# ---- norm_shifter8 ----
[config.mk]
export PLATFORM = sky130hd
export DESIGN_NAME = norm_shifter8
export DESIGN_NICKNAME = d
export VERILOG_FILES = /design/src/rtl/norm_shifter8.sv
export SDC_FILE = /design/constraint.sdc
export NUM_CORES = 1
export LEC_CHECK = 0
export ABC_CLOCK_PERIOD_IN_PS = 4300
export CORE_MARGIN = 1.5
export CORE_UTILIZATION = 35
export CTS_BUF_LIST = sky130_fd_sc_hd__clkbuf_8
export DETAILED_ROUTE_END_ITERATION = 6
export GPL_TIMING_DRIVEN = 0
export PLACE_DENSITY = 0.56
export SLEW_MARGIN = 15
export SYNTH_ARGS = -nofsm -noshare
export SYNTH_HDL_FRONTEND = slang
export SYNTH_SLANG_ARGS = --single-unit
[constraint.sdc]
create_clock -name clk -period 4.3 [get_ports clk]
set_clock_uncertainty 0.1 [all_clocks]
set_input_delay 0.43 -clock clk [delete_from_list [all_inputs] [get_ports clk]]
set_output_delay 0.43 -clock clk [all_outputs]
set_load 0.02 [all_outputs]
[src/rtl/norm_shifter8.sv]
// norm_shifter8 -- sequential 8-bit normalizer with valid/ready on both sides.
//
// Left-shifts an accepted operand until its leading significant bit sits in
// bit 7 and returns the normalized value plus the number of shifts applied.
// signed_mode=0 normalizes on leading zeros, signed_mode=1 on leading sign
// bits. A zero operand short-circuits straight to DONE with zero=1.
//
// Build option: define NORM_FAST_EN to replace the one-bit-per-cycle SHIFT
// loop with a priority encoder evaluated at acceptance. DONE is then entered
// on the accepting edge for every operand; results are bit-identical.
//
// All outputs come straight from flops.

module norm_shifter8 (
  input  logic       clk,
  input  logic       rst_n,
  input  logic       in_valid,
  output logic       in_ready,
  input  logic [7:0] din,
  input  logic       signed_mode,
  output logic       out_valid,
  input  logic       out_ready,
  output logic [7:0] dout,
  output logic [2:0] shamt,
  output logic       zero
);

`ifdef NORM_FAST_EN
  typedef enum logic [1:0] {
    IDLE = 2'd0,
    DONE = 2'd2
  } state_t;
`else
  typedef enum logic [1:0] {
    IDLE  = 2'd0,
    SHIFT = 2'd1,
    DONE  = 2'd2
  } state_t;
`endif

  // True when w is already normalized for the selected mode: the top bit is
  // set (unsigned) or the top two bits differ (signed).
  function automatic logic norm_stop(input logic [7:0] w, input logic sm);
    logic stop;
    if (sm) begin
      stop = (w[7] != w[6]);
    end else begin
      stop = w[7];
    end
    return stop;
  endfunction

`ifdef NORM_FAST_EN
  // Priority encoder: smallest shift k (0..6) that normalizes d, else 7.
  // Mirrors the iterative loop, which also stops at a count of 7.
  function automatic logic [2:0] lead_shift(input logic [7:0] d, input logic sm);
    logic [2:0] amt;
    logic       found;
    logic [7:0] cand;
    amt   = 3'd7;
    found = 1'b0;
    for (int k = 0; k < 7; k++) begin
      cand = d << k;
      if (!found && norm_stop(cand, sm)) begin
        amt   = k[2:0];
        found = 1'b1;
      end
    end
    return amt;
  endfunction
`endif

  state_t     state_q, state_d;
  logic       in_ready_q, in_ready_d;
  logic       out_valid_q, out_valid_d;
  logic [7:0] dout_q, dout_d;
  logic [2:0] shamt_q, shamt_d;
  logic       zero_q, zero_d;

`ifdef NORM_FAST_EN
  logic [2:0] fast_amt_s;
  logic [7:0] fast_val_s;

  assign fast_amt_s = lead_shift(din, signed_mode);
  assign fast_val_s = din << fast_amt_s;
`else
  logic [7:0] work_q, work_d;
  logic [2:0] cnt_q, cnt_d;
  logic       smode_q, smode_d;
  logic       stop_s;

  // Evaluation of the current work value; a count of 7 also ends the loop
  // so the counter can never wrap.
  assign stop_s = norm_stop(work_q, smode_q) || (cnt_q == 3'd7);
`endif

  // Next-state and next-output logic; every register holds by default.
  always_comb begin
    state_d     = state_q;
    in_ready_d  = in_ready_q;
    out_valid_d = out_valid_q;
    dout_d      = dout_q;
    shamt_d     = shamt_q;
    zero_d      = zero_q;
`ifndef NORM_FAST_EN
    work_d      = work_q;
    cnt_d       = cnt_q;
    smode_d     = smode_q;
`endif
    case (state_q)
      IDLE: begin
        if (in_valid && in_ready_q) begin
          in_ready_d = 1'b0;
`ifndef NORM_FAST_EN
          work_d     = din;
          cnt_d      = 3'd0;
          smode_d    = signed_mode;
`endif
          if (din == 8'h00) begin
            state_d     = DONE;
            out_valid_d = 1'b1;
            dout_d      = 8'h00;
            shamt_d     = 3'd0;
            zero_d      = 1'b1;
          end else begin
`ifdef NORM_FAST_EN
            state_d     = DONE;
            out_valid_d = 1'b1;
            dout_d      = fast_val_s;
            shamt_d     = fast_amt_s;
            zero_d      = 1'b0;
`else
            state_d     = SHIFT;
`endif
          end
        end else begin
          // Also raises in_ready on the first edge out of reset.
          in_ready_d = 1'b1;
        end
      end
`ifndef NORM_FAST_EN
      SHIFT: begin
        if (stop_s) begin
          state_d     = DONE;
          out_valid_d = 1'b1;
          dout_d      = work_q;
          shamt_d     = cnt_q;
          zero_d      = 1'b0;
        end else begin
          work_d = {work_q[6:0], 1'b0};
          cnt_d  = cnt_q + 3'd1;
        end
      end
`endif
      DONE: begin
        // Result is held until the consumer takes it; no operand is accepted
        // on the handshake edge itself.
        if (out_ready) begin
          state_d     = IDLE;
          out_valid_d = 1'b0;
          in_ready_d  = 1'b1;
        end else begin
          state_d     = DONE;
        end
      end
      default: begin
        state_d     = IDLE;
        in_ready_d  = 1'b0;
        out_valid_d = 1'b0;
      end
    endcase
  end

  // State and output registers; asynchronous reset clears everything.
  always_ff @(posedge clk or negedge rst_n) begin
    if (!rst_n) begin
      state_q     <= IDLE;
      in_ready_q  <= 1'b0;
      out_valid_q <= 1'b0;
      dout_q      <= 8'h00;
      shamt_q     <= 3'd0;
      zero_q      <= 1'b0;
    end else begin
      state_q     <= state_d;
      in_ready_q  <= in_ready_d;
      out_valid_q <= out_valid_d;
      dout_q      <= dout_d;
      shamt_q     <= shamt_d;
      zero_q      <= zero_d;
    end
  end

`ifndef NORM_FAST_EN
  // Working datapath registers for the iterative shift loop.
  always_ff @(posedge clk or negedge rst_n) begin
    if (!rst_n) begin
      work_q  <= 8'h00;
      cnt_q   <= 3'd0;
      smode_q <= 1'b0;
    end else begin
      work_q  <= work_d;
      cnt_q   <= cnt_d;
      smode_q <= smode_d;
    end
  end
`endif

  assign in_ready  = in_ready_q;
  assign out_valid = out_valid_q;
  assign dout      = dout_q;
  assign shamt     = shamt_q;
  assign zero      = zero_q;

endmodule

# ---- ps2_kbd_fifo ----
===== src/rtl/ps2_kbd_fifo.sv =====
// PS/2 keyboard receiver: sync, 11-bit frame check, E0/F0 folding into tagged events, show-ahead event FIFO.
// Event visible 2 clk after the stop-bit fall pulse; a full FIFO drops new events (sticky overflow) unless popped that cycle.
module ps2_kbd_fifo #(
    parameter int FIFO_DEPTH     = 8,
    parameter int SYNC_STAGES    = 3,
    parameter int TIMEOUT_CYCLES = 50000
) (
    input  logic                          clk,
    input  logic                          rst,
    input  logic                          ps2_clk,
    input  logic                          ps2_data,
    input  logic                          rd_en,
    input  logic                          err_clr,
    output logic                          valid,
    output logic [7:0]                    code,
    output logic                          is_break,
    output logic                          is_ext,
    output logic [$clog2(FIFO_DEPTH):0]   fifo_level,
    output logic                          overflow,
    output logic                          frame_err,
    output logic [7:0]                    press_count
);
    localparam int AW = $clog2(FIFO_DEPTH);
    localparam int LW = AW + 1;
    localparam int TW = $clog2(TIMEOUT_CYCLES + 1);

    typedef struct packed {
        logic       ext;
        logic       brk;
        logic [7:0] code;
    } evt_t;

    // Sync flops reset to the idle-high line level so reset release never fakes a fall.
    logic [SYNC_STAGES-1:0] clk_sync_q, data_sync_q;
    logic                   clk_prev_q;
    logic                   fall, data_s;

    always_ff @(posedge clk or negedge rst) begin
        if (!rst) begin
            clk_sync_q  <= '1;
            data_sync_q <= '1;
            clk_prev_q  <= 1'b1;
        end else begin
            clk_sync_q  <= {clk_sync_q[SYNC_STAGES-2:0], ps2_clk};
            data_sync_q <= {data_sync_q[SYNC_STAGES-2:0], ps2_data};
            clk_prev_q  <= clk_sync_q[SYNC_STAGES-1];
        end
    end

    assign fall   = clk_prev_q & ~clk_sync_q[SYNC_STAGES-1];
    assign data_s = data_sync_q[SYNC_STAGES-1];

    logic [9:0]    frame_q, frame_d;
    logic [3:0]    bitcnt_q, bitcnt_d;
    logic [TW-1:0] idle_q, idle_d;
    logic          byte_stb_q, byte_stb_d;
    logic [7:0]    byte_q, byte_d;
    logic [10:0]   frame_full;
    logic          chk_ok, timeout, bad;

    assign frame_full = {data_s, frame_q};
    assign chk_ok     = ~frame_full[0] & frame_full[10] & (^frame_full[9:1]);
    assign timeout    = (bitcnt_q != 4'd0) && (idle_q == TW'(TIMEOUT_CYCLES));

    always_comb begin
        frame_d    = frame_q;
        bitcnt_d   = bitcnt_q;
        idle_d     = idle_q;
        byte_stb_d = 1'b0;
        byte_d     = byte_q;
        bad        = 1'b0;
        if (fall) begin
            idle_d = '0;
            if (bitcnt_q == 4'd10) begin
                bitcnt_d   = 4'd0;
                byte_stb_d = chk_ok;
                byte_d     = frame_full[8:1];
                bad        = ~chk_ok;
            end else begin
                frame_d[bitcnt_q] = data_s;
                bitcnt_d          = bitcnt_q + 4'd1;
            end
        end else if (timeout) begin
            bitcnt_d = 4'd0;
            idle_d   = '0;
            bad      = 1'b1;
        end else if (bitcnt_q != 4'd0) begin
            idle_d = idle_q + 1'b1;
        end
    end

    logic ext_q, ext_d, brk_q, brk_d;
    logic push;
    evt_t evt_in;

    assign push   = byte_stb_q && (byte_q != 8'hE0) && (byte_q != 8'hF0);
    assign evt_in = '{ext: ext_q, brk: brk_q, code: byte_q};

    always_comb begin
        ext_d = ext_q;
        brk_d = brk_q;
        if (byte_stb_q) begin
            if (byte_q == 8'hE0) begin
                ext_d = 1'b1;
            end else if (byte_q == 8'hF0) begin
                brk_d = 1'b1;
            end else begin
                ext_d = 1'b0;
                brk_d = 1'b0;
            end
        end
        if (bad) begin
            ext_d = 1'b0;
            brk_d = 1'b0;
        end
    end

    evt_t          mem_q [FIFO_DEPTH];
    logic [AW-1:0] wr_ptr_q, rd_ptr_q;
    logic [LW-1:0] count_q, count_d;
    logic          full, pop, wr;
    logic          ovf_q, ovf_d, ferr_q, ferr_d;
    logic [7:0]    press_q, press_d;
    evt_t          head;

    assign full = (count_q == LW'(FIFO_DEPTH));
    assign pop  = rd_en && (count_q != '0);
    assign wr   = push && (!full || pop);

    always_comb begin
        count_d = count_q;
        case ({wr, pop})
            2'b10:   count_d = count_q + 1'b1;
            2'b01:   count_d = count_q - 1'b1;
            default: count_d = count_q;
        endcase
        // A new error wins over a simultaneous clear.
        ovf_d   = (ovf_q & ~err_clr) | (push & full & ~pop);
        ferr_d  = (ferr_q & ~err_clr) | bad;
        press_d = (push && brk_q) ? press_q + 8'd1 : press_q;
    end

    always_ff @(posedge clk or negedge rst) begin
        if (!rst) begin
            frame_q    <= '0;
            bitcnt_q   <= '0;
            idle_q     <= '0;
            byte_stb_q <= 1'b0;
            byte_q     <= '0;
            ext_q      <= 1'b0;
            brk_q      <= 1'b0;
            wr_ptr_q   <= '0;
            rd_ptr_q   <= '0;
            count_q    <= '0;
            ovf_q      <= 1'b0;
            ferr_q     <= 1'b0;
            press_q    <= '0;
            for (int i = 0; i < FIFO_DEPTH; i++) mem_q[i] <= '0;
        end else begin
            frame_q    <= frame_d;
            bitcnt_q   <= bitcnt_d;
            idle_q     <= idle_d;
            byte_stb_q <= byte_stb_d;
            byte_q     <= byte_d;
            ext_q      <= ext_d;
            brk_q      <= brk_d;
            count_q    <= count_d;
            ovf_q      <= ovf_d;
            ferr_q     <= ferr_d;
            press_q    <= press_d;
            if (wr) begin
                mem_q[wr_ptr_q] <= evt_in;
                wr_ptr_q        <= wr_ptr_q + 1'b1;
            end
            if (pop) rd_ptr_q <= rd_ptr_q + 1'b1;
        end
    end

    assign head        = mem_q[rd_ptr_q];
    assign valid       = (count_q != '0);
    assign code        = valid ? head.code : 8'h00;
    assign is_break    = valid & head.brk;
    assign is_ext      = valid & head.ext;
    assign fifo_level  = count_q;
    assign overflow    = ovf_q;
    assign frame_err   = ferr_q;
    assign press_count = press_q;

endmodule


===== config.mk =====
export PLATFORM = sky130hd
export DESIGN_NAME = ps2_kbd_fifo
export DESIGN_NICKNAME = d
export VERILOG_FILES = /design/src/rtl/ps2_kbd_fifo.sv
export SDC_FILE = /design/constraint.sdc
export NUM_CORES = 1
export LEC_CHECK = 0
export CAP_MARGIN = 40
export CORE_ASPECT_RATIO = 1.4
export CORE_UTILIZATION = 55
export CTS_BUF_LIST = sky130_fd_sc_hd__clkbuf_4 sky130_fd_sc_hd__clkbuf_8
export DETAILED_ROUTE_END_ITERATION = 6
export MAX_ROUTING_LAYER = met4
export PLACE_DENSITY = 0.73
export SYNTH_ARGS = -nofsm -noshare
export SYNTH_HDL_FRONTEND = slang
export SYNTH_SLANG_ARGS = --single-unit

===== constraint.sdc =====
create_clock -name clk -period 2.9 [get_ports clk]
set_input_delay 0.29 -clock clk [delete_from_list [all_inputs] [get_ports clk]]
set_output_delay 0.29 -clock clk [all_outputs]
set_load 0.01 [all_outputs]

Fig. 1: ps2_kbd_fifo, signal wires on met1
Supply wires on this layer in gray.
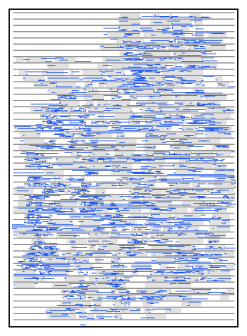
nets with wire on the layer: 550
wire length on this layer: 5650 µm
final WL: 13660 µm
GR met1 Demand/Resource: 0.2615
Vias: 4346

==> impl_metrics.tcl, ps2_kbd_fifo <==
# yosys + openroad results
set metrics [dict create \
    max_freq_mhz 368.7 \
    fillers 957 \
    p_total_mw 5.702 \
    whs_ps 261.3 \
    rows 49 \
    cts.repair.resized 0 \
    async_flop_share 1.000 \
    finalCritPeriodShare 0.9352 \
    syn-num-nets 557 \
    gp_congestion 0.8212 \
    synth_cell_types 59 \
    start_kind "flip-flop" \
    status "finished, final reports clean" \
    cts_buffer_depth 2 \
    p_sw_mw 1.733 \
]
## ps2_kbd_fifo: registers in the layout, summed over array words and instances (netlist names), 3 cells and up
name         cells
bitcnt_q         4
wr_ptr_q         3
data_sync_q      3
fifo_level       4
clk_sync_q       3
idle_q          16
mem_q           80
rd_ptr_q         3
frame_q         10
byte_q           8
press_count      8
## ps2_kbd_fifo: worst register-to-register path: stages (launching register included)
cell and delay, ps:
dfrtp_1 460, or3_1 460, nor2_1 190, inv_1 70, and2_1 220, ha_1 290
xor2_1 170, ha_1 180, a21oi_1 140, xor2_1 180, nor2_1 70, xor2_1 150
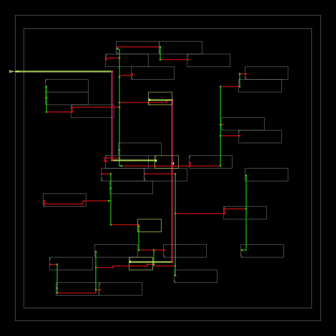
Fig. 2. Clock wiring as the flow saved it (norm_shifter8).
clk latency of the worst-skew pair: 280 ps
CTS Buf Count: 3
clk_buf instances: 4
Clock group: 0.170 mW

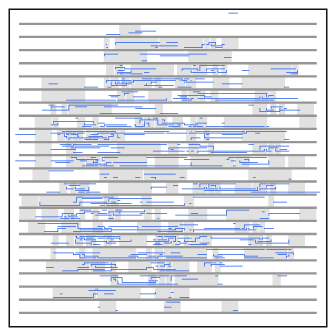
Fig. 3. Signal wires on met1 (norm_shifter8).
Supply wires on this layer in gray.
wire length on this layer: 1500 µm
nets with wire on the layer: 164
share of all routed wire: 48%
longest straight run: 21.2 µm
main direction: horizontal
GR met1 Demand/Resource: 0.2160
final WL: 3090 µm
Vias: 1197

==> impl_metrics.tcl, norm_shifter8 <==
# yosys + openroad results
set metrics [dict create \
    status "finished, final reports clean" \
    fillers 375 \
    grt_use_met2 0.2666 \
    maxCapViolCount 0 \
    grtUsageTotal 0.1645 \
    mux_area_frac 0 \
    mostFrequentLayoutCells "dfrtp_1 (28), clkdlybuf4s50_1 (25), nor2_1 (21)" \
    p_leak_nw 0.8370 \
    met3_usage 0.02740 \
    final.min_clock_period_ps 2077 \
    drc 0 \
    ios 27 \
    worst_path_largest_cell_delay_ps 570 \
    max_freq_mhz 481.4 \
    gp_congestion 0.8381 \
    start_kind "primary input" \
]
-- norm_shifter8: cells in the mapped netlist, drive strengths merged, types with 2 or more instances --
cell type  instances  share of area
nand2             20          0.055
dfrtp             28           0.51
inv                5          0.014
or4                2          0.017
o22ai              7          0.032
nor2              21          0.058
a211o             11          0.071
clkbuf             8          0.022
ha                 2          0.018
a21oi             10          0.037
buf                3          0.017
and3              12          0.055
nand3              5          0.018
o21ai              9          0.036
nor3               2          0.016
-- norm_shifter8: kinds of logic after synthesis --
group / after synthesis
flops: 28
fa+ha+maj: 2
compound gates: 39
buf+inv: 16
simple gates: 64

# ---- data_mem_arbiter_flat ----
**src/rtl/data_mem_arbiter_if.sv**
```systemverilog
// Requester-side bundle for one data-memory port: level req/ack handshake plus
// access fields (write, byte, address, data) and the completion response.
interface data_mem_arbiter_if #(
    parameter int N = 32
);
    logic         req;
    logic         we;
    logic         is_byte;
    logic [N-1:0] addr;
    logic [N-1:0] wdata;
    logic         ack;
    logic         err;
    logic [N-1:0] rdata;

    modport master (
        output req, we, is_byte, addr, wdata,
        input  ack, err, rdata
    );

    modport slave (
        input  req, we, is_byte, addr, wdata,
        output ack, err, rdata
    );
endinterface

```
**src/rtl/data_mem_arbiter.sv**
```systemverilog
// Two-port arbiter and setup/strobe/capture sequencer in front of a strobe-triggered
// byte-addressed data memory; port A has priority with starvation relief for port B.
module data_mem_arbiter #(
    parameter int N            = 32,
    parameter int ADDR_WIDTH   = 19,
    parameter int STARVE_LIMIT = 2
) (
    input  logic                   clk,
    input  logic                   rst,
    data_mem_arbiter_if.slave      a,
    data_mem_arbiter_if.slave      b,
    output logic [N-1:0]           mem_addr,
    output logic [N-1:0]           mem_wdata,
    output logic                   mem_isByte,
    output logic                   mem_re,
    output logic                   mem_we,
    input  logic [N-1:0]           mem_rdata,
    output logic                   busy
);

    localparam int CW = (STARVE_LIMIT < 1) ? 1 : $clog2(STARVE_LIMIT + 1);
    localparam logic [CW-1:0] STARVE_MAX = CW'(STARVE_LIMIT);

    typedef enum logic [2:0] {
        S_IDLE,
        S_SETUP,
        S_STROBE,
        S_RESP,
        S_ERR
    } state_t;

    typedef enum logic {
        PORT_A,
        PORT_B
    } port_t;

    state_t        state, next_state;
    port_t         grant;
    logic          lat_we;
    logic [CW-1:0] starve_cnt;
    logic [N-1:0]  rdata_q;

    logic          any_req;
    logic          pick_b;
    logic          win_we;
    logic          win_byte;
    logic [N-1:0]  win_addr;
    logic [N-1:0]  win_wdata;
    logic          win_bad;

    // NOTE: every signal assigned here gets a default first, so no path can infer a latch.
    always_comb begin
        any_req    = a.req | b.req;
        pick_b     = b.req && (!a.req || (starve_cnt == STARVE_MAX));
        win_we     = pick_b ? b.we      : a.we;
        win_byte   = pick_b ? b.is_byte : a.is_byte;
        win_addr   = pick_b ? b.addr    : a.addr;
        win_wdata  = pick_b ? b.wdata   : a.wdata;
        win_bad    = (!win_byte && (win_addr[1:0] != 2'b00)) ||
                     ((win_addr >> ADDR_WIDTH) != '0);
        next_state = state;
        unique case (state)
            S_IDLE:   if (any_req) next_state = win_bad ? S_ERR : S_SETUP;
            S_SETUP:  next_state = S_STROBE;
            S_STROBE: next_state = S_RESP;
            S_RESP:   next_state = S_IDLE;
            S_ERR:    next_state = S_IDLE;
            default:  next_state = S_IDLE;
        endcase
    end

    // NOTE: sequential state uses non-blocking assignments so all registers update together.
    always_ff @(posedge clk or posedge rst) begin
        if (rst) begin
            state      <= S_IDLE;
            grant      <= PORT_A;
            lat_we     <= 1'b0;
            starve_cnt <= '0;
            rdata_q    <= '0;
            mem_addr   <= '0;
            mem_wdata  <= '0;
            mem_isByte <= 1'b0;
            mem_re     <= 1'b0;
            mem_we     <= 1'b0;
        end else begin
            state  <= next_state;
            // Strobes are flops so the memory never sees a glitch from the request side.
            mem_re <= (next_state == S_STROBE) && !lat_we;
            mem_we <= (next_state == S_STROBE) &&  lat_we;

            if (state == S_IDLE) begin
                if (any_req) begin
                    grant  <= pick_b ? PORT_B : PORT_A;
                    lat_we <= win_we;
                    // Rejected accesses leave the memory bus at its previous values.
                    if (!win_bad) begin
                        mem_addr   <= win_addr;
                        mem_wdata  <= win_wdata;
                        mem_isByte <= win_byte;
                    end
                end

                if (any_req && pick_b) begin
                    starve_cnt <= '0;
                end else if (a.req && b.req) begin
                    if (starve_cnt != STARVE_MAX) starve_cnt <= starve_cnt + 1'b1;
                end else if (!b.req) begin
                    starve_cnt <= '0;
                end
            end

            if (state == S_STROBE) begin
                if (lat_we)          rdata_q <= '0;
                else if (mem_isByte) rdata_q <= {{(N-8){1'b0}}, mem_rdata[7:0]};
                else                 rdata_q <= mem_rdata;
            end
        end
    end

    always_comb begin
        a.ack   = ((state == S_RESP) || (state == S_ERR)) && (grant == PORT_A);
        a.err   = (state == S_ERR) && (grant == PORT_A);
        a.rdata = ((state == S_RESP) && (grant == PORT_A)) ? rdata_q : '0;
        b.ack   = ((state == S_RESP) || (state == S_ERR)) && (grant == PORT_B);
        b.err   = (state == S_ERR) && (grant == PORT_B);
        b.rdata = ((state == S_RESP) && (grant == PORT_B)) ? rdata_q : '0;
        busy    = (state != S_IDLE);
    end

endmodule

```
**src/flat_wrapper.sv**
```systemverilog
// flat-port wrapper written by rule: the top's interface ports become plain ports
module data_mem_arbiter_flat 
#(
    parameter int N            = 32,
    parameter int ADDR_WIDTH   = 19,
    parameter int STARVE_LIMIT = 2
)
  (clk, rst, mem_addr, mem_wdata, mem_isByte, mem_re, mem_we, mem_rdata, busy, a_req, a_we, a_is_byte, a_addr, a_wdata, a_ack, a_err, a_rdata, b_req, b_we, b_is_byte, b_addr, b_wdata, b_ack, b_err, b_rdata);
  data_mem_arbiter_if #(.N(N)) a_i ();
  data_mem_arbiter_if #(.N(N)) b_i ();
  input  logic clk;
  input  logic rst;
  output logic [N-1:0] mem_addr;
  output logic [N-1:0] mem_wdata;
  output logic mem_isByte;
  output logic mem_re;
  output logic mem_we;
  input  logic [N-1:0] mem_rdata;
  output logic busy;
  input wire logic [$bits(a_i.req)-1:0] a_req;
  input wire logic [$bits(a_i.we)-1:0] a_we;
  input wire logic [$bits(a_i.is_byte)-1:0] a_is_byte;
  input wire logic [$bits(a_i.addr)-1:0] a_addr;
  input wire logic [$bits(a_i.wdata)-1:0] a_wdata;
  output wire logic [$bits(a_i.ack)-1:0] a_ack;
  output wire logic [$bits(a_i.err)-1:0] a_err;
  output wire logic [$bits(a_i.rdata)-1:0] a_rdata;
  input wire logic [$bits(b_i.req)-1:0] b_req;
  input wire logic [$bits(b_i.we)-1:0] b_we;
  input wire logic [$bits(b_i.is_byte)-1:0] b_is_byte;
  input wire logic [$bits(b_i.addr)-1:0] b_addr;
  input wire logic [$bits(b_i.wdata)-1:0] b_wdata;
  output wire logic [$bits(b_i.ack)-1:0] b_ack;
  output wire logic [$bits(b_i.err)-1:0] b_err;
  output wire logic [$bits(b_i.rdata)-1:0] b_rdata;
  assign a_i.req = a_req;
  assign a_i.we = a_we;
  assign a_i.is_byte = a_is_byte;
  assign a_i.addr = a_addr;
  assign a_i.wdata = a_wdata;
  assign a_ack = a_i.ack;
  assign a_err = a_i.err;
  assign a_rdata = a_i.rdata;
  assign b_i.req = b_req;
  assign b_i.we = b_we;
  assign b_i.is_byte = b_is_byte;
  assign b_i.addr = b_addr;
  assign b_i.wdata = b_wdata;
  assign b_ack = b_i.ack;
  assign b_err = b_i.err;
  assign b_rdata = b_i.rdata;
  data_mem_arbiter #(.N(N), .ADDR_WIDTH(ADDR_WIDTH), .STARVE_LIMIT(STARVE_LIMIT)) u_core (.clk(clk), .rst(rst), .a(a_i), .b(b_i), .mem_addr(mem_addr), .mem_wdata(mem_wdata), .mem_isByte(mem_isByte), .mem_re(mem_re), .mem_we(mem_we), .mem_rdata(mem_rdata), .busy(busy));
endmodule
```
**config.mk**
```make
export PLATFORM = sky130hd
export DESIGN_NAME = data_mem_arbiter_flat
export DESIGN_NICKNAME = d
export VERILOG_FILES = /design/src/rtl/data_mem_arbiter_if.sv /design/src/rtl/data_mem_arbiter.sv /design/src/flat_wrapper.sv
export SDC_FILE = /design/constraint.sdc
export NUM_CORES = 1
export LEC_CHECK = 0
export CORE_UTILIZATION = 35
export CTS_BUF_LIST = sky130_fd_sc_hd__clkbuf_2 sky130_fd_sc_hd__clkbuf_4 sky130_fd_sc_hd__clkbuf_8
export CTS_CLUSTER_DIAMETER = 60
export CTS_CLUSTER_SIZE = 16
export DETAILED_ROUTE_END_ITERATION = 8
export GPL_ROUTABILITY_DRIVEN = 0
export GPL_TIMING_DRIVEN = 0
export PLACE_DENSITY = 0.75
export SYNTH_ARGS = -nofsm -noshare
export SYNTH_HDL_FRONTEND = slang
export SYNTH_SLANG_ARGS = --single-unit
```
**constraint.sdc**
```tcl
create_clock -name clk -period 9.7 [get_ports clk]
set_input_delay 1.94 -clock clk [delete_from_list [all_inputs] [get_ports clk]]
set_output_delay 1.94 -clock clk [all_outputs]
set_load 0.02 [all_outputs]
```
# ---- min_arbiter ----
`config.mk`:
```
export PLATFORM = sky130hd
export DESIGN_NAME = min_arbiter
export DESIGN_NICKNAME = d
export VERILOG_FILES = /design/src/rtl/min_arbiter.sv
export SDC_FILE = /design/constraint.sdc
export NUM_CORES = 1
export LEC_CHECK = 0
export CAP_MARGIN = 20
export CORE_MARGIN = 3
export CORE_UTILIZATION = 60
export CTS_CLUSTER_SIZE = 10
export DETAILED_ROUTE_END_ITERATION = 8
export DONT_BUFFER_PORTS = 1
export PLACE_DENSITY = 0.75
export SLEW_MARGIN = 20
export SYNTH_ARGS = -nofsm -noshare
export SYNTH_HDL_FRONTEND = slang
export SYNTH_SLANG_ARGS = --single-unit
export TNS_END_PERCENT = 30
```
`constraint.sdc`:
```
create_clock -name clk -period 9.6 [get_ports clk]
set_input_delay 1.92 -clock clk [delete_from_list [all_inputs] [get_ports clk]]
set_output_delay 1.92 -clock clk [all_outputs]
set_load 0.01 [all_outputs]
```
`src/rtl/min_arbiter.sv`:
```
// Four-way arbiter granting the requester with the smallest key; ties go round-robin.
// Define MIN_ARB_AGING_EN to compile in per-lane age counters that lower effective keys.
module min_arbiter #(
  parameter int KEY_W    = 8,
  parameter int HOLD_MAX = 15
) (
  input  logic             clk,
  input  logic             rst,
  input  logic [3:0]       req,
  input  logic [KEY_W-1:0] key0,
  input  logic [KEY_W-1:0] key1,
  input  logic [KEY_W-1:0] key2,
  input  logic [KEY_W-1:0] key3,
  input  logic             done,
  output logic [3:0]       gnt,
  output logic [1:0]       gnt_id,
  output logic [KEY_W-1:0] gnt_key,
  output logic             busy,
  output logic             timeout
);

  typedef enum logic [1:0] {S_IDLE, S_ARB, S_GRANT} state_e;

  localparam logic [7:0] HOLD_LAST = 8'(HOLD_MAX - 1);

  state_e           state_q, state_d;
  logic [3:0]       gnt_q, gnt_d;
  logic [1:0]       gnt_id_q, gnt_id_d;
  logic [KEY_W-1:0] gnt_key_q, gnt_key_d;
  logic             busy_q, busy_d;
  logic             timeout_q, timeout_d;
  logic [1:0]       rr_q, rr_d;
  logic [7:0]       hold_q, hold_d;

  logic [KEY_W-1:0] keys    [4];
  logic [KEY_W-1:0] eff_key [4];
  logic [KEY_W-1:0] best_key;
  logic [1:0]       win_id;
  logic [1:0]       lane;
  logic             win_found;

`ifdef MIN_ARB_AGING_EN
  logic [3:0] age_q [4];
  logic [3:0] age_d [4];
`endif

  assign keys = '{key0, key1, key2, key3};

  always_comb begin
    for (int i = 0; i < 4; i++) begin
`ifdef MIN_ARB_AGING_EN
      eff_key[i] = (keys[i] > KEY_W'(age_q[i])) ? keys[i] - KEY_W'(age_q[i]) : '0;
`else
      eff_key[i] = keys[i];
`endif
    end
  end

  // Scan from rr_q upward; strict less-than keeps the earliest lane on equal keys.
  always_comb begin
    win_found = 1'b0;
    win_id    = rr_q;
    best_key  = '0;
    lane      = rr_q;
    for (int j = 0; j < 4; j++) begin
      lane = rr_q + 2'(j);
      if (req[lane] && (!win_found || eff_key[lane] < best_key)) begin
        win_found = 1'b1;
        win_id    = lane;
        best_key  = eff_key[lane];
      end
    end
  end

  always_comb begin
    // NOTE: every *_d gets a default up front so no path leaves it unassigned (no latches).
    state_d   = state_q;
    gnt_d     = gnt_q;
    gnt_id_d  = gnt_id_q;
    gnt_key_d = gnt_key_q;
    rr_d      = rr_q;
    hold_d    = hold_q;
    timeout_d = 1'b0;
`ifdef MIN_ARB_AGING_EN
    age_d     = age_q;
`endif

    unique case (state_q)
      S_IDLE: if (|req) state_d = S_ARB;
      S_ARB: begin
        if (|req) begin
          gnt_d     = 4'b0001 << win_id;
          gnt_id_d  = win_id;
          gnt_key_d = keys[win_id];
          rr_d      = win_id + 2'd1;
          hold_d    = '0;
          state_d   = S_GRANT;
`ifdef MIN_ARB_AGING_EN
          for (int i = 0; i < 4; i++) begin
            if (2'(i) == win_id)           age_d[i] = '0;
            else if (req[i] && age_q[i] != 4'hF) age_d[i] = age_q[i] + 4'd1;
          end
`endif
        end else begin
          state_d = S_IDLE;
        end
      end
      S_GRANT: begin
        // done and owner drop take priority over the hold timeout.
        if (done || !req[gnt_id_q]) begin
          gnt_d   = '0;
          state_d = S_IDLE;
        end else if (hold_q == HOLD_LAST) begin
          gnt_d     = '0;
          timeout_d = 1'b1;
          state_d   = S_IDLE;
        end else begin
          hold_d = hold_q + 8'd1;
        end
      end
      default: state_d = S_IDLE;
    endcase

`ifdef MIN_ARB_AGING_EN
    for (int i = 0; i < 4; i++) if (!req[i]) age_d[i] = '0;
`endif
    busy_d = (state_d != S_IDLE);
  end

  always_ff @(posedge clk) begin
    // NOTE: non-blocking assignments so every flop samples pre-edge values.
    if (rst) begin
      state_q   <= S_IDLE;
      gnt_q     <= '0;
      gnt_id_q  <= '0;
      gnt_key_q <= '0;
      busy_q    <= 1'b0;
      timeout_q <= 1'b0;
      rr_q      <= '0;
      hold_q    <= '0;
`ifdef MIN_ARB_AGING_EN
      for (int i = 0; i < 4; i++) age_q[i] <= '0;
`endif
    end else begin
      state_q   <= state_d;
      gnt_q     <= gnt_d;
      gnt_id_q  <= gnt_id_d;
      gnt_key_q <= gnt_key_d;
      busy_q    <= busy_d;
      timeout_q <= timeout_d;
      rr_q      <= rr_d;
      hold_q    <= hold_d;
`ifdef MIN_ARB_AGING_EN
      age_q     <= age_d;
`endif
    end
  end

  assign gnt     = gnt_q;
  assign gnt_id  = gnt_id_q;
  assign gnt_key = gnt_key_q;
  assign busy    = busy_q;
  assign timeout = timeout_q;

endmodule
```
# ---- bridge_plant_responder ----
`config.mk`:
```
export PLATFORM = sky130hd
export DESIGN_NAME = bridge_plant_responder
export DESIGN_NICKNAME = d
export VERILOG_FILES = /design/src/rtl/bridge_plant_responder.sv
export SDC_FILE = /design/constraint.sdc
export NUM_CORES = 1
export LEC_CHECK = 0
export ABC_AREA = 0
export CAP_MARGIN = 30
export CORE_UTILIZATION = 58
export DETAILED_ROUTE_END_ITERATION = 16
export PLACE_DENSITY_LB_ADDON = 0.1
export SETUP_SLACK_MARGIN = 0.2
export SLEW_MARGIN = 0
export SYNTH_ARGS = -nofsm -noshare
export SYNTH_HDL_FRONTEND = slang
export SYNTH_SLANG_ARGS = --single-unit
```
`constraint.sdc`:
```
create_clock -name clk -period 3.1 [get_ports clk]
set_input_delay 0.31 -clock clk [delete_from_list [all_inputs] [get_ports clk]]
set_output_delay 0.31 -clock clk [all_outputs]
set_load 0.01 [all_outputs]
```
`src/rtl/bridge_plant_responder.sv`:
```
// Closed-loop emulator of the movable-bridge plant: span, barrier gates and span lock.
// It consumes the bridge controller's actuator commands and returns the sensor levels
// that the controller samples. It models travel time, command reversal and sticky
// interlock faults.
//
// Ports:
//   clk, rst                      rising-edge clock; asynchronous active-high reset
//   cmd_raise / cmd_lower         drive the span up / down
//   cmd_gate_close / cmd_gate_open drive the gates closed / open
//   cmd_lock_release / _engage    release / engage the span lock
//   fault_clr                     clears a latched interlock fault
//   span_down, span_up            span position sensors (0 / MOVE_CYCLES)
//   gate_closed, gate_open        gate position sensors (GATE_CYCLES / 0)
//   lock_engaged                  lock fully engaged
//   busy                          span, gate or lock in motion
//   fault                         sticky interlock violation
//   raise_count                   completed raises, saturating
//
// Span states:
//   state     | meaning
//   LOCKED    | span down, lock engaged
//   UNLOCKING | lock releasing, LOCK_CYCLES cycles
//   IDLE      | unlocked, span stationary
//   RAISING   | pos counting up
//   LOWERING  | pos counting down
//   LOCKING   | lock engaging, LOCK_CYCLES cycles
//   FAULT     | interlock violation latched; all motion frozen
//   STOPPED   | fault cleared with span mid-travel
//
// Gate states:
//   state     | meaning
//   G_OPEN    | gpos = 0
//   G_CLOSING | gpos counting up
//   G_CLOSED  | gpos = GATE_CYCLES
//   G_OPENING | gpos counting down
module bridge_plant_responder #(
    parameter int unsigned MOVE_CYCLES = 8,
    parameter int unsigned GATE_CYCLES = 4,
    parameter int unsigned LOCK_CYCLES = 2,
    parameter int unsigned CNT_W       = 8
) (
    input  logic             clk,
    input  logic             rst,
    input  logic             cmd_raise,
    input  logic             cmd_lower,
    input  logic             cmd_gate_close,
    input  logic             cmd_gate_open,
    input  logic             cmd_lock_release,
    input  logic             cmd_lock_engage,
    input  logic             fault_clr,
    output logic             span_down,
    output logic             span_up,
    output logic             gate_closed,
    output logic             gate_open,
    output logic             lock_engaged,
    output logic             busy,
    output logic             fault,
    output logic [CNT_W-1:0] raise_count
);

    localparam logic [7:0] MOVE_MAX  = 8'(MOVE_CYCLES);
    localparam logic [7:0] GATE_MAX  = 8'(GATE_CYCLES);
    localparam logic [3:0] LOCK_LOAD = 4'(LOCK_CYCLES - 1);

    typedef enum logic [2:0] {
        S_LOCKED, S_UNLOCKING, S_IDLE, S_RAISING,
        S_LOWERING, S_LOCKING, S_FAULT, S_STOPPED
    } span_state_t;

    typedef enum logic [1:0] {G_OPEN, G_CLOSING, G_CLOSED, G_OPENING} gate_state_t;

    span_state_t      state_q, state_d;
    gate_state_t      gstate_q, gstate_d;
    logic [7:0]       pos_q, pos_d;
    logic [7:0]       gpos_q, gpos_d;
    logic [3:0]       lcnt_q, lcnt_d;
    logic             lock_q, lock_d;
    logic             ghold_q, ghold_d;   // gate left mid-travel by a fault clear: stationary
    logic [CNT_W-1:0] cnt_q, cnt_d;
    logic             viol;
    logic             do_up, do_down, do_gclose, do_gopen;
    logic             gate_moving_d;

    // Interlocks are judged against the sensor levels the controller currently sees.
    assign viol = (cmd_raise & cmd_lower)
                | (cmd_gate_close & cmd_gate_open)
                | (cmd_raise & (lock_engaged | ~gate_closed))
                | (cmd_gate_open & ~span_down)
                | (cmd_lock_engage & ~span_down)
                | (cmd_lock_release & ~gate_closed);

    always_comb begin
        state_d   = state_q;
        gstate_d  = gstate_q;
        pos_d     = pos_q;
        gpos_d    = gpos_q;
        lcnt_d    = lcnt_q;
        lock_d    = lock_q;
        ghold_d   = ghold_q;
        cnt_d     = cnt_q;
        do_up     = 1'b0;
        do_down   = 1'b0;
        do_gclose = 1'b0;
        do_gopen  = 1'b0;

        if (state_q == S_FAULT) begin
            if (fault_clr) begin
                if (pos_q == 8'd0)
                    state_d = lock_q ? S_LOCKED : S_IDLE;
                else if (pos_q == MOVE_MAX)
                    state_d = S_IDLE;
                else
                    state_d = S_STOPPED;
                if (gpos_q == 8'd0) begin
                    gstate_d = G_OPEN;
                    ghold_d  = 1'b0;
                end else if (gpos_q == GATE_MAX) begin
                    gstate_d = G_CLOSED;
                    ghold_d  = 1'b0;
                end else begin
                    ghold_d = 1'b1;
                end
            end
        end else if (viol) begin
            state_d = S_FAULT;
        end else begin
            unique case (state_q)
                S_LOCKED: begin
                    if (cmd_lock_release) begin
                        state_d = S_UNLOCKING;
                        lcnt_d  = LOCK_LOAD;
                    end
                end
                S_UNLOCKING: begin
                    if (lcnt_q == 4'd0) begin
                        state_d = S_IDLE;
                        lock_d  = 1'b0;
                    end else begin
                        lcnt_d = lcnt_q - 4'd1;
                    end
                end
                S_LOCKING: begin
                    if (lcnt_q == 4'd0) begin
                        state_d = S_LOCKED;
                        lock_d  = 1'b1;
                    end else begin
                        lcnt_d = lcnt_q - 4'd1;
                    end
                end
                S_IDLE, S_STOPPED: begin
                    if (cmd_raise && pos_q < MOVE_MAX) begin
                        do_up = 1'b1;
                    end else if (cmd_lower && pos_q != 8'd0) begin
                        do_down = 1'b1;
                    end else if (state_q == S_IDLE && cmd_lock_engage && pos_q == 8'd0) begin
                        state_d = S_LOCKING;
                        lcnt_d  = LOCK_LOAD;
                    end
                end
                // A reversal turns around in place; a completing step takes priority.
                S_RAISING: begin
                    if (cmd_lower && pos_q != MOVE_MAX - 8'd1) state_d = S_LOWERING;
                    else                                       do_up   = 1'b1;
                end
                S_LOWERING: begin
                    if (cmd_raise && pos_q != 8'd1) state_d = S_RAISING;
                    else                            do_down = 1'b1;
                end
                default: state_d = state_q;
            endcase

            if (ghold_q) begin
                if (cmd_gate_close) begin
                    ghold_d   = 1'b0;
                    do_gclose = 1'b1;
                end else if (cmd_gate_open) begin
                    ghold_d  = 1'b0;
                    do_gopen = 1'b1;
                end
            end else begin
                unique case (gstate_q)
                    G_OPEN:    if (cmd_gate_close) do_gclose = 1'b1;
                    G_CLOSED:  if (cmd_gate_open)  do_gopen  = 1'b1;
                    G_CLOSING: begin
                        if (cmd_gate_open && gpos_q != GATE_MAX - 8'd1) gstate_d  = G_OPENING;
                        else                                            do_gclose = 1'b1;
                    end
                    G_OPENING: begin
                        if (cmd_gate_close && gpos_q != 8'd1) gstate_d = G_CLOSING;
                        else                                  do_gopen = 1'b1;
                    end
                    default: gstate_d = gstate_q;
                endcase
            end
        end

        // Each motion step also covers the entry edge, so travel takes exactly N cycles.
        if (do_up) begin
            pos_d = pos_q + 8'd1;
            if (pos_q == MOVE_MAX - 8'd1) begin
                state_d = S_IDLE;
                if (cnt_q != {CNT_W{1'b1}}) cnt_d = cnt_q + 1'b1;
            end else begin
                state_d = S_RAISING;
            end
        end
        if (do_down) begin
            pos_d   = pos_q - 8'd1;
            state_d = (pos_q == 8'd1) ? S_IDLE : S_LOWERING;
        end
        if (do_gclose) begin
            gpos_d   = gpos_q + 8'd1;
            gstate_d = (gpos_q == GATE_MAX - 8'd1) ? G_CLOSED : G_CLOSING;
        end
        if (do_gopen) begin
            gpos_d   = gpos_q - 8'd1;
            gstate_d = (gpos_q == 8'd1) ? G_OPEN : G_OPENING;
        end
    end

    assign gate_moving_d = !ghold_d && (state_d != S_FAULT)
                         && (gstate_d == G_CLOSING || gstate_d == G_OPENING);

    always_ff @(posedge clk or posedge rst) begin
        if (rst) begin
            state_q      <= S_LOCKED;
            gstate_q     <= G_OPEN;
            pos_q        <= 8'd0;
            gpos_q       <= 8'd0;
            lcnt_q       <= 4'd0;
            lock_q       <= 1'b1;
            ghold_q      <= 1'b0;
            cnt_q        <= '0;
            span_down    <= 1'b1;
            span_up      <= 1'b0;
            gate_closed  <= 1'b0;
            gate_open    <= 1'b1;
            lock_engaged <= 1'b1;
            busy         <= 1'b0;
            fault        <= 1'b0;
        end else begin
            state_q      <= state_d;
            gstate_q     <= gstate_d;
            pos_q        <= pos_d;
            gpos_q       <= gpos_d;
            lcnt_q       <= lcnt_d;
            lock_q       <= lock_d;
            ghold_q      <= ghold_d;
            cnt_q        <= cnt_d;
            span_down    <= (pos_d == 8'd0);
            span_up      <= (pos_d == MOVE_MAX);
            gate_closed  <= (gpos_d == GATE_MAX);
            gate_open    <= (gpos_d == 8'd0);
            lock_engaged <= lock_d;
            busy         <= (state_d == S_RAISING) || (state_d == S_LOWERING)
                         || (state_d == S_UNLOCKING) || (state_d == S_LOCKING)
                         || gate_moving_d;
            fault        <= (state_d == S_FAULT);
        end
    end

    assign raise_count = cnt_q;

endmodule
```
Fig. 4: min_arbiter, sizing map
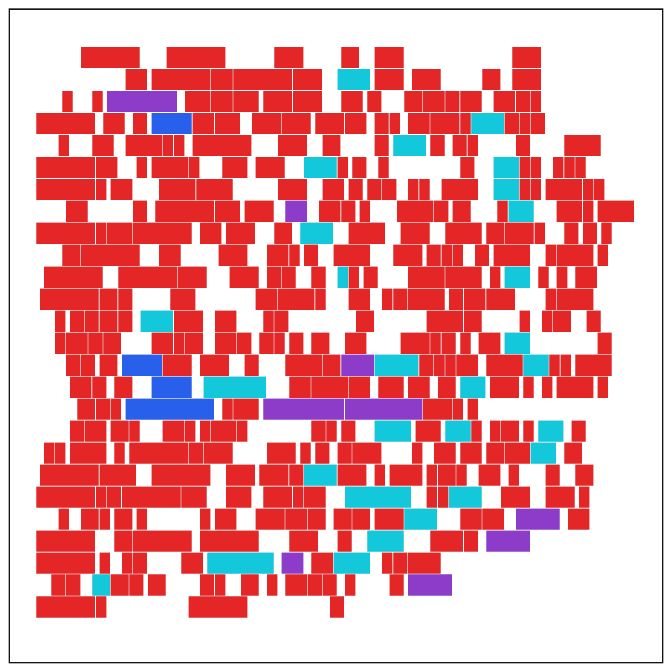
[_3 and _4 cells] purple | cells: 9 | share: 2.2% | most used: mux2_4
[_2 cells] cyan | cells: 28 | share: 6.9% | most used: mux2_2
[_6 and larger] blue | cells: 4 | share: 0.98% | most used: clkbuf_8
[_0 and _1 cells] red | cells: 366 | share: 90% | most used: nand2_1
Non-clk bufs: 2
post-route cell area: 3387 µm²
final worst slack: 1164 ps
Area Overhead vs Synth: 1.196%

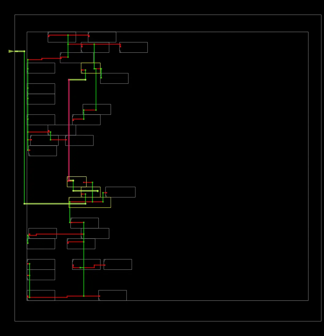
Fig. 5. Clock wiring as the flow saved it (min_arbiter).
CTS Buf Count: 3
Sink Count: 28
Clock Skew: 2.323 ps
clk_buf instances: 3
clk latency of the worst-skew pair: 280 ps

==> impl_metrics.tcl, min_arbiter <==
# yosys + openroad results
set metrics [dict create \
    status "finished, final reports clean" \
    mux_area_frac 0.1899 \
    synth_top_cell_by_count "nand2_1" \
    worst_path_largest_cell_delay_ps 510 \
    finalSetupViolations 0 \
    clk-power_mw 0.0920 \
    dp.cells 473 \
    syn_inst 428 \
    gp_congestion 0.9409 \
    h-tree-depth 1 \
    clock_cell_area_share 0.02106 \
    fa_ha_area_frac 0.1009 \
    finalCritPeriodShare 0.8788 \
    tightestPinTransition_ps 913.1 \
    slew_viol_final 0 \
    ys_ff 28 \
    switching_share 0.4985 \
    fin_setup_tns_ps 0 \
    flops 28 \
    compound_area_frac 0.2471 \
    rsz0062_at_grt "no" \
]
-- min_arbiter: how the worst max path moves through the flow --
stage,endpoint,startpoint
2_1_floorplan,gnt[0],req[1]
3_3_place_gp,gnt_key[7],key3[7]
3_5_place_dp,gnt_key[5],req[2]
4_1_cts,gnt_key[5],key3[7]
5_1_grt,gnt_key[7],key3[5]
6_report,gnt_key[5],req[2]
-- min_arbiter: metal layers --
metal	up-vias	wire, µm	track usage
met5	-	0	0
met4	0	51	0.05912
met3	4	511	0.04821
met2	62	3757	0.4197
met1	1424	3698	0.3397
li1	1546	-	-
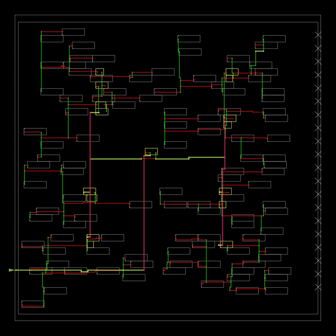
Fig. 6. Clock wiring as the flow saved it (data_mem_arbiter_flat).
CTS Buf Count: 9
Sink Count: 106
clk_buf instances: 9

==> impl_metrics.tcl, data_mem_arbiter_flat <==
# yosys + openroad results
set metrics [dict create \
    hpwlAfterDp_um 13210 \
    h-tree-depth 3 \
    syn-num-nets 634 \
    drc 20 \
    largest_cell_class "non-clock buffers" \
    vias_per_cell 4.754 \
    mux_area_frac 0.2430 \
    worstPathCellList "nand3b_1 -> nor2_1 -> clkbuf_1 -> and2_1 -> clkdlybuf4s50_1" \
    inverters_excl_clock 4 \
    maxUsedRoutingLayer "met4" \
    ys_sh_xor 0 \
    whs_ps 498.9 \
    status "finished, violations left" \
    violations "design-rule violations" \
    layout.cells.most_common "clkdlybuf4s50_1" \
    hold_end "u_core.mem_addr[24]" \
]
==> data_mem_arbiter_flat: kinds of logic after synthesis <==
group,after synthesis
flip-flops,106
buffers and inverters,31
AND/OR/NAND/NOR,176
multiplexers,105
AND-OR/OR-AND,46
adder cells (fa/ha/maj),1
==> data_mem_arbiter_flat: sequential cells by signal (all words and copies together), names as in the netlist <==
register	count
u_core.grant	1
u_core.mem_isByte	1
u_core.lat_we	1
u_core.mem_we	1
u_core.rdata_q	32
u_core.mem_addr	32
u_core.starve_cnt	2
u_core.state	3
u_core.mem_wdata	32
u_core.mem_re	1
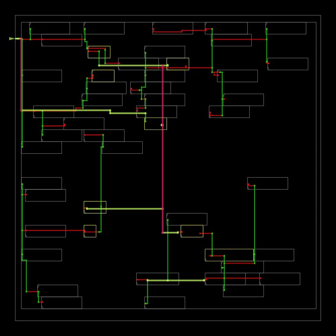
Fig. 7. Clock wiring as the flow saved it (bridge_plant_responder).
Clock group: 0.449 mW
clk latency of the worst-skew pair: 300 ps
Sink Count: 41
clk_buf instances: 6

==> impl_metrics.tcl, bridge_plant_responder <==
# yosys + openroad results
set metrics [dict create \
    status "finished, final reports clean" \
    hold_class "in2async" \
    grt_pass1_vias 2496 \
    flops 41 \
    grt_pass1_wl_um 11530 \
    critPathCaptureType "flip-flop" \
    syn_area_per_cell_um2 8.685 \
    top_area_frac 0.3590 \
    maxUsedRoutingLayer "met4" \
    worst_path_largest_cell_delay_ps 560 \
    drive_gt1_frac 0.1722 \
    crit_type "in2reg" \
    p_leak_nw 1.450 \
    via_count 2613 \
    post-route-util 0.7560 \
    grtUsageMet1 0.4136 \
    wl_um 6993 \
]
[bridge_plant_responder: cells in the final DEF (no fill, tap or decap), types with 6 or more instances in the layout]
cell type,count
a21oi_1,11
a31oi_1,13
buf_4,31
clkbuf_8,6
clkdlybuf4s50_1,23
dfrtp_1,38
ha_1,9
inv_1,16
nand2_1,24
nand2b_1,8
nand3_1,20
nor2_1,29
nor2b_1,6
nor3_1,11
nor4_1,7
nor4_2,6
o21ai_0,13
xnor2_1,14
xor2_1,7

# ---- kd_tree_sched ----
Fig. 8: kd_tree_sched, signal wires on met1
Supply wires on this layer in gray.
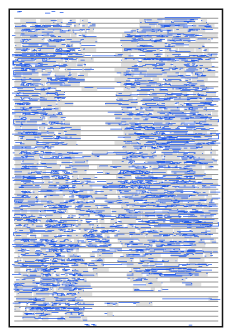

==> config.mk <==
export PLATFORM = sky130hd
export DESIGN_NAME = kd_tree_sched
export DESIGN_NICKNAME = d
export VERILOG_FILES = /design/src/rtl/kd_tree_sched.sv
export SDC_FILE = /design/constraint.sdc
export NUM_CORES = 1
export LEC_CHECK = 0
export CAP_MARGIN = 20
export CORE_AREA = 2 2 116 174
export DETAILED_ROUTE_END_ITERATION = 8
export DIE_AREA = 0 0 118 176
export MAX_ROUTING_LAYER = met4
export PLACE_DENSITY = 0.87
export RECOVER_POWER = 50
export SLEW_MARGIN = 20
export SYNTH_ARGS = -nofsm -noshare
export SYNTH_HDL_FRONTEND = slang
export SYNTH_SLANG_ARGS = --single-unit
==> constraint.sdc <==
create_clock -name clk -period 6.2 [get_ports clk]
set_clock_uncertainty 0.1 [all_clocks]
set_input_delay 0.62 -clock clk [delete_from_list [all_inputs] [get_ports clk]]
set_output_delay 0.62 -clock clk [all_outputs]
set_load 0.01 [all_outputs]
==> src/rtl/kd_tree_sched.sv <==
// kd_tree_sched: sequences one KD-tree run.
//   IDLE  -> wait for start, latch query count.
//   LOAD  -> stream NUM_NODE_WORDS aggregator words into the tree's node storage.
//   QUERY -> issue query patches into the tree pipeline. Issue is credit-gated
//            so that every result has a guaranteed slot in the result FIFO.
//   DRAIN -> wait until no results are in flight and the FIFO has been read out.
//   DONE  -> one-cycle done pulse, then back to IDLE.
// Ports:
//   clk, rst_n                       clock, async active-low reset
//   start, num_queries               run request / query count (IDLE only)
//   node_data/valid/ready            aggregator word stream (consumed in LOAD)
//   query_patch/valid/ready          query source stream (consumed in QUERY)
//   tree_fsm_enable                  tree enable (LOAD/QUERY/DRAIN)
//   tree_sender_enable/data          node write strobe + word to the tree
//   tree_patch_in                    registered patch to the tree
//   tree_leaf_index                  leaf index returned TREE_LATENCY cycles later
//   res_leaf/valid/ready             show-ahead result FIFO output
//   busy, done                       status
module kd_tree_sched #(
  parameter int DSIZE          = 11,
  parameter int FETCH_WIDTH    = 2,
  parameter int PATCH_WIDTH    = 55,
  parameter int ADDRESS_WIDTH  = 8,
  parameter int NUM_NODE_WORDS = 255,
  parameter int TREE_LATENCY   = 8,
  parameter int RESULT_DEPTH   = 16,
  parameter int QCOUNT_WIDTH   = 16
) (
  input  logic                         clk,
  input  logic                         rst_n,
  input  logic                         start,
  input  logic [QCOUNT_WIDTH-1:0]      num_queries,
  input  logic [FETCH_WIDTH*DSIZE-1:0] node_data,
  input  logic                         node_valid,
  output logic                         node_ready,
  input  logic [PATCH_WIDTH-1:0]       query_patch,
  input  logic                         query_valid,
  output logic                         query_ready,
  output logic                         tree_fsm_enable,
  output logic                         tree_sender_enable,
  output logic [FETCH_WIDTH*DSIZE-1:0] tree_sender_data,
  output logic [PATCH_WIDTH-1:0]       tree_patch_in,
  input  logic [ADDRESS_WIDTH-1:0]     tree_leaf_index,
  output logic [ADDRESS_WIDTH-1:0]     res_leaf,
  output logic                         res_valid,
  input  logic                         res_ready,
  output logic                         busy,
  output logic                         done
);
  localparam int NCW  = $clog2(NUM_NODE_WORDS + 1);
  localparam int PTRW = $clog2(RESULT_DEPTH);
  localparam int CNTW = $clog2(RESULT_DEPTH + 1);
  localparam int IFW  = $clog2(TREE_LATENCY + 1);
  localparam int SUMW = CNTW + 1;

  typedef enum logic [2:0] {S_IDLE, S_LOAD, S_QUERY, S_DRAIN, S_DONE} state_t;

  state_t                                  r_state, w_state_nxt;
  logic [QCOUNT_WIDTH-1:0]                 r_qremain;
  logic [NCW-1:0]                          r_node_cnt;
  logic [TREE_LATENCY-1:0]                 r_vld_pipe, w_pipe_nxt;
  logic [IFW-1:0]                          r_inflight;
  logic [RESULT_DEPTH-1:0][ADDRESS_WIDTH-1:0] r_mem;
  logic [PTRW-1:0]                         r_wptr, r_rptr;
  logic [CNTW-1:0]                         r_count;

  logic w_start, w_node_hs, w_last_node, w_q_hs, w_credit, w_push, w_pop;

  assign w_start     = (r_state == S_IDLE) & start;
  assign w_node_hs   = (r_state == S_LOAD) & node_valid;
  assign w_last_node = r_node_cnt == NCW'(NUM_NODE_WORDS - 1);
  // Credit: every issued query owns a FIFO slot from issue until it is popped.
  assign w_credit    = (SUMW'(r_count) + SUMW'(r_inflight)) < SUMW'(RESULT_DEPTH);
  assign w_q_hs      = query_ready & query_valid;
  assign w_push      = r_vld_pipe[TREE_LATENCY-1];
  assign w_pop       = res_valid & res_ready;

  assign node_ready         = (r_state == S_LOAD);
  assign tree_sender_enable = w_node_hs;
  assign tree_sender_data   = node_data;
  assign query_ready        = (r_state == S_QUERY) & (r_qremain != '0) & w_credit;
  assign tree_fsm_enable    = (r_state == S_LOAD) | (r_state == S_QUERY) | (r_state == S_DRAIN);
  assign busy               = (r_state != S_IDLE);
  assign done               = (r_state == S_DONE);
  assign res_valid          = (r_count != '0);
  assign res_leaf           = r_mem[r_rptr];

  always_comb begin
    w_pipe_nxt    = r_vld_pipe << 1;
    w_pipe_nxt[0] = w_q_hs;
  end

  always_comb begin
    w_state_nxt = r_state;
    case (r_state)
      S_IDLE:  if (start) w_state_nxt = S_LOAD;
      S_LOAD:  if (w_node_hs && w_last_node)
                 w_state_nxt = (r_qremain == '0) ? S_DRAIN : S_QUERY;
      S_QUERY: if (w_q_hs && r_qremain == QCOUNT_WIDTH'(1)) w_state_nxt = S_DRAIN;
      S_DRAIN: if (r_inflight == '0 && r_count == '0) w_state_nxt = S_DONE;
      S_DONE:  w_state_nxt = S_IDLE;
      default: w_state_nxt = S_IDLE;
    endcase
  end

  always_ff @(posedge clk or negedge rst_n) begin
    if (!rst_n) begin
      r_state       <= S_IDLE;
      r_qremain     <= '0;
      r_node_cnt    <= '0;
      r_vld_pipe    <= '0;
      r_inflight    <= '0;
      tree_patch_in <= '0;
    end else begin
      r_state    <= w_state_nxt;
      r_vld_pipe <= w_pipe_nxt;
      r_inflight <= r_inflight + IFW'(w_q_hs) - IFW'(w_push);
      if (w_start) begin
        r_qremain  <= num_queries;
        r_node_cnt <= '0;
      end else begin
        if (w_node_hs) r_node_cnt <= r_node_cnt + NCW'(1);
        if (w_q_hs)    r_qremain  <= r_qremain - QCOUNT_WIDTH'(1);
      end
      if (w_q_hs) tree_patch_in <= query_patch;
    end
  end

  // Result FIFO. Full-with-push cannot happen because of the issue credit.
  always_ff @(posedge clk or negedge rst_n) begin
    if (!rst_n) begin
      r_mem   <= '0;
      r_wptr  <= '0;
      r_rptr  <= '0;
      r_count <= '0;
    end else begin
      if (w_push) begin
        r_mem[r_wptr] <= tree_leaf_index;
        r_wptr        <= r_wptr + PTRW'(1);
      end
      if (w_pop) r_rptr <= r_rptr + PTRW'(1);
      case ({w_push, w_pop})
        2'b10:   r_count <= r_count + CNTW'(1);
        2'b01:   r_count <= r_count - CNTW'(1);
        default: r_count <= r_count;
      endcase
    end
  end
endmodule
# ---- spi_master_arbiter ----
--- config.mk ---
export PLATFORM = sky130hd
export DESIGN_NAME = spi_master_arbiter
export DESIGN_NICKNAME = d
export VERILOG_FILES = /design/src/rtl/spi_master_arbiter.sv
export SDC_FILE = /design/constraint.sdc
export NUM_CORES = 1
export LEC_CHECK = 0
export ABC_AREA = 1
export CAP_MARGIN = 40
export CORE_MARGIN = 3
export CORE_UTILIZATION = 40
export DETAILED_ROUTE_END_ITERATION = 8
export GPL_TIMING_DRIVEN = 0
export PLACE_DENSITY_LB_ADDON = 0.3
export RECOVER_POWER = 100
export SLEW_MARGIN = 10
export SYNTH_ARGS = -nofsm -noshare
export SYNTH_HDL_FRONTEND = slang
export SYNTH_SLANG_ARGS = --single-unit
--- constraint.sdc ---
create_clock -name clk -period 2.55 [get_ports clk]
set_input_delay 0.3825 -clock clk [delete_from_list [all_inputs] [get_ports clk]]
set_output_delay 0.3825 -clock clk [all_outputs]
set_load 0.05 [all_outputs]
--- src/rtl/spi_master_arbiter.sv ---
// spi_master_arbiter: round-robin arbiter sequencing one-byte transfers from NREQ requesters onto a shared SPI master.
// Define SPI_ARB_TIMEOUT_EN to abort transfers that exceed TIMEOUT cycles (err pulse, rdata 8'hFF).
module spi_master_arbiter #(
   parameter int NREQ    = 4,
   parameter int TIMEOUT = 1023
) (
   input  logic              clk,
   input  logic              rst,
   input  logic [NREQ-1:0]   req,
   input  logic [4*NREQ-1:0] req_addr,
   input  logic [8*NREQ-1:0] req_wdata,
   input  logic [NREQ-1:0]   req_cpol,
   input  logic [3*NREQ-1:0] req_clk_sel,
   output logic [NREQ-1:0]   gnt,
   output logic [NREQ-1:0]   done,
   output logic [7:0]        rdata,
   output logic              err,
   output logic              m_start,
   output logic [3:0]        m_addr,
   output logic [7:0]        m_wdata,
   output logic              m_cpol,
   output logic [2:0]        m_clk_sel,
   input  logic              m_busy,
   input  logic [7:0]        m_rdata
);
   localparam int PW = $clog2(NREQ);
   typedef enum logic [1:0] {IDLE, ACK, RUN} state_t;
   state_t state, nxt;
   logic [PW-1:0] ptr, w, win, j;
   logic found, grant, fin, to;
   logic [3:0] a_arr [NREQ];
   logic [7:0] w_arr [NREQ];
   logic [2:0] s_arr [NREQ];
   genvar i;
   generate
      for (i = 0; i < NREQ; i++) begin : g_unpack
         assign a_arr[i] = req_addr[4*i +: 4];
         assign w_arr[i] = req_wdata[8*i +: 8];
         assign s_arr[i] = req_clk_sel[3*i +: 3];
      end
   endgenerate
   // First requesting index at or after ptr, wrapping modulo NREQ
   always_comb begin
      found = 1'b0;
      win = ptr;
      j = '0;
      for (int k = 0; k < NREQ; k++) begin
         j = PW'((int'(ptr) + k) % NREQ);
         if (!found && req[j]) begin
            found = 1'b1;
            win = j;
         end
      end
      nxt = state;
      case (state)
         IDLE:    nxt = (found && !m_busy) ? ACK : IDLE;
         ACK:     nxt = to ? IDLE : m_busy ? RUN : ACK;
         RUN:     nxt = (!m_busy || to) ? IDLE : RUN;
         default: nxt = IDLE;
      endcase
   end
   assign grant = state == IDLE && found && !m_busy;
   assign fin = state == RUN && !m_busy;
`ifdef SPI_ARB_TIMEOUT_EN
   logic [15:0] cnt;
   always_ff @(posedge clk or negedge rst)
      if (!rst) cnt <= '0;
      else cnt <= grant ? '0 : (state != IDLE) ? cnt + 16'd1 : cnt;
   assign to = state != IDLE && cnt == 16'(TIMEOUT - 1) && !fin;
`else
   assign to = TIMEOUT < 0;
`endif
   always_ff @(posedge clk or negedge rst) begin
      if (!rst) begin
         state <= IDLE;
         ptr <= '0;
         w <= '0;
         gnt <= '0;
         done <= '0;
         rdata <= 8'h00;
         err <= 1'b0;
         m_start <= 1'b0;
         m_addr <= '0;
         m_wdata <= '0;
         m_cpol <= 1'b0;
         m_clk_sel <= '0;
      end else begin
         state <= nxt;
         gnt <= grant ? NREQ'(1) << win : '0;
         m_start <= grant;
         done <= (fin || to) ? NREQ'(1) << w : '0;
         err <= to;
         if (grant) begin
            w <= win;
            m_addr <= a_arr[win];
            m_wdata <= w_arr[win];
            m_cpol <= req_cpol[win];
            m_clk_sel <= s_arr[win];
         end
         if (fin || to) begin
            rdata <= fin ? m_rdata : 8'hFF;
            ptr <= (w == PW'(NREQ - 1)) ? '0 : w + 1'b1;
         end
      end
   end
endmodule
# ---- sram_burst_ctrl ----
`src/rtl/sram_burst_ctrl.sv`:
```
// Burst controller that owns the single port of one sram_sp buffer.
// Streams write beats into the SRAM and read beats out through a 2-entry return buffer.
//
// state | meaning
// IDLE  | waiting for a burst command, cmd_ready high
// WRITE | accepting wr_data beats, one SRAM write per handshake
// READ  | issuing SRAM reads and draining the return buffer
module sram_burst_ctrl #(
    parameter int DATA_WIDTH = 128,
    parameter int DEPTH      = 2048,
    parameter int ADDR_WIDTH = $clog2(DEPTH),
    parameter int LEN_WIDTH  = 8
) (
    input  logic                  clk,
    input  logic                  rst,
    input  logic                  cmd_valid,
    output logic                  cmd_ready,
    input  logic                  cmd_write,
    input  logic [ADDR_WIDTH-1:0] cmd_addr,
    input  logic [LEN_WIDTH-1:0]  cmd_len,
    input  logic                  wr_valid,
    output logic                  wr_ready,
    input  logic [DATA_WIDTH-1:0] wr_data,
    output logic                  rd_valid,
    input  logic                  rd_ready,
    output logic [DATA_WIDTH-1:0] rd_data,
    output logic                  rd_last,
    output logic                  busy,
    output logic                  mem_en,
    output logic                  mem_we,
    output logic [ADDR_WIDTH-1:0] mem_addr,
    output logic [DATA_WIDTH-1:0] mem_wdata,
    input  logic [DATA_WIDTH-1:0] mem_rdata
);

    typedef enum logic [1:0] {IDLE, WRITE, READ} state_t;

    localparam int CNT_WIDTH = LEN_WIDTH + 1;
    localparam logic [ADDR_WIDTH-1:0] LAST_ADDR = ADDR_WIDTH'(DEPTH - 1);

    state_t                state, state_next;
    logic [ADDR_WIDTH-1:0] cur_addr, addr_inc;
    logic [CNT_WIDTH-1:0]  beats, issued;
    logic                  inflight, inflight_last;
    logic [DATA_WIDTH-1:0] buf_data [2];
    logic [1:0]            buf_last;
    logic [1:0]            buf_count;
    logic                  head, tail;
    logic [2:0]            occupancy;
    logic                  cmd_fire, wr_fire, rd_issue, rd_pop, issue_last;

    // Explicit compare so non-power-of-two depths wrap correctly.
    assign addr_inc   = (cur_addr == LAST_ADDR) ? '0 : cur_addr + 1'b1;
    assign issue_last = (issued == beats - 1'b1);

    assign cmd_ready  = (state == IDLE) && !rst;
    assign cmd_fire   = cmd_valid && cmd_ready;
    assign wr_ready   = (state == WRITE);
    assign wr_fire    = wr_valid && wr_ready;

    assign rd_valid   = (buf_count != 2'd0);
    assign rd_data    = buf_data[head];
    assign rd_last    = buf_last[head];
    assign rd_pop     = rd_valid && rd_ready;

    // Slots committed after this cycle's pop; a new issue needs one free.
    assign occupancy  = {1'b0, buf_count} + {2'b00, inflight} - {2'b00, rd_pop};
    assign rd_issue   = (state == READ) && (issued < beats) && (occupancy < 3'd2);

    assign mem_en     = wr_fire || rd_issue;
    assign mem_we     = wr_fire;
    assign mem_addr   = cur_addr;
    assign mem_wdata  = wr_data;
    assign busy       = (state != IDLE);

    always_comb begin
        state_next = state;
        case (state)
            IDLE:    if (cmd_fire) state_next = cmd_write ? WRITE : READ;
            WRITE:   if (wr_fire && issue_last) state_next = IDLE;
            READ:    if (rd_pop && rd_last) state_next = IDLE;
            default: state_next = IDLE;
        endcase
    end

    always_ff @(posedge clk or posedge rst) begin
        if (rst) begin
            state    <= IDLE;
            cur_addr <= '0;
            beats    <= '0;
            issued   <= '0;
        end else begin
            state <= state_next;
            if (cmd_fire) begin
                cur_addr <= cmd_addr;
                beats    <= {1'b0, cmd_len} + 1'b1;
                issued   <= '0;
            end else if (wr_fire || rd_issue) begin
                cur_addr <= addr_inc;
                issued   <= issued + 1'b1;
            end
        end
    end

    // Return buffer: capture SRAM data the cycle after each read issue.
    always_ff @(posedge clk or posedge rst) begin
        if (rst) begin
            inflight      <= 1'b0;
            inflight_last <= 1'b0;
            buf_data[0]   <= '0;
            buf_data[1]   <= '0;
            buf_last      <= '0;
            buf_count     <= '0;
            head          <= 1'b0;
            tail          <= 1'b0;
        end else begin
            inflight      <= rd_issue;
            inflight_last <= rd_issue && issue_last;
            if (inflight) begin
                buf_data[tail] <= mem_rdata;
                buf_last[tail] <= inflight_last;
                tail           <= ~tail;
            end
            if (rd_pop) head <= ~head;
            buf_count <= buf_count + {1'b0, inflight} - {1'b0, rd_pop};
        end
    end

endmodule

```
`config.mk`:
```
export PLATFORM = sky130hd
export DESIGN_NAME = sram_burst_ctrl
export DESIGN_NICKNAME = d
export VERILOG_FILES = /design/src/rtl/sram_burst_ctrl.sv
export SDC_FILE = /design/constraint.sdc
export NUM_CORES = 1
export LEC_CHECK = 0
export CAP_MARGIN = 20
export CORE_AREA = 2 2 217 219
export CTS_CLUSTER_SIZE = 10
export DETAILED_ROUTE_END_ITERATION = 12
export DIE_AREA = 0 0 219 221
export PLACE_DENSITY = 0.67
export REMOVE_ABC_BUFFERS = 1
export SYNTH_ARGS = -nofsm -noshare
export SYNTH_HDL_FRONTEND = slang
export SYNTH_SLANG_ARGS = --single-unit
export TNS_END_PERCENT = 5
```
`constraint.sdc`:
```
create_clock -name clk -period 11.85 [get_ports clk]
set_input_delay 1.185 -clock clk [delete_from_list [all_inputs] [get_ports clk]]
set_output_delay 1.185 -clock clk [all_outputs]
set_load 0.03 [all_outputs]
```
Fig. 9: sram_burst_ctrl, signal wires on met1
Supply wires on this layer in gray.
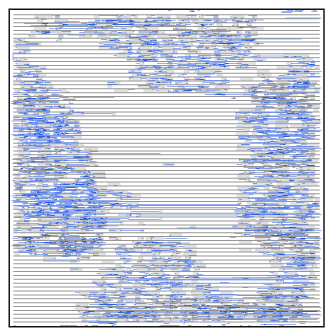
nets with wire on the layer: 1369
share of all routed wire: 25%
longest straight run: 93.8 µm
GR met1 Demand/Resource: 0.1822
final WL: 62430 µm

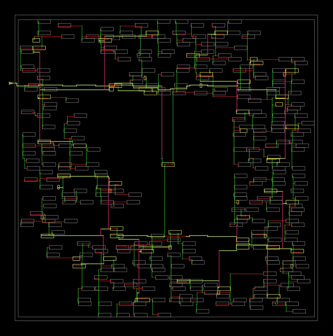
Fig. 10. Clock wiring as the flow saved it (sram_burst_ctrl).
Sink Count: 295
CTS Buf Count: 37
Clock Skew: 15.26 ps

==> impl_metrics.tcl, sram_burst_ctrl <==
# yosys + openroad results
set metrics [dict create \
    status "finished, final reports clean" \
    grt_max_degree 92 \
    top_area_frac 0.5114 \
    ys_ff 295 \
    synth_seq_share 0.5114 \
    wl_met3_um 16510 \
    drt-initial-drc-count 449 \
    drive_gt1_frac 0.3604 \
    maxUsedRoutingLayer "met5" \
    top_register "buf_data" \
    ios 555 \
    fa_ha_area_frac 0.01439 \
    cts.repair.resized 0 \
    yosys-stat-cells 1094 \
    synthFlopType "dfrtp_1" \
]
-- sram_burst_ctrl: critical path: stages --
cell             delay (ps)
clkdlybuf4s50_1         400
nand2_1                  90
inv_1                    60
ha_1                    260
inv_1                    40
ha_1                    190
fa_1                    470
nor4b_2                 250
o211ai_1                140
a21oi_2                 170
a21oi_2                  70
buf_4                   260
inv_1                    90
clkdlybuf4s50_1         660
-- sram_burst_ctrl: power by group --
part / switching, mW / total, mW / internal, mW
Sequential: 0.290 / 1.80 / 1.51
Clock: 0.418 / 1.04 / 0.625
Combinational: 1.51 / 2.99 / 1.48
Total: 2.22 / 5.83 / 3.61
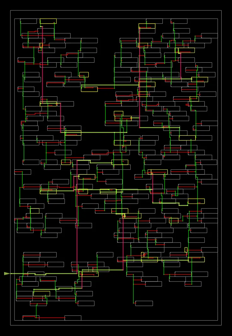
Fig. 11. Clock wiring as the flow saved it (kd_tree_sched).
Clock group: 1.34 mW
Flops: 235
clk_buf instances: 36

About Fig. 8:
longest straight run: 30.8 µm
wire length on this layer: 9250 µm
share of all routed wire: 38%
main direction: horizontal
nets with wire on the layer: 995

==> impl_metrics.tcl, kd_tree_sched <==
# yosys + openroad results
set metrics [dict create \
    maxCapViolCount 1 \
    p_clk_frac 0.343 \
    synthFlopType "dfrtp_1" \
    slew_viol_final 60 \
    rows 62 \
    insertion_delay_ps 500 \
    worst_path_largest_cell_delay_ps 2280 \
    status "finished, violations left" \
    grt_pass1_vias 7837 \
    violations "max-capacitance violations, max-slew violations" \
    switching_share 0.2617 \
    ys_sh_simple 0.1226 \
    overflow 0 \
    grt_max_degree 109 \
    top_cells_by_area "dfrtp_1 (55%), mux2_2 (14%), mux4_2 (8.4%)" \
    nets 1114 \
]
==> kd_tree_sched: flip-flops by register name, summed over array words and instances, names as in the netlist <==
signal / count
r_count: 5
tree_patch_in: 55
r_qremain: 16
r_state: 3
r_vld_pipe: 8
r_rptr: 4
r_wptr: 4
r_node_cnt: 8
r_mem: 128
r_inflight: 4
==> kd_tree_sched: layout make-up <==
cell class	count	share of cell area
Sequential cell	235	0.4512
Timing Repair Buffer	159	0.1212
Inverter	16	0.004607
Clock inverter	3	0.001152
Multi-Input combinational cell	550	0.3424
Tap cell	256	0.02457
Clock buffer	36	0.05480
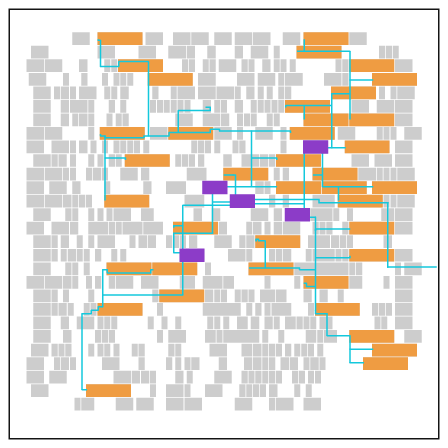
Fig. 12. Clock distribution (spi_master_arbiter).
[clock wires] cyan | length: 514 µm
[clock drivers] purple | count: 5
[flip-flops] orange | count: 39
routed clock nets: 6
Clock power frac: 0.091
Clock Skew: 12.78 ps

==> impl_metrics.tcl, spi_master_arbiter <==
# yosys + openroad results
set metrics [dict create \
    status "finished, final reports clean" \
    grt_pass1_wl_um 12490 \
    regArea_um2 975.9 \
    inverters_excl_clock 18 \
    finalSetupViolations 0 \
    r2r_cells 14 \
    comb_area_frac 0.3524 \
    synth_cell_types 25 \
    hold_viol 0 \
    worstPathMaxFanout 10 \
    crit_start "req[3]" \
    maxUsedRoutingLayer "met4" \
    met3_usage 0.05764 \
    log.warning_count 29 \
    fin_setup_tns_ps 0 \
    path_buffers 3 \
    finalCritPeriodShare 0.8743 \
    grt_use_met2 0.3693 \
    r2r_slack_ps 340 \
    p_total_mw 5.705 \
    post-route-util 0.6404 \
    slew_viol_final 0 \
    reg_top3 "m_wdata (8), rdata (8)" \
    async_flop_share 1.000 \
    dpl_cell_area_um2 3780 \
    largest_cell_class "multi-input combinational cells" \
    flops 39 \
    crit_family "simple AND/OR/NAND/NOR gates" \
    cts_tree "yes" \
    max_freq_mhz 448.5 \
]
spi_master_arbiter: cells in the final DEF (no fill, tap or decap), drive strengths merged:
cell / Yosys / layout
nand4: 2 / 2
clkinv: 0 / 2
bufinv: 0 / 1
a21oi: 1 / 1
nor2: 10 / 10
clkbuf: 2 / 12
dfrtp: 39 / 39
nor3: 2 / 2
buf: 18 / 15
dlygate4sd3: 0 / 35
nand2: 241 / 241
nor4: 1 / 1
conb: 1 / 1
ha: 4 / 4
clkdlybuf4s50: 0 / 76
nand3: 46 / 46
inv: 18 / 18
o21ai: 6 / 6

==> notes/layouts.md <==
Pictures saved along the way, in no particular order.

Sizing map.
image #1
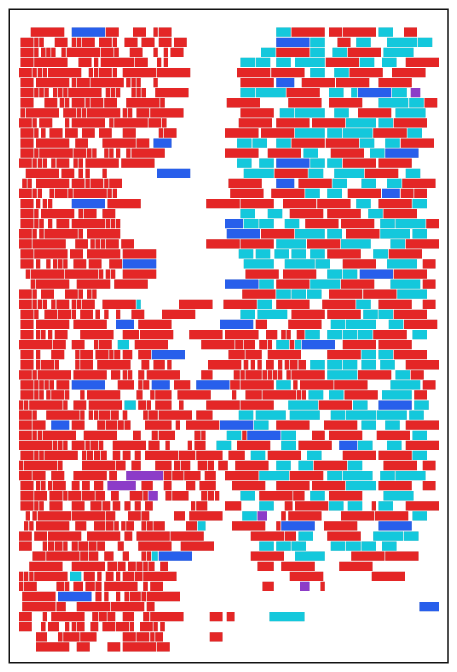
image #2
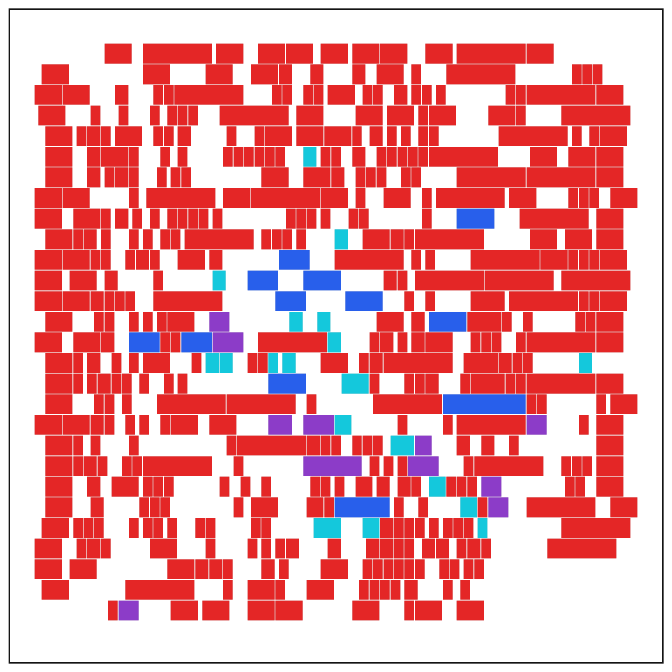
image #3
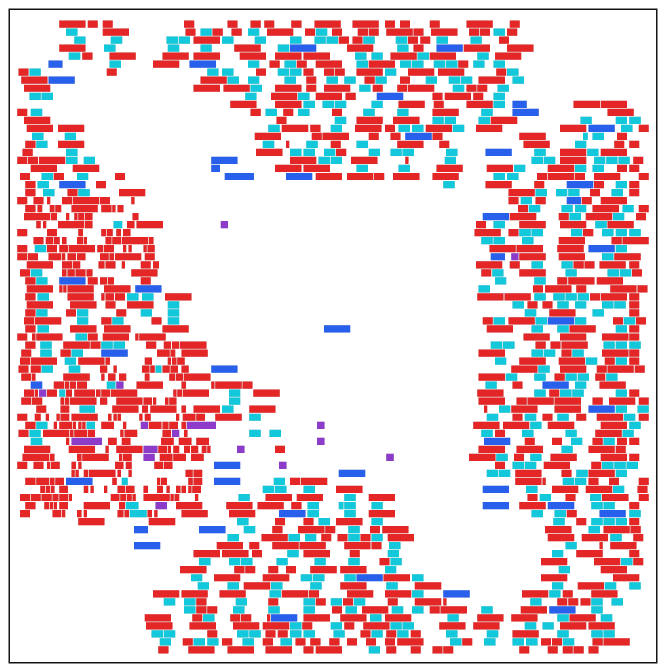
For spi_master_arbiter, see image #2.
For sram_burst_ctrl, see image #3.
For kd_tree_sched, see image #1.

Key to image #2:
[_0 and _1 cells] red | cells: 470 | share: 92% | most used: nand2_1
[_3 and _4 cells] purple | cells: 11 | share: 2.1% | most used: buf_4
[_6 and larger] blue | cells: 12 | share: 2.3%
[_2 cells] cyan | cells: 19 | share: 3.7% | most used: buf_2


# ---- branch_resolve_unit ----
Fig. 13: branch_resolve_unit, signal wires on met1
Supply wires on this layer in gray.
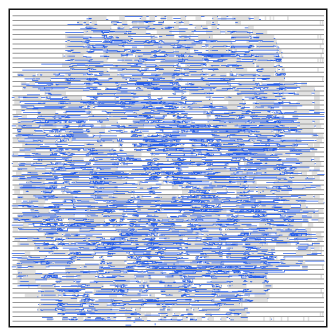

===== src/rtl/branch_resolve_unit.sv =====
// rtl/branch_resolve_unit.sv - in-order branch prediction queue with mem-stage resolve, flush and training
//
// Holds predictions issued at decode and checks each one, oldest first, against
// the actual outcome at mem stage. A mispredict squashes the pipeline via flush
// and redirect_pc. Every accepted resolve emits a one-cycle training pulse.
//
// Ports:
//   clk, rst_n                         clock, asynchronous active-low reset
//   pred_valid/taken/pc/target         push of a decoded branch prediction
//   resolve_valid/taken/target         actual outcome of the oldest branch
//   flush, redirect_pc                 squash pulse and fetch PC to use with it
//   update_valid/taken/pc              training pulse back to the predictor
//   full, empty                        queue occupancy status
//   err_overflow, err_underflow        sticky protocol error flags
//   resolved_cnt, mispred_cnt          statistics counters
//
// Optional feature macro: BRU_STATS_EN builds saturating 16-bit counters for
// resolved branches and mispredictions; without it both outputs read zero.

module branch_resolve_unit #(
  parameter int DEPTH  = 4,
  parameter int ADDR_W = 32
) (
  input  logic              clk,
  input  logic              rst_n,
  input  logic              pred_valid,
  input  logic              pred_taken,
  input  logic [ADDR_W-1:0] pred_pc,
  input  logic [ADDR_W-1:0] pred_target,
  input  logic              resolve_valid,
  input  logic              resolve_taken,
  input  logic [ADDR_W-1:0] resolve_target,
  output logic              flush,
  output logic [ADDR_W-1:0] redirect_pc,
  output logic              update_valid,
  output logic              update_taken,
  output logic [ADDR_W-1:0] update_pc,
  output logic              full,
  output logic              empty,
  output logic              err_overflow,
  output logic              err_underflow,
  output logic [15:0]       resolved_cnt,
  output logic [15:0]       mispred_cnt
);

  localparam int PTR_W = $clog2(DEPTH);
  localparam logic [PTR_W:0]   FULL_CNT = (PTR_W+1)'(DEPTH);
  localparam logic [PTR_W:0]   CNT_ONE  = (PTR_W+1)'(1);
  localparam logic [PTR_W-1:0] PTR_ONE  = PTR_W'(1);

  logic [ADDR_W-1:0] pc_mem     [DEPTH];
  logic [ADDR_W-1:0] target_mem [DEPTH];
  logic              taken_mem  [DEPTH];

  logic [PTR_W-1:0] wr_ptr;
  logic [PTR_W-1:0] rd_ptr;
  logic [PTR_W:0]   count;

  logic [ADDR_W-1:0] head_pc;
  logic [ADDR_W-1:0] head_target;
  logic              head_taken;
  logic              pop;
  logic              mispred;
  logic              push_ok;

  assign full  = (count == FULL_CNT);
  assign empty = (count == '0);

  assign head_pc     = pc_mem[rd_ptr];
  assign head_target = target_mem[rd_ptr];
  assign head_taken  = taken_mem[rd_ptr];

  assign pop = resolve_valid & ~empty;

  // A taken/taken pair still mispredicts when the predicted target was wrong.
  assign mispred = pop & ((head_taken != resolve_taken) |
                          (head_taken & resolve_taken & (head_target != resolve_target)));

  // A pop in the same cycle frees a slot, so a full queue can still accept.
  // A push alongside a mispredict is wrong-path and is dropped.
  assign push_ok = pred_valid & (~full | pop) & ~mispred;

  // Entry storage needs no reset: only slots between the pointers are ever read.
  always_ff @(posedge clk) begin
    if (push_ok) begin
      pc_mem[wr_ptr]     <= pred_pc;
      target_mem[wr_ptr] <= pred_target;
      taken_mem[wr_ptr]  <= pred_taken;
    end
  end

  always_ff @(posedge clk or negedge rst_n) begin
    if (!rst_n) begin
      wr_ptr        <= '0;
      rd_ptr        <= '0;
      count         <= '0;
      err_overflow  <= 1'b0;
      err_underflow <= 1'b0;
      flush         <= 1'b0;
      redirect_pc   <= '0;
      update_valid  <= 1'b0;
      update_taken  <= 1'b0;
      update_pc     <= '0;
    end else begin
      if (mispred) begin
        wr_ptr <= '0;
        rd_ptr <= '0;
        count  <= '0;
      end else begin
        if (push_ok) wr_ptr <= wr_ptr + PTR_ONE;
        if (pop)     rd_ptr <= rd_ptr + PTR_ONE;
        case ({push_ok, pop})
          2'b10:   count <= count + CNT_ONE;
          2'b01:   count <= count - CNT_ONE;
          default: count <= count;
        endcase
      end

      if (pred_valid && full && !pop) err_overflow  <= 1'b1;
      if (resolve_valid && empty)     err_underflow <= 1'b1;

      update_valid <= pop;
      update_taken <= pop & resolve_taken;
      update_pc    <= pop ? head_pc : '0;
      flush        <= mispred;
      if (pop) begin
        redirect_pc <= resolve_taken ? resolve_target : head_pc + ADDR_W'(4);
      end
    end
  end

`ifdef BRU_STATS_EN
  always_ff @(posedge clk or negedge rst_n) begin
    if (!rst_n) begin
      resolved_cnt <= '0;
      mispred_cnt  <= '0;
    end else begin
      if (pop && resolved_cnt != 16'hFFFF)    resolved_cnt <= resolved_cnt + 16'd1;
      if (mispred && mispred_cnt != 16'hFFFF) mispred_cnt  <= mispred_cnt + 16'd1;
    end
  end
`else
  assign resolved_cnt = 16'h0000;
  assign mispred_cnt  = 16'h0000;
`endif

endmodule


===== config.mk =====
export PLATFORM = sky130hd
export DESIGN_NAME = branch_resolve_unit
export DESIGN_NICKNAME = d
export VERILOG_FILES = /design/src/rtl/branch_resolve_unit.sv
export SDC_FILE = /design/constraint.sdc
export NUM_CORES = 1
export LEC_CHECK = 0
export ABC_AREA = 1
export CORE_UTILIZATION = 45
export DETAILED_ROUTE_END_ITERATION = 6
export HOLD_SLACK_MARGIN = 0.1
export MAX_ROUTING_LAYER = met4
export PLACE_DENSITY_LB_ADDON = 0.12
export SYNTH_ARGS = -nofsm -noshare
export SYNTH_HDL_FRONTEND = slang
export SYNTH_SLANG_ARGS = --single-unit

===== constraint.sdc =====
create_clock -name clk -period 6.6 [get_ports clk]
set_clock_uncertainty 0.1 [all_clocks]
set_input_delay 1.98 -clock clk [delete_from_list [all_inputs] [get_ports clk]]
set_output_delay 1.98 -clock clk [all_outputs]
set_load 0.05 [all_outputs]

# ---- gru_ht_update ----
File: src/rtl/gru_ht_update.sv
// rtl/gru_ht_update.sv - GRU hidden-state update ht = (1-zt)*htb + zt*hc, Q2.14, one shared multiplier.
// Five-state FSM with registered handshake; counts elements to flag the last of each vector.
module gru_ht_update #(
  parameter int DATABIT = 16,
  parameter int FRAC    = 14,
  parameter int N       = 32
) (
  input  logic                      clk,
  input  logic                      rst,
  input  logic                      in_valid,
  output logic                      in_ready,
  input  logic signed [DATABIT-1:0] zt,
  input  logic signed [DATABIT-1:0] htb,
  input  logic signed [DATABIT-1:0] hc,
  output logic                      out_valid,
  input  logic                      out_ready,
  output logic signed [DATABIT-1:0] ht,
  output logic                      out_last
);

  localparam int PW  = 2 * DATABIT + 1;
  localparam int PSW = PW - FRAC;
  localparam int IW  = (N > 1) ? $clog2(N) : 1;

  localparam logic signed [DATABIT:0]   ONE   = {{(DATABIT-FRAC){1'b0}}, 1'b1, {FRAC{1'b0}}};
  localparam logic signed [DATABIT:0]   P_MAX = {1'b0, {DATABIT{1'b1}}};
  localparam logic signed [DATABIT:0]   P_MIN = {1'b1, {DATABIT{1'b0}}};
  localparam logic signed [DATABIT-1:0] H_MAX = {1'b0, {(DATABIT-1){1'b1}}};
  localparam logic signed [DATABIT-1:0] H_MIN = {1'b1, {(DATABIT-1){1'b0}}};

  typedef enum logic [2:0] {IDLE, MUL_A, MUL_B, SUM, OUT} state_t;

  state_t                    state;
  logic signed [DATABIT-1:0] zt_q, htb_q, hc_q;
  logic signed [DATABIT:0]   p1, p2;
  logic [IW-1:0]             idx;

  logic signed [DATABIT:0]   omz, mul_a;
  logic signed [DATABIT-1:0] mul_b;
  logic signed [PW-1:0]      ext_a, ext_b;
  logic signed [PSW-1:0]     prod_sh;
  logic signed [DATABIT:0]   prod_sat;
  logic signed [DATABIT+1:0] sum;
  logic signed [DATABIT-1:0] sum_sat;
  logic                      prod_fits, sum_fits;

  // 17-bit omz keeps zt = -1.0 from wrapping to a negative weight.
  always_comb begin
    omz      = ONE - {zt_q[DATABIT-1], zt_q};
    mul_a    = (state == MUL_A) ? omz : {zt_q[DATABIT-1], zt_q};
    mul_b    = (state == MUL_A) ? htb_q : hc_q;
    ext_a    = {{(PW-DATABIT-1){mul_a[DATABIT]}}, mul_a};
    ext_b    = {{(PW-DATABIT){mul_b[DATABIT-1]}}, mul_b};
    prod_sh  = PSW'((ext_a * ext_b) >>> FRAC);
    prod_fits = (&prod_sh[PSW-1:DATABIT]) | ~(|prod_sh[PSW-1:DATABIT]);
    prod_sat = prod_fits ? prod_sh[DATABIT:0] : (prod_sh[PSW-1] ? P_MIN : P_MAX);
    sum      = {p1[DATABIT], p1} + {p2[DATABIT], p2};
    sum_fits = (&sum[DATABIT+1:DATABIT-1]) | ~(|sum[DATABIT+1:DATABIT-1]);
    sum_sat  = sum_fits ? sum[DATABIT-1:0] : (sum[DATABIT+1] ? H_MIN : H_MAX);
  end

  always_ff @(posedge clk or posedge rst) begin
    if (rst) begin
      state     <= IDLE;
      in_ready  <= 1'b1;
      out_valid <= 1'b0;
      out_last  <= 1'b0;
      ht        <= '0;
      idx       <= '0;
      zt_q      <= '0;
      htb_q     <= '0;
      hc_q      <= '0;
      p1        <= '0;
      p2        <= '0;
    end else begin
      case (state)
        IDLE: if (in_valid) begin
          zt_q     <= zt;
          htb_q    <= htb;
          hc_q     <= hc;
          in_ready <= 1'b0;
          state    <= MUL_A;
        end
        MUL_A: begin
          p1    <= prod_sat;
          state <= MUL_B;
        end
        MUL_B: begin
          p2    <= prod_sat;
          state <= SUM;
        end
        SUM: begin
          ht        <= sum_sat;
          out_valid <= 1'b1;
          out_last  <= (idx == IW'(N - 1));
          state     <= OUT;
        end
        OUT: if (out_ready) begin
          out_valid <= 1'b0;
          in_ready  <= 1'b1;
          idx       <= (idx == IW'(N - 1)) ? '0 : idx + IW'(1);
          state     <= IDLE;
        end
        default: state <= IDLE;
      endcase
    end
  end

endmodule

File: config.mk
export PLATFORM = sky130hd
export DESIGN_NAME = gru_ht_update
export DESIGN_NICKNAME = d
export VERILOG_FILES = /design/src/rtl/gru_ht_update.sv
export SDC_FILE = /design/constraint.sdc
export NUM_CORES = 1
export LEC_CHECK = 0
export ABC_AREA = 1
export CAP_MARGIN = 10
export CORE_MARGIN = 2
export CORE_UTILIZATION = 40
export CTS_BUF_LIST = sky130_fd_sc_hd__clkbuf_4 sky130_fd_sc_hd__clkbuf_8
export DETAILED_ROUTE_END_ITERATION = 16
export DONT_BUFFER_PORTS = 1
export PLACE_DENSITY = 0.62
export SYNTH_ARGS = -nofsm -noshare
export SYNTH_HDL_FRONTEND = slang
export SYNTH_SLANG_ARGS = --single-unit
File: constraint.sdc
create_clock -name clk -period 16.45 [get_ports clk]
set_input_delay 3.29 -clock clk [delete_from_list [all_inputs] [get_ports clk]]
set_output_delay 3.29 -clock clk [all_outputs]
set_load 0.005 [all_outputs]
# ---- lshifter_seq ----
==> src/rtl/lshifter_seq.sv <==
// lshifter_seq: multi-cycle logical left shifter with valid/ready handshakes.
// One request at a time: the operand is latched, shifted in log2(WIDTH)
// conditional power-of-two stages (one per cycle), then the result is held
// until the consumer takes it. Latency is fixed regardless of the shift amount.
module lshifter_seq #(
    parameter int WIDTH = 32
) (
    input  logic             clk,
    input  logic             rst_n,
    input  logic             in_valid,
    output logic             in_ready,
    input  logic [WIDTH-1:0] x,
    input  logic [31:0]      y,
    output logic             out_valid,
    input  logic             out_ready,
    output logic [WIDTH-1:0] z,
    output logic             lost,
    output logic             busy
);

    // Number of shift stages, and a counter wide enough to also hold STAGES
    // itself: k counts up to STAGES and sits there for one cycle before DONE,
    // which is what gives the log2(WIDTH)+1 edge latency.
    localparam int STAGES = $clog2(WIDTH);
    localparam int KW     = $clog2(STAGES + 1);

    typedef enum logic [1:0] {
        IDLE  = 2'd0,
        SHIFT = 2'd1,
        DONE  = 2'd2
    } state_t;

    state_t            state_q, state_d;
    logic [WIDTH-1:0]  acc_q, acc_d;
    // Only the low stage-select bits of y are kept; the upper bits matter
    // solely for the y >= WIDTH decision, which is resolved at accept time.
    logic [STAGES-1:0] ys_q, ys_d;
    logic [KW-1:0]     k_q, k_d;
    logic              lost_q, lost_d;

    logic [31:0]       stage_amt;
    logic [WIDTH-1:0]  spill;

    // Per-stage shift distance (2^k) and the bits of acc that would leave
    // the top of the word if this stage shifts.
    always_comb begin
        stage_amt = 32'd1 << k_q;
        spill     = acc_q >> (32'(WIDTH) - stage_amt);
    end

    // Next-state and datapath update for the IDLE -> SHIFT -> DONE sequence.
    always_comb begin
        // NOTE: every signal gets a hold value first so no path through the
        // case statement leaves one unassigned, which would infer a latch.
        state_d = state_q;
        acc_d   = acc_q;
        ys_d    = ys_q;
        k_d     = k_q;
        lost_d  = lost_q;

        case (state_q)
            IDLE: begin
                if (in_valid) begin
                    ys_d    = y[STAGES-1:0];
                    k_d     = '0;
                    state_d = SHIFT;
                    if (y >= 32'(WIDTH)) begin
                        // Everything is shifted out; stages still run on zero.
                        acc_d  = '0;
                        lost_d = |x;
                    end else begin
                        acc_d  = x;
                        lost_d = 1'b0;
                    end
                end
            end

            SHIFT: begin
                if (k_q == KW'(STAGES)) begin
                    state_d = DONE;
                end else begin
                    if (ys_q[k_q[$clog2(STAGES)-1:0]]) begin
                        acc_d  = acc_q << stage_amt;
                        lost_d = lost_q | (|spill);
                    end
                    k_d = k_q + KW'(1);
                end
            end

            DONE: begin
                if (out_ready) begin
                    state_d = IDLE;
                end
            end

            default: begin
                state_d = IDLE;
            end
        endcase
    end

    // State and datapath registers; reset aborts any operation in flight.
    always_ff @(posedge clk or negedge rst_n) begin
        if (!rst_n) begin
            state_q <= IDLE;
            acc_q   <= '0;
            ys_q    <= '0;
            k_q     <= '0;
            lost_q  <= 1'b0;
        end else begin
            // NOTE: non-blocking assignments so every register samples the
            // values from before this edge, independent of statement order.
            state_q <= state_d;
            acc_q   <= acc_d;
            ys_q    <= ys_d;
            k_q     <= k_d;
            lost_q  <= lost_d;
        end
    end

    assign in_ready  = (state_q == IDLE);
    assign busy      = (state_q != IDLE);
    assign out_valid = (state_q == DONE);
    assign z         = acc_q;
    assign lost      = lost_q;

endmodule
==> config.mk <==
export PLATFORM = sky130hd
export DESIGN_NAME = lshifter_seq
export DESIGN_NICKNAME = d
export VERILOG_FILES = /design/src/rtl/lshifter_seq.sv
export SDC_FILE = /design/constraint.sdc
export NUM_CORES = 1
export LEC_CHECK = 0
export CAP_MARGIN = 20
export CORE_MARGIN = 2
export CORE_UTILIZATION = 45
export DETAILED_ROUTE_END_ITERATION = 7
export PLACE_DENSITY = 0.73
export REMOVE_ABC_BUFFERS = 1
export SLEW_MARGIN = 20
export SYNTH_ARGS = -nofsm -noshare
export SYNTH_HDL_FRONTEND = slang
export SYNTH_SLANG_ARGS = --single-unit
==> constraint.sdc <==
create_clock -name clk -period 7.4 [get_ports clk]
set_input_delay 1.48 -clock clk [delete_from_list [all_inputs] [get_ports clk]]
set_output_delay 1.48 -clock clk [all_outputs]
set_load 0.03 [all_outputs]

==> notes/layouts.md <==
Pictures saved along the way, in no particular order.

Clock wiring as the flow saved it.
Plate I
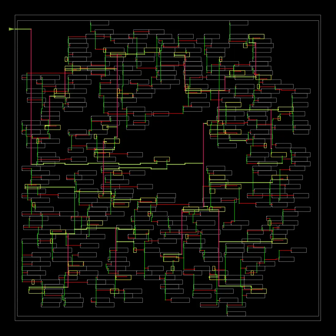
Plate II
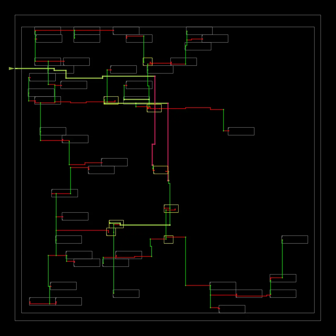
Plate III
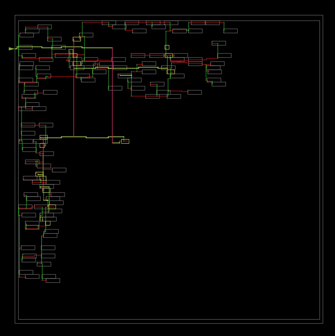
gru_ht_update is Plate III.
branch_resolve_unit is Plate I.
lshifter_seq is Plate II.
- most sequential cells: Plate I

Fig. 14: branch_resolve_unit, cells colored by class
The bar under the picture is 50 µm long.
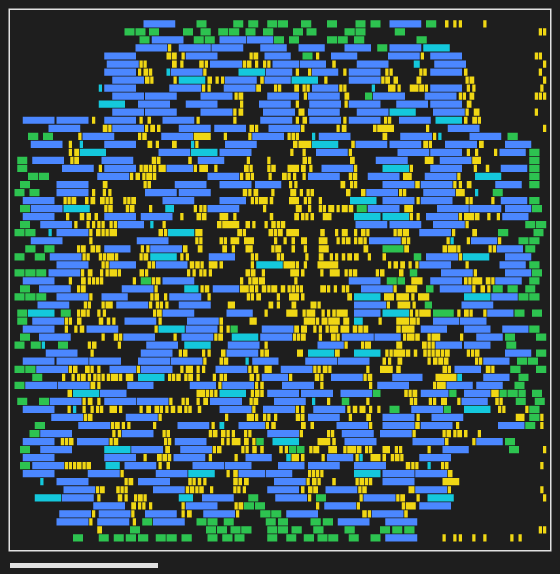
[sequential cells] blue | cells: 336
[clock drivers and dummy loads] cyan | cells: 66
[remaining buffers and delay cells] green | cells: 189
[combinational and other logic] yellow | cells: 983
sequential fraction of total cell area: 0.5459
post-route cell area: 17800 µm²

About Fig. 13:
wire length on this layer: 17300 µm
longest straight run: 87.9 µm
nets with wire on the layer: 1476

==> impl_metrics.tcl, branch_resolve_unit <==
# yosys + openroad results
set metrics [dict create \
    nets 1655 \
    ant_nets 0 \
    grt_use_met2 0.3785 \
    fa_ha_area_frac 0.006460 \
    wl_per_cell_um 19.57 \
    ys_ff 336 \
    status "finished, final reports clean" \
    crit_path_end "redirect_pc[28]" \
    cts_setup_buffers 0 \
    mux_area_frac 0 \
    relSlewSlack 0.3582 \
    cts-root-buf "clkbuf_16" \
    r2r_cells 17 \
    tightestPinTransition_ps 962.6 \
    antenna_found_initial 1 \
    log.warning_count 29 \
    hold_class "reg2reg" \
    r2r_slack_ps 1970 \
    core_um2 31880 \
    ys_sh_xor 0.004760 \
    regArea_um2 9714 \
    fp.dieH_um 182.9 \
    critPathSlowestCell "dfrtp_4" \
    insertion_delay_ps 530 \
    maxCapViolCount 0 \
    overflow 0 \
]
-- branch_resolve_unit: final cells by class --
class | count | area share
multi-input combinational | 893 | 0.2358
antenna | 1 | 0.0001406
sequential | 336 | 0.5459
timing repair buffer | 189 | 0.1052
tap | 435 | 0.03058
inverter | 90 | 0.01926
clock inverter | 7 | 0.002390
clock buffer | 59 | 0.06075
-- branch_resolve_unit: registers in the layout, indices dropped and copies added, names as in the netlist --
signal         flops
rd_ptr             2
err_overflow       1
update_pc         32
pc_mem           128
count              3
err_underflow      1
update_taken       1
redirect_pc       32
taken_mem          4
wr_ptr             2
update_valid       1
flush              1
target_mem       128
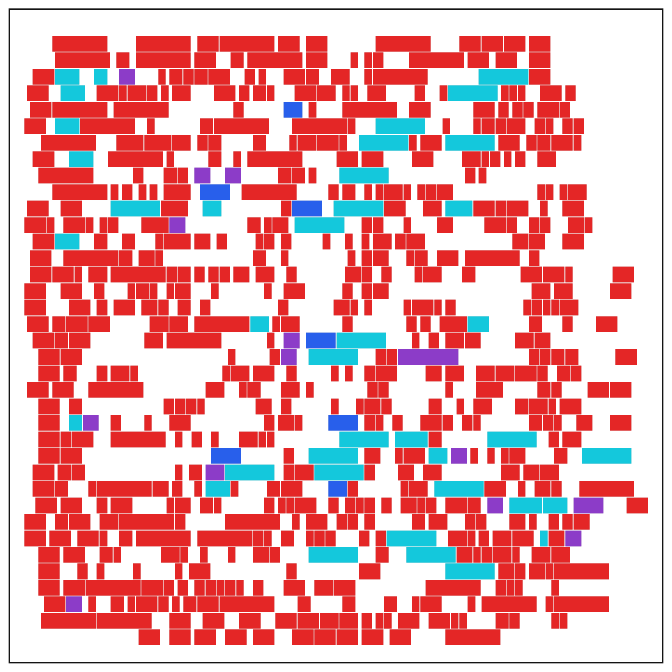
Fig. 15. Sizing map (lshifter_seq).
[_0 and _1 cells] red | cells: 614 | share: 91% | most used: clkdlybuf4s50_1
[_2 cells] cyan | cells: 39 | share: 5.8% | most used: mux4_2
[_3 and _4 cells] purple | cells: 14 | share: 2.1% | most used: buf_4
[_6 and larger] blue | cells: 7 | share: 1.0% | most used: clkbuf_8
post-route cell area: 5922 µm²
Area Overhead vs Synth: 22.68%
Non-clk bufs: 113
final worst slack: 2451 ps

==> impl_metrics.tcl, lshifter_seq <==
# yosys + openroad results
set metrics [dict create \
    status "finished, final reports clean" \
    compound_area_frac 0.2742 \
    whs_path_depth 1 \
    grtUsageTotal 0.3376 \
    top_area_frac 0.2229 \
    critPathSlowestCell "ha_1" \
    final.min_clock_period_ps 4949 \
    finClkSkew_ps 9.541 \
    h-tree-depth 2 \
    fp_util 0.4655 \
    cts_tree "yes" \
    antenna_found_initial 0 \
    drive_gt1_frac 0.08902 \
    post-route-util 0.5711 \
]
## lshifter_seq: registers in the layout, indices dropped and copies added, names as in the netlist
signal   cells
ys_q         5
lost         1
k_q          3
state_q      2
z           32
## lshifter_seq: critical path, delay by kind of cell (launching register included)
kind,cells,cell delay [ps]
adders and majority gates,2,1030
buffers and inverters,5,1660
DFF,1,470
and+or+nand+nor,2,400
AOI/OAI and AO/OA,6,1250
## lshifter_seq: per-layer routing
metal | wire, µm | up-vias
met2 | 8892 | 390
met3 | 1917 | 40
met5 | 0 | -
met1 | 7820 | 2736
li1 | - | 2461
met4 | 570 | 0
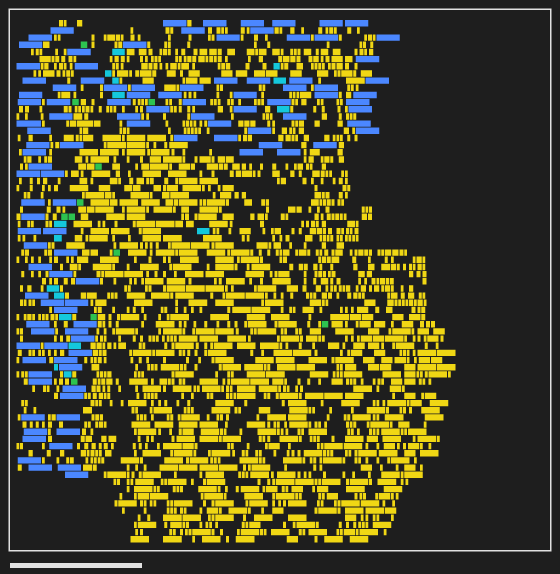
Fig. 16. Cells colored by class (gru_ht_update).
The bar under the picture is 50 µm long.
[remaining buffers and delay cells] green | cells: 11
[clock drivers and dummy loads] cyan | cells: 16
[combinational and other logic] yellow | cells: 1877
[sequential cells] blue | cells: 109

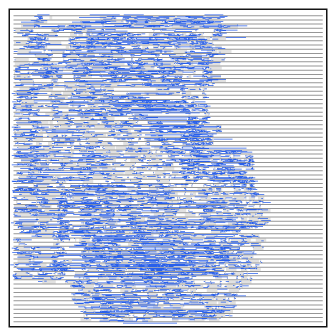
Fig. 17. Signal wires on met1 (gru_ht_update).
Supply wires on this layer in gray.
wire length on this layer: 18200 µm
nets with wire on the layer: 2255
longest straight run: 37.7 µm

==> impl_metrics.tcl, gru_ht_update <==
# yosys + openroad results
set metrics [dict create \
    status "finished, final reports clean" \
    logic_gate_count 1428 \
    antenna_found_initial 0 \
    drt-initial-drc-count 753 \
    hold_end "htb_q[12]" \
    finClkSkew_ps 21.17 \
    ys_top_logic_family "adder cells" \
    grt_pass1_vias 13450 \
    worstPathArrival_ps 9810 \
    hold_viol 0 \
    dr_wl_met2_um 20140 \
    cts_tree "yes" \
    dr.pass1.iters 7 \
    grtUsageTotal 0.2187 \
    worst_path_largest_cell_delay_ps 1080 \
    syn_inst 2033 \
    n_antenna_cell 0 \
    slew_viol_final 0 \
    grt_use_met2 0.3597 \
    gp_congestion 0.9716 \
    holdBufCountCts 0 \
    insertion_delay_ps 400 \
    fin_area_um2 16850 \
    largest_cell_class "multi-input combinational cells" \
    hold_class "reg2reg" \
    finalSetupViolations 0 \
    inverters_excl_clock 449 \
    rows 73 \
    ys_ff 109 \
]
## gru_ht_update: flip-flops by register name, indices dropped and copies added (netlist names), 3 cells and up
name,cells
hc_q,16
ht,16
htb_q,16
idx,5
p1,17
p2,17
state,3
zt_q,16

# ---- bitstream_packer_fifo_flat ----
Fig. 18: bitstream_packer_fifo_flat, cells colored by class
The bar under the picture is 200 µm long.
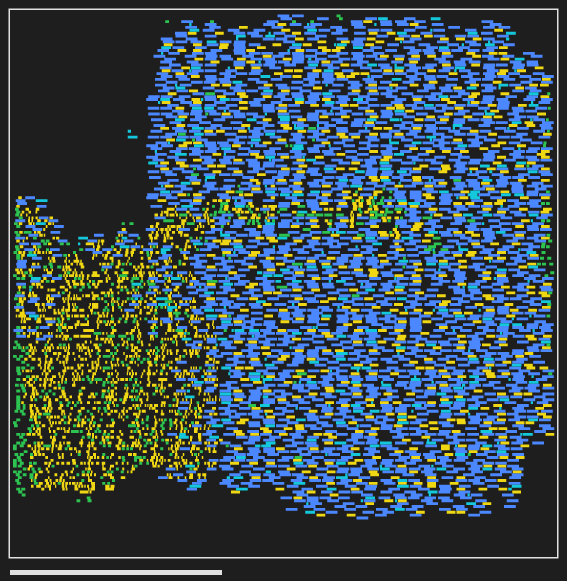

**config.mk**
```make
export PLATFORM = sky130hd
export DESIGN_NAME = bitstream_packer_fifo_flat
export DESIGN_NICKNAME = d
export VERILOG_FILES = /design/src/rtl/bitstream_packer_fifo_pkg.sv /design/src/rtl/bitstream_packer_fifo_if.sv /design/src/rtl/bitstream_packer_fifo_bs_out_fifo.sv /design/src/rtl/bitstream_packer_fifo.sv /design/src/flat_wrapper.sv
export SDC_FILE = /design/constraint.sdc
export NUM_CORES = 2
export LEC_CHECK = 0
export CAP_MARGIN = 10
export CELL_PAD_IN_SITES_DETAIL_PLACEMENT = 1
export CELL_PAD_IN_SITES_GLOBAL_PLACEMENT = 1
export CORE_MARGIN = 2
export CORE_UTILIZATION = 35
export CTS_CLUSTER_SIZE = 20
export DETAILED_ROUTE_END_ITERATION = 10
export PLACE_DENSITY = 0.57
export SKIP_LAST_GASP = 1
export SYNTH_ARGS = -nofsm -noshare
export SYNTH_HDL_FRONTEND = slang
export SYNTH_SLANG_ARGS = --single-unit
```
**constraint.sdc**
```tcl
create_clock -name clk -period 7.3 [get_ports clk]
set_input_delay 2.19 -clock clk [delete_from_list [all_inputs] [get_ports clk]]
set_output_delay 2.19 -clock clk [all_outputs]
set_load 0.02 [all_outputs]
```
**src/rtl/bitstream_packer_fifo_pkg.sv**
```systemverilog
// Shared types and sizing helpers for the bitstream packer and its output FIFO.
// The package is named packer_pkg because the FSM type is referenced as packer_pkg::pk_state_e.
package packer_pkg;

  typedef enum logic [2:0] {
    RUN,
    STOP,
    PAD,
    DRAIN,
    DONE
  } pk_state_e;

  // The accumulator holds one full output word plus one maximum-width code.
  function automatic int acc_w(input int code_w, input int out_w);
    return code_w + out_w;
  endfunction

  // The fill counter must be able to hold every value from 0 to ACC_W inclusive.
  function automatic int fill_w(input int code_w, input int out_w);
    return $clog2(code_w + out_w + 1);
  endfunction

endpackage

```
**src/rtl/bitstream_packer_fifo_if.sv**
```systemverilog
// Code-input and word-output handshakes of the bitstream packer.
// master is the code producer / word consumer side, and slave is the packer.
interface bitstream_packer_fifo_if #(
  parameter int CODE_W = 64,
  parameter int LEN_W  = 7,
  parameter int OUT_W  = 32
);
  logic              code_valid;
  logic              code_ready;
  logic [CODE_W-1:0] codebit;
  logic [LEN_W-1:0]  codelength;
  logic              out_valid;
  logic              out_ready;
  logic [OUT_W-1:0]  out_data;

  modport master (
    output code_valid, codebit, codelength, out_ready,
    input  code_ready, out_valid, out_data
  );

  modport slave (
    input  code_valid, codebit, codelength, out_ready,
    output code_ready, out_valid, out_data
  );
endinterface

```
**src/rtl/bitstream_packer_fifo_bs_out_fifo.sv**
```systemverilog
// Show-ahead output FIFO. Each pointer carries an extra wrap bit, so level is the pointer difference.
// A push that arrives together with a pop is accepted even when the FIFO is full.
module bs_out_fifo #(
  parameter int DEPTH = 64,
  parameter int W     = 32
) (
  input  logic                   clk,
  input  logic                   rst,
  input  logic                   push,
  input  logic [W-1:0]           din,
  input  logic                   pop,
  output logic [W-1:0]           dout,
  output logic                   empty,
  output logic                   full,
  output logic [$clog2(DEPTH):0] level
);
  localparam int AW = $clog2(DEPTH);

  logic [W-1:0] mem [DEPTH];
  logic [AW:0]  wr_ptr, rd_ptr;
  logic         do_pop, do_push;

  assign level   = wr_ptr - rd_ptr;
  assign empty   = (level == '0);
  assign full    = (level == (AW+1)'(DEPTH));
  assign do_pop  = pop && !empty;
  assign do_push = push && (!full || do_pop);
  assign dout    = mem[rd_ptr[AW-1:0]];

  // NOTE: the storage array has no reset; only the pointers decide which entries are valid.
  always_ff @(posedge clk) begin
    if (do_push) mem[wr_ptr[AW-1:0]] <= din;
  end

  // NOTE: sequential state uses non-blocking assignments so every register samples pre-edge values.
  always_ff @(posedge clk or posedge rst) begin
    if (rst) begin
      wr_ptr <= '0;
      rd_ptr <= '0;
    end else begin
      if (do_push) wr_ptr <= wr_ptr + 1'b1;
      if (do_pop)  rd_ptr <= rd_ptr + 1'b1;
    end
  end
endmodule

```
**src/rtl/bitstream_packer_fifo.sv**
```systemverilog
// Packs variable-length codes MSB-first into OUT_W-bit words and buffers them in a show-ahead FIFO.
// A flush appends an optional rbsp stop bit, pads with zeros to a word boundary and drains the accumulator.
module bitstream_packer_fifo
  import packer_pkg::*;
#(
  parameter int CODE_W   = 64,
  parameter int LEN_W    = 7,
  parameter int OUT_W    = 32,
  parameter int DEPTH    = 64,
  parameter int STOP_BIT = 1
) (
  input  logic                   clk,
  input  logic                   rst,
  bitstream_packer_fifo_if.slave bus,
  input  logic                   flush,
  output logic                   flush_done,
  output logic [$clog2(DEPTH):0] level,
  output logic [31:0]            bit_count
);
  localparam int ACC_W  = acc_w(CODE_W, OUT_W);
  localparam int FILL_W = fill_w(CODE_W, OUT_W);

  pk_state_e         state, state_next;
  logic [ACC_W-1:0]  acc, acc_sh, placed, add_bits;
  logic [FILL_W-1:0] fill, base, add_len, shamt;
  logic [LEN_W-1:0]  len_eff;
  logic              fifo_full, fifo_empty, pop, emit, room, code_ready;

  assign pop  = !fifo_empty && bus.out_ready;
  // A pop in the same cycle frees the slot that the emitted word needs.
  assign emit = (fill >= FILL_W'(OUT_W)) && (!fifo_full || pop);
  assign base = emit ? fill - FILL_W'(OUT_W) : fill;
  assign room = (base < FILL_W'(OUT_W));
  assign acc_sh = emit ? (acc << OUT_W) : acc;

  assign len_eff = (bus.codelength > LEN_W'(CODE_W)) ? LEN_W'(CODE_W) : bus.codelength;

  // New bits are placed directly below the bits that are still held.
  assign shamt  = FILL_W'(ACC_W) - base - add_len;
  assign placed = add_bits << shamt;

  always_ff @(posedge clk or posedge rst) begin
    if (rst) state <= RUN;
    else     state <= state_next;
  end

  // NOTE: each combinational output gets a default first, so no path can infer a latch.
  always_comb begin
    state_next = state;
    unique case (state)
      RUN:     if (flush) state_next = (STOP_BIT != 0) ? STOP : PAD;
      STOP:    if (room) state_next = PAD;
      PAD:     if (room) state_next = DRAIN;
      DRAIN:   if (fill == '0) state_next = DONE;
      DONE:    state_next = RUN;
      default: state_next = RUN;
    endcase
  end

  always_comb begin
    code_ready = 1'b0;
    flush_done = 1'b0;
    add_len    = '0;
    add_bits   = '0;
    unique case (state)
      RUN: begin
        code_ready = !flush && room;
        if (code_ready && bus.code_valid) begin
          add_len  = FILL_W'(len_eff);
          add_bits = {{OUT_W{1'b0}}, bus.codebit} & ~({ACC_W{1'b1}} << len_eff);
        end
      end
      STOP: begin
        if (room) begin
          add_len  = FILL_W'(1);
          add_bits = ACC_W'(1);
        end
      end
      PAD: begin
        // Zero bits only advance the fill count; base is zero when the stream is already aligned.
        if (room && base != '0) add_len = FILL_W'(OUT_W) - base;
      end
      DONE:    flush_done = 1'b1;
      default: ;
    endcase
  end

  always_ff @(posedge clk or posedge rst) begin
    if (rst) begin
      acc       <= '0;
      fill      <= '0;
      bit_count <= '0;
    end else begin
      acc       <= acc_sh | placed;
      fill      <= base + add_len;
      bit_count <= bit_count + 32'(add_len);
    end
  end

  assign bus.code_ready = code_ready;
  assign bus.out_valid  = !fifo_empty;

  bs_out_fifo #(
    .DEPTH (DEPTH),
    .W     (OUT_W)
  ) u_fifo (
    .clk   (clk),
    .rst   (rst),
    .push  (emit),
    .din   (acc[ACC_W-1 -: OUT_W]),
    .pop   (bus.out_ready),
    .dout  (bus.out_data),
    .empty (fifo_empty),
    .full  (fifo_full),
    .level (level)
  );
endmodule

```
**src/flat_wrapper.sv**
```systemverilog
// flat-port wrapper written by rule: the top's interface ports become plain ports
module bitstream_packer_fifo_flat import packer_pkg::*;
#(
  parameter int CODE_W   = 64,
  parameter int LEN_W    = 7,
  parameter int OUT_W    = 32,
  parameter int DEPTH    = 64,
  parameter int STOP_BIT = 1
)
  (clk, rst, flush, flush_done, level, bit_count, bus_code_valid, bus_codebit, bus_codelength, bus_out_ready, bus_code_ready, bus_out_valid, bus_out_data);
  bitstream_packer_fifo_if #(.CODE_W(CODE_W), .LEN_W(LEN_W), .OUT_W(OUT_W)) bus_i ();
  input  logic clk;
  input  logic rst;
  input  logic flush;
  output logic flush_done;
  output logic [$clog2(DEPTH):0] level;
  output logic [31:0] bit_count;
  input wire logic [$bits(bus_i.code_valid)-1:0] bus_code_valid;
  input wire logic [$bits(bus_i.codebit)-1:0] bus_codebit;
  input wire logic [$bits(bus_i.codelength)-1:0] bus_codelength;
  input wire logic [$bits(bus_i.out_ready)-1:0] bus_out_ready;
  output wire logic [$bits(bus_i.code_ready)-1:0] bus_code_ready;
  output wire logic [$bits(bus_i.out_valid)-1:0] bus_out_valid;
  output wire logic [$bits(bus_i.out_data)-1:0] bus_out_data;
  assign bus_i.code_valid = bus_code_valid;
  assign bus_i.codebit = bus_codebit;
  assign bus_i.codelength = bus_codelength;
  assign bus_i.out_ready = bus_out_ready;
  assign bus_code_ready = bus_i.code_ready;
  assign bus_out_valid = bus_i.out_valid;
  assign bus_out_data = bus_i.out_data;
  bitstream_packer_fifo #(.CODE_W(CODE_W), .LEN_W(LEN_W), .OUT_W(OUT_W), .DEPTH(DEPTH), .STOP_BIT(STOP_BIT)) u_core (.clk(clk), .rst(rst), .bus(bus_i), .flush(flush), .flush_done(flush_done), .level(level), .bit_count(bit_count));
endmodule
```
# ---- des_key_sched ----
### src/rtl/des_key_sched.sv
`default_nettype none
// ==== des_key_sched : DES round-subkey generator, K1..K16 (encrypt) or K16..K1 (decrypt) ====
// ==== rev 1.0                                                                             ====
module des_key_sched #(
  parameter int NUM_ROUNDS = 16
) (
  input  logic        clk,
  input  logic        rst_n,
  input  logic        key_load,
  input  logic [64:1] key_in,
  input  logic        dir,
  output logic        busy,
  output logic [48:1] subkey,
  output logic [3:0]  subkey_idx,
  output logic        subkey_valid,
  input  logic        subkey_ready,
  output logic        done
);

  localparam int PC1 [1:56] = '{
    57, 49, 41, 33, 25, 17,  9,  1, 58, 50, 42, 34, 26, 18,
    10,  2, 59, 51, 43, 35, 27, 19, 11,  3, 60, 52, 44, 36,
    63, 55, 47, 39, 31, 23, 15,  7, 62, 54, 46, 38, 30, 22,
    14,  6, 61, 53, 45, 37, 29, 21, 13,  5, 28, 20, 12,  4};

  localparam int PC2 [1:48] = '{
    14, 17, 11, 24,  1,  5,  3, 28, 15,  6, 21, 10,
    23, 19, 12,  4, 26,  8, 16,  7, 27, 20, 13,  2,
    41, 52, 31, 37, 47, 55, 30, 40, 51, 45, 33, 48,
    44, 49, 39, 56, 34, 53, 46, 42, 50, 36, 29, 32};

  localparam logic [3:0] LAST = 4'(NUM_ROUNDS - 1);

  typedef enum logic [1:0] {
    IDLE = 2'd0,
    RUN  = 2'd1,
    DONE = 2'd2
  } state_t;

  state_t      state;
  logic        dir_q;
  logic [1:28] c, d;
  logic [1:28] pc1_c, pc1_d;
  logic [1:56] cd;
  logic        adv_single;
  logic        last;
  logic        unused_parity;

  if (NUM_ROUNDS != 16) begin : g_bad_rounds
    $error("des_key_sched: NUM_ROUNDS must be 16");
  end

  for (genvar i = 1; i <= 28; i++) begin : g_pc1
    assign pc1_c[i] = key_in[PC1[i]];
    assign pc1_d[i] = key_in[PC1[i+28]];
  end

  assign cd = {c, d};
  for (genvar i = 1; i <= 48; i++) begin : g_pc2
    assign subkey[i] = cd[PC2[i]];
  end

  assign unused_parity = ^{key_in[8], key_in[16], key_in[24], key_in[32],
                           key_in[40], key_in[48], key_in[56], key_in[64]};

  // Rounds 1, 2, 9 and 16 (idx 0, 1, 8, 15) shift by one; all others by two.
  function automatic logic one_shift(input logic [3:0] i);
    return (i == 4'd0) || (i == 4'd1) || (i == 4'd8) || (i == 4'd15);
  endfunction

  function automatic logic [1:28] rot(input logic [1:28] x, input logic right,
                                      input logic single);
    if (!right) return single ? {x[2:28], x[1]} : {x[3:28], x[1:2]};
    else        return single ? {x[28], x[1:27]} : {x[27:28], x[1:26]};
  endfunction

  // Encrypt moves to round idx+2 (shift of that round); decrypt undoes round idx+1.
  assign adv_single = dir_q ? one_shift(subkey_idx) : one_shift(subkey_idx + 4'd1);
  assign last       = dir_q ? (subkey_idx == 4'd0) : (subkey_idx == LAST);

  always_ff @(posedge clk or negedge rst_n) begin
    if (!rst_n) begin
      state        <= IDLE;
      dir_q        <= 1'b0;
      c            <= '0;
      d            <= '0;
      subkey_idx   <= 4'd0;
      busy         <= 1'b0;
      subkey_valid <= 1'b0;
      done         <= 1'b0;
    end else begin
      case (state)
        IDLE: begin
          done <= 1'b0;
          if (key_load) begin
            dir_q        <= dir;
            busy         <= 1'b1;
            subkey_valid <= 1'b1;
            state        <= RUN;
            if (dir) begin
              // C16D16 equals C0D0, so decryption starts from the raw PC-1 output.
              c          <= pc1_c;
              d          <= pc1_d;
              subkey_idx <= LAST;
            end else begin
              c          <= rot(pc1_c, 1'b0, 1'b1);
              d          <= rot(pc1_d, 1'b0, 1'b1);
              subkey_idx <= 4'd0;
            end
          end
        end
        RUN: begin
          if (subkey_ready) begin
            if (last) begin
              state        <= DONE;
              busy         <= 1'b0;
              subkey_valid <= 1'b0;
              done         <= 1'b1;
            end else begin
              c          <= rot(c, dir_q, adv_single);
              d          <= rot(d, dir_q, adv_single);
              subkey_idx <= dir_q ? subkey_idx - 4'd1 : subkey_idx + 4'd1;
            end
          end
        end
        DONE: begin
          done  <= 1'b0;
          state <= IDLE;
        end
        default: state <= IDLE;
      endcase
    end
  end

endmodule
`default_nettype wire

### config.mk
export PLATFORM = sky130hd
export DESIGN_NAME = des_key_sched
export DESIGN_NICKNAME = d
export VERILOG_FILES = /design/src/rtl/des_key_sched.sv
export SDC_FILE = /design/constraint.sdc
export NUM_CORES = 1
export LEC_CHECK = 0
export CAP_MARGIN = 25
export CORE_MARGIN = 2
export CORE_UTILIZATION = 30
export DETAILED_ROUTE_END_ITERATION = 8
export PLACE_DENSITY = 0.6
export SKIP_LAST_GASP = 1
export SYNTH_ARGS = -nofsm -noshare
export SYNTH_HDL_FRONTEND = slang
export SYNTH_SLANG_ARGS = --single-unit
### constraint.sdc
create_clock -name clk -period 6.9 [get_ports clk]
set_input_delay 1.035 -clock clk [delete_from_list [all_inputs] [get_ports clk]]
set_output_delay 1.035 -clock clk [all_outputs]
set_load 0.1 [all_outputs]
Fig. 19: bitstream_packer_fifo_flat, clock wiring as the flow saved it
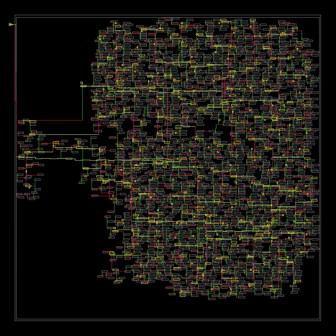
clk_buf instances: 281
Sink Count: 2200
Clock Skew: 95.05 ps
clk latency of the worst-skew pair: 870 ps

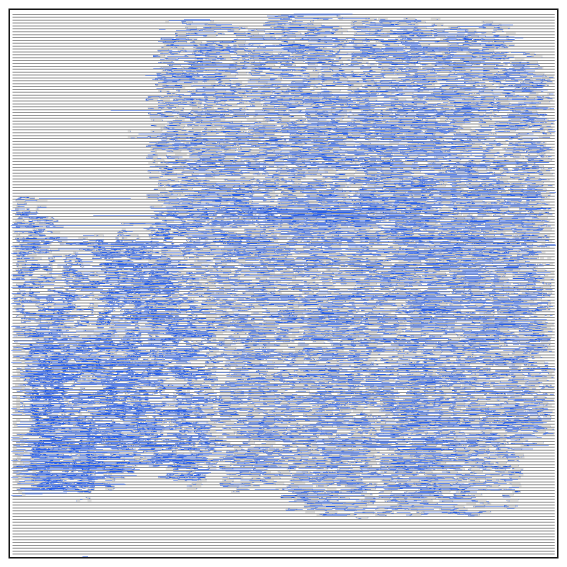
Fig. 20. Signal wires on met1 (bitstream_packer_fifo_flat).
Supply wires on this layer in gray.
main direction: horizontal
nets with wire on the layer: 5177
wire length on this layer: 120 mm
longest straight run: 158 µm

About Fig. 18:
[sequential cells] blue | cells: 2200
[remaining buffers and delay cells] green | cells: 568
[combinational and other logic] yellow | cells: 2239
[clock drivers and dummy loads] cyan | cells: 419

==> impl_metrics.tcl, bitstream_packer_fifo_flat <==
# yosys + openroad results
set metrics [dict create \
    cp.required_ps 5110 \
    via_count 49540 \
    fin_area_um2 108200 \
    r2r_start "u_core.u_fifo.wr_ptr[0]" \
    ys_top_logic_family "multiplexers" \
    wl_um 275400 \
    r2r_end "u_core.acc[56]" \
    fa_ha_area_frac 0.005519 \
    synth_top_cell_by_count "edfxtp_1" \
    hpwlAfterDp_um 165400 \
    critPathSlowestCell "buf_4" \
    path_common_cell "mux4_2" \
    mux_area_frac 0.1780 \
    n_antenna_cell 5 \
    grt_pass1_wl_um 394900 \
    status "finished, final reports clean" \
    vias_per_cell 5.549 \
    max_freq_mhz 141.2 \
]
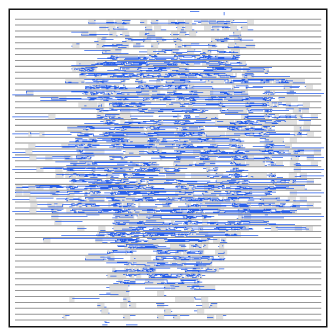
Fig. 21. Signal wires on met1 (des_key_sched).
Supply wires on this layer in gray.
wire length on this layer: 9330 µm
share of all routed wire: 44%
main direction: horizontal
GR met1 Demand/Resource: 0.2649
Vias: 5796
final WL: 21400 µm

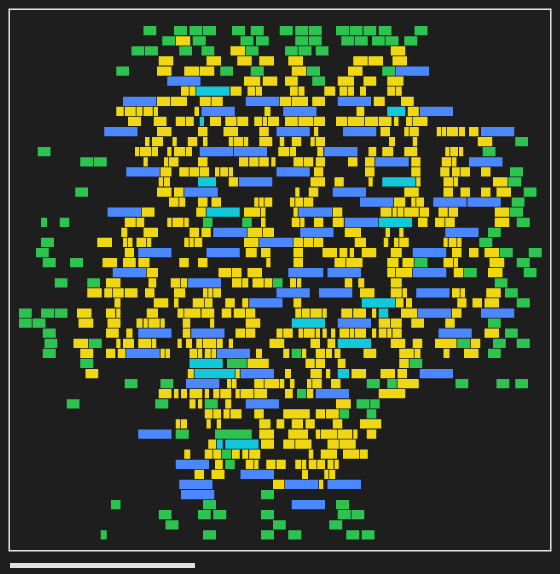
Fig. 22. Cells colored by class (des_key_sched).
The bar under the picture is 50 µm long.
[sequential cells] blue | cells: 65
[clock drivers and dummy loads] cyan | cells: 16
[combinational and other logic] yellow | cells: 500
[remaining buffers and delay cells] green | cells: 130
core area: 19590 µm²
post-route cell area: 7242 µm²
Final Util: 0.3697
sequential fraction of total cell area: 0.2248
row count: 51

==> impl_metrics.tcl, des_key_sched <==
# yosys + openroad results
set metrics [dict create \
    overflow 0 \
    grt_pass1_vias 5815 \
    rsz0062_at_grt "no" \
    status "finished, final reports clean" \
    dpl_cell_area_um2 6934 \
    met3_usage 0.04765 \
    syn-num-nets 752 \
    synthFlopType "dfrtp_1" \
    clkTransAtPathRegs_ps 50 \
    fa_ha_area_frac 0.01039 \
    relSlewSlack 0.3145 \
    max_freq_mhz 312.3 \
    hold_class "reg2reg" \
    worst_path_largest_cell_delay_ps 1220 \
]
==> des_key_sched: area by class of cell <==
cell class	count	area share
Tap cell	265	0.04578
Multi-Input combinational cell	494	0.5069
Clock inverter	4	0.007084
Clock buffer	12	0.03542
Sequential cell	65	0.2248
Inverter	6	0.003110
Timing Repair Buffer	130	0.1769
==> des_key_sched: how the worst min path moves through the flow <==
stage | startpoint | end | slack (ps) | depth (start not counted)
after floorplan | state[0] | done | 530 | 1
after global placement | done | done | 480 | 1
after detailed placement | done | done | 490 | 1
after CTS | done | done | 500 | 1
after global routing | done | done | 530 | 1
final | done | done | 500 | 1


==> gallery <==
Cells colored by class.
(a)
The bar under the picture is 50 µm long.
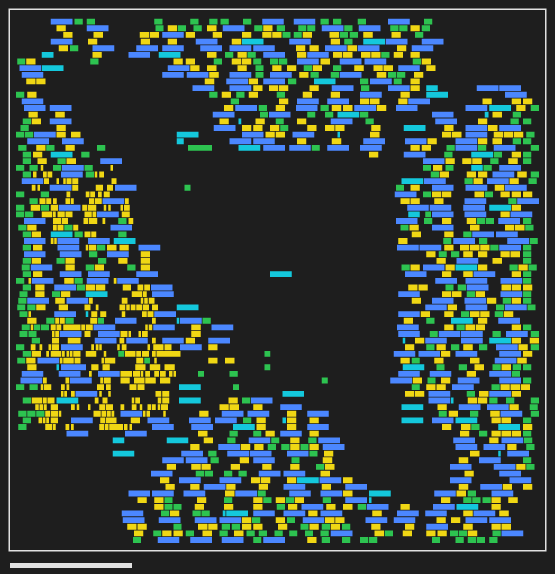
(b)
The bar under the picture is 20 µm long.
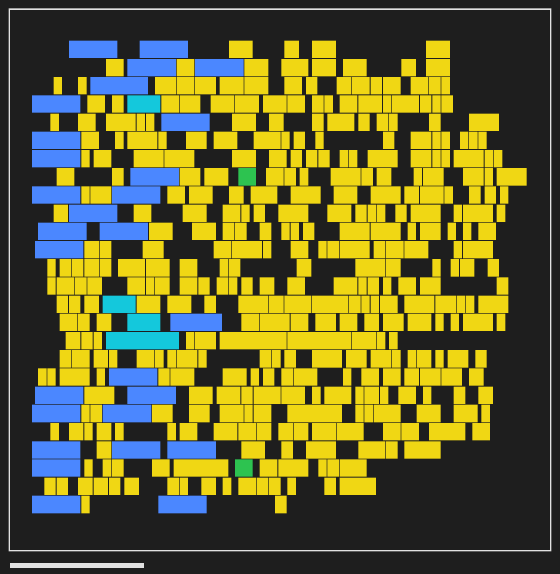
(c)
The bar under the picture is 20 µm long.
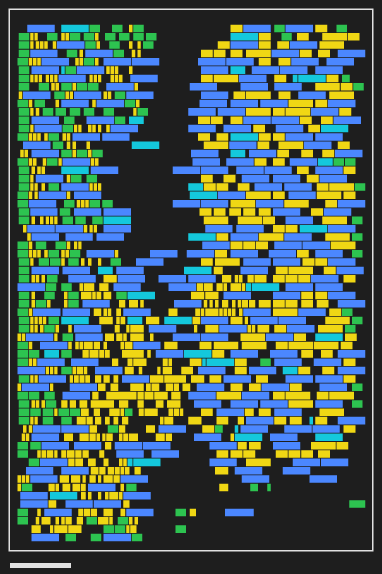
(d)
The bar under the picture is 20 µm long.
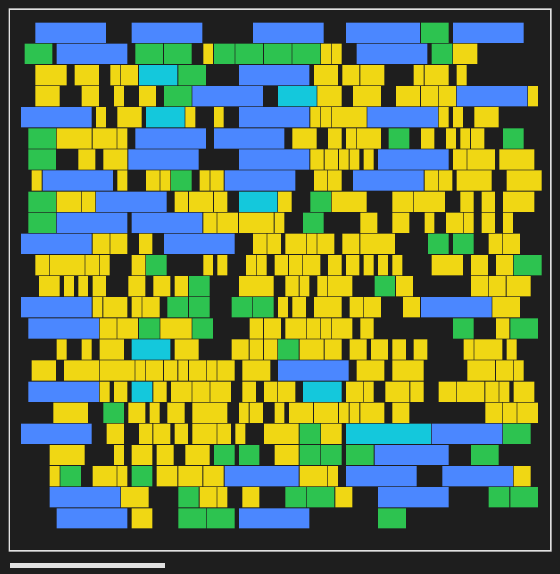
(e)
The bar under the picture is 20 µm long.
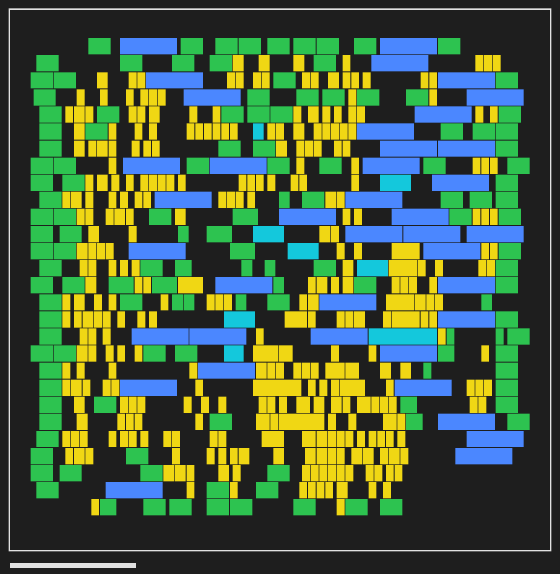
(f)
The bar under the picture is 50 µm long.
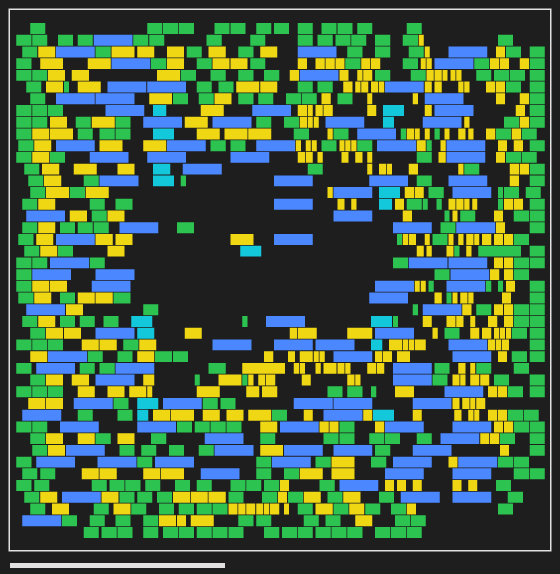
(c) is kd_tree_sched.
(a) is sram_burst_ctrl.
(e) is spi_master_arbiter.
(b) is min_arbiter.
(d) is bridge_plant_responder.
(f) is data_mem_arbiter_flat.
- fewest sequential cells: (b)
- most sequential cells: (a)


==> layout pictures side by side <==
Signal wires on met1.
Supply wires on this layer in gray.
shot_01.png
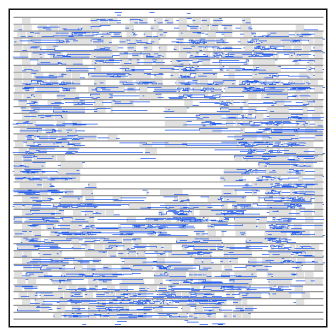
shot_02.png
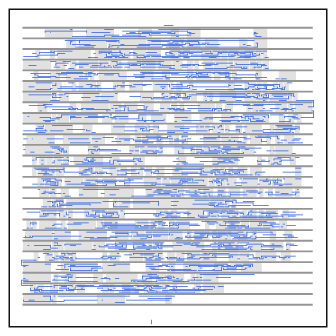
shot_03.png
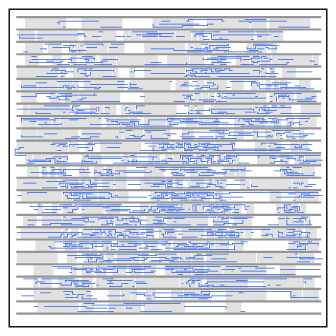
shot_04.png
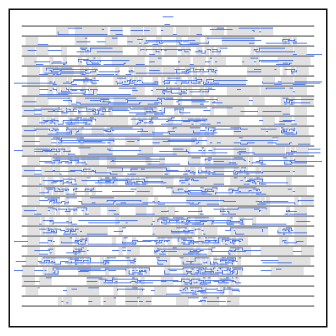
shot_05.png
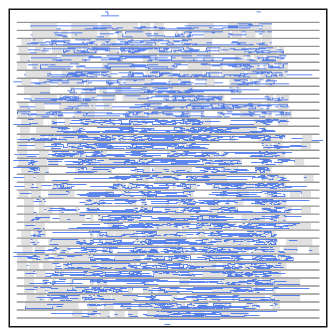
| from | picture |
|---|---|
| data_mem_arbiter_flat | shot_01.png |
| spi_master_arbiter | shot_04.png |
| bridge_plant_responder | shot_03.png |
| lshifter_seq | shot_05.png |
| min_arbiter | shot_02.png |

Key to shot_05.png:
wire length on this layer: 7820 µm
nets with wire on the layer: 664
longest straight run: 40.0 µm
main direction: horizontal
share of all routed wire: 41%

Power figures rest on the tool's default switching activity, not on a simulated workload.
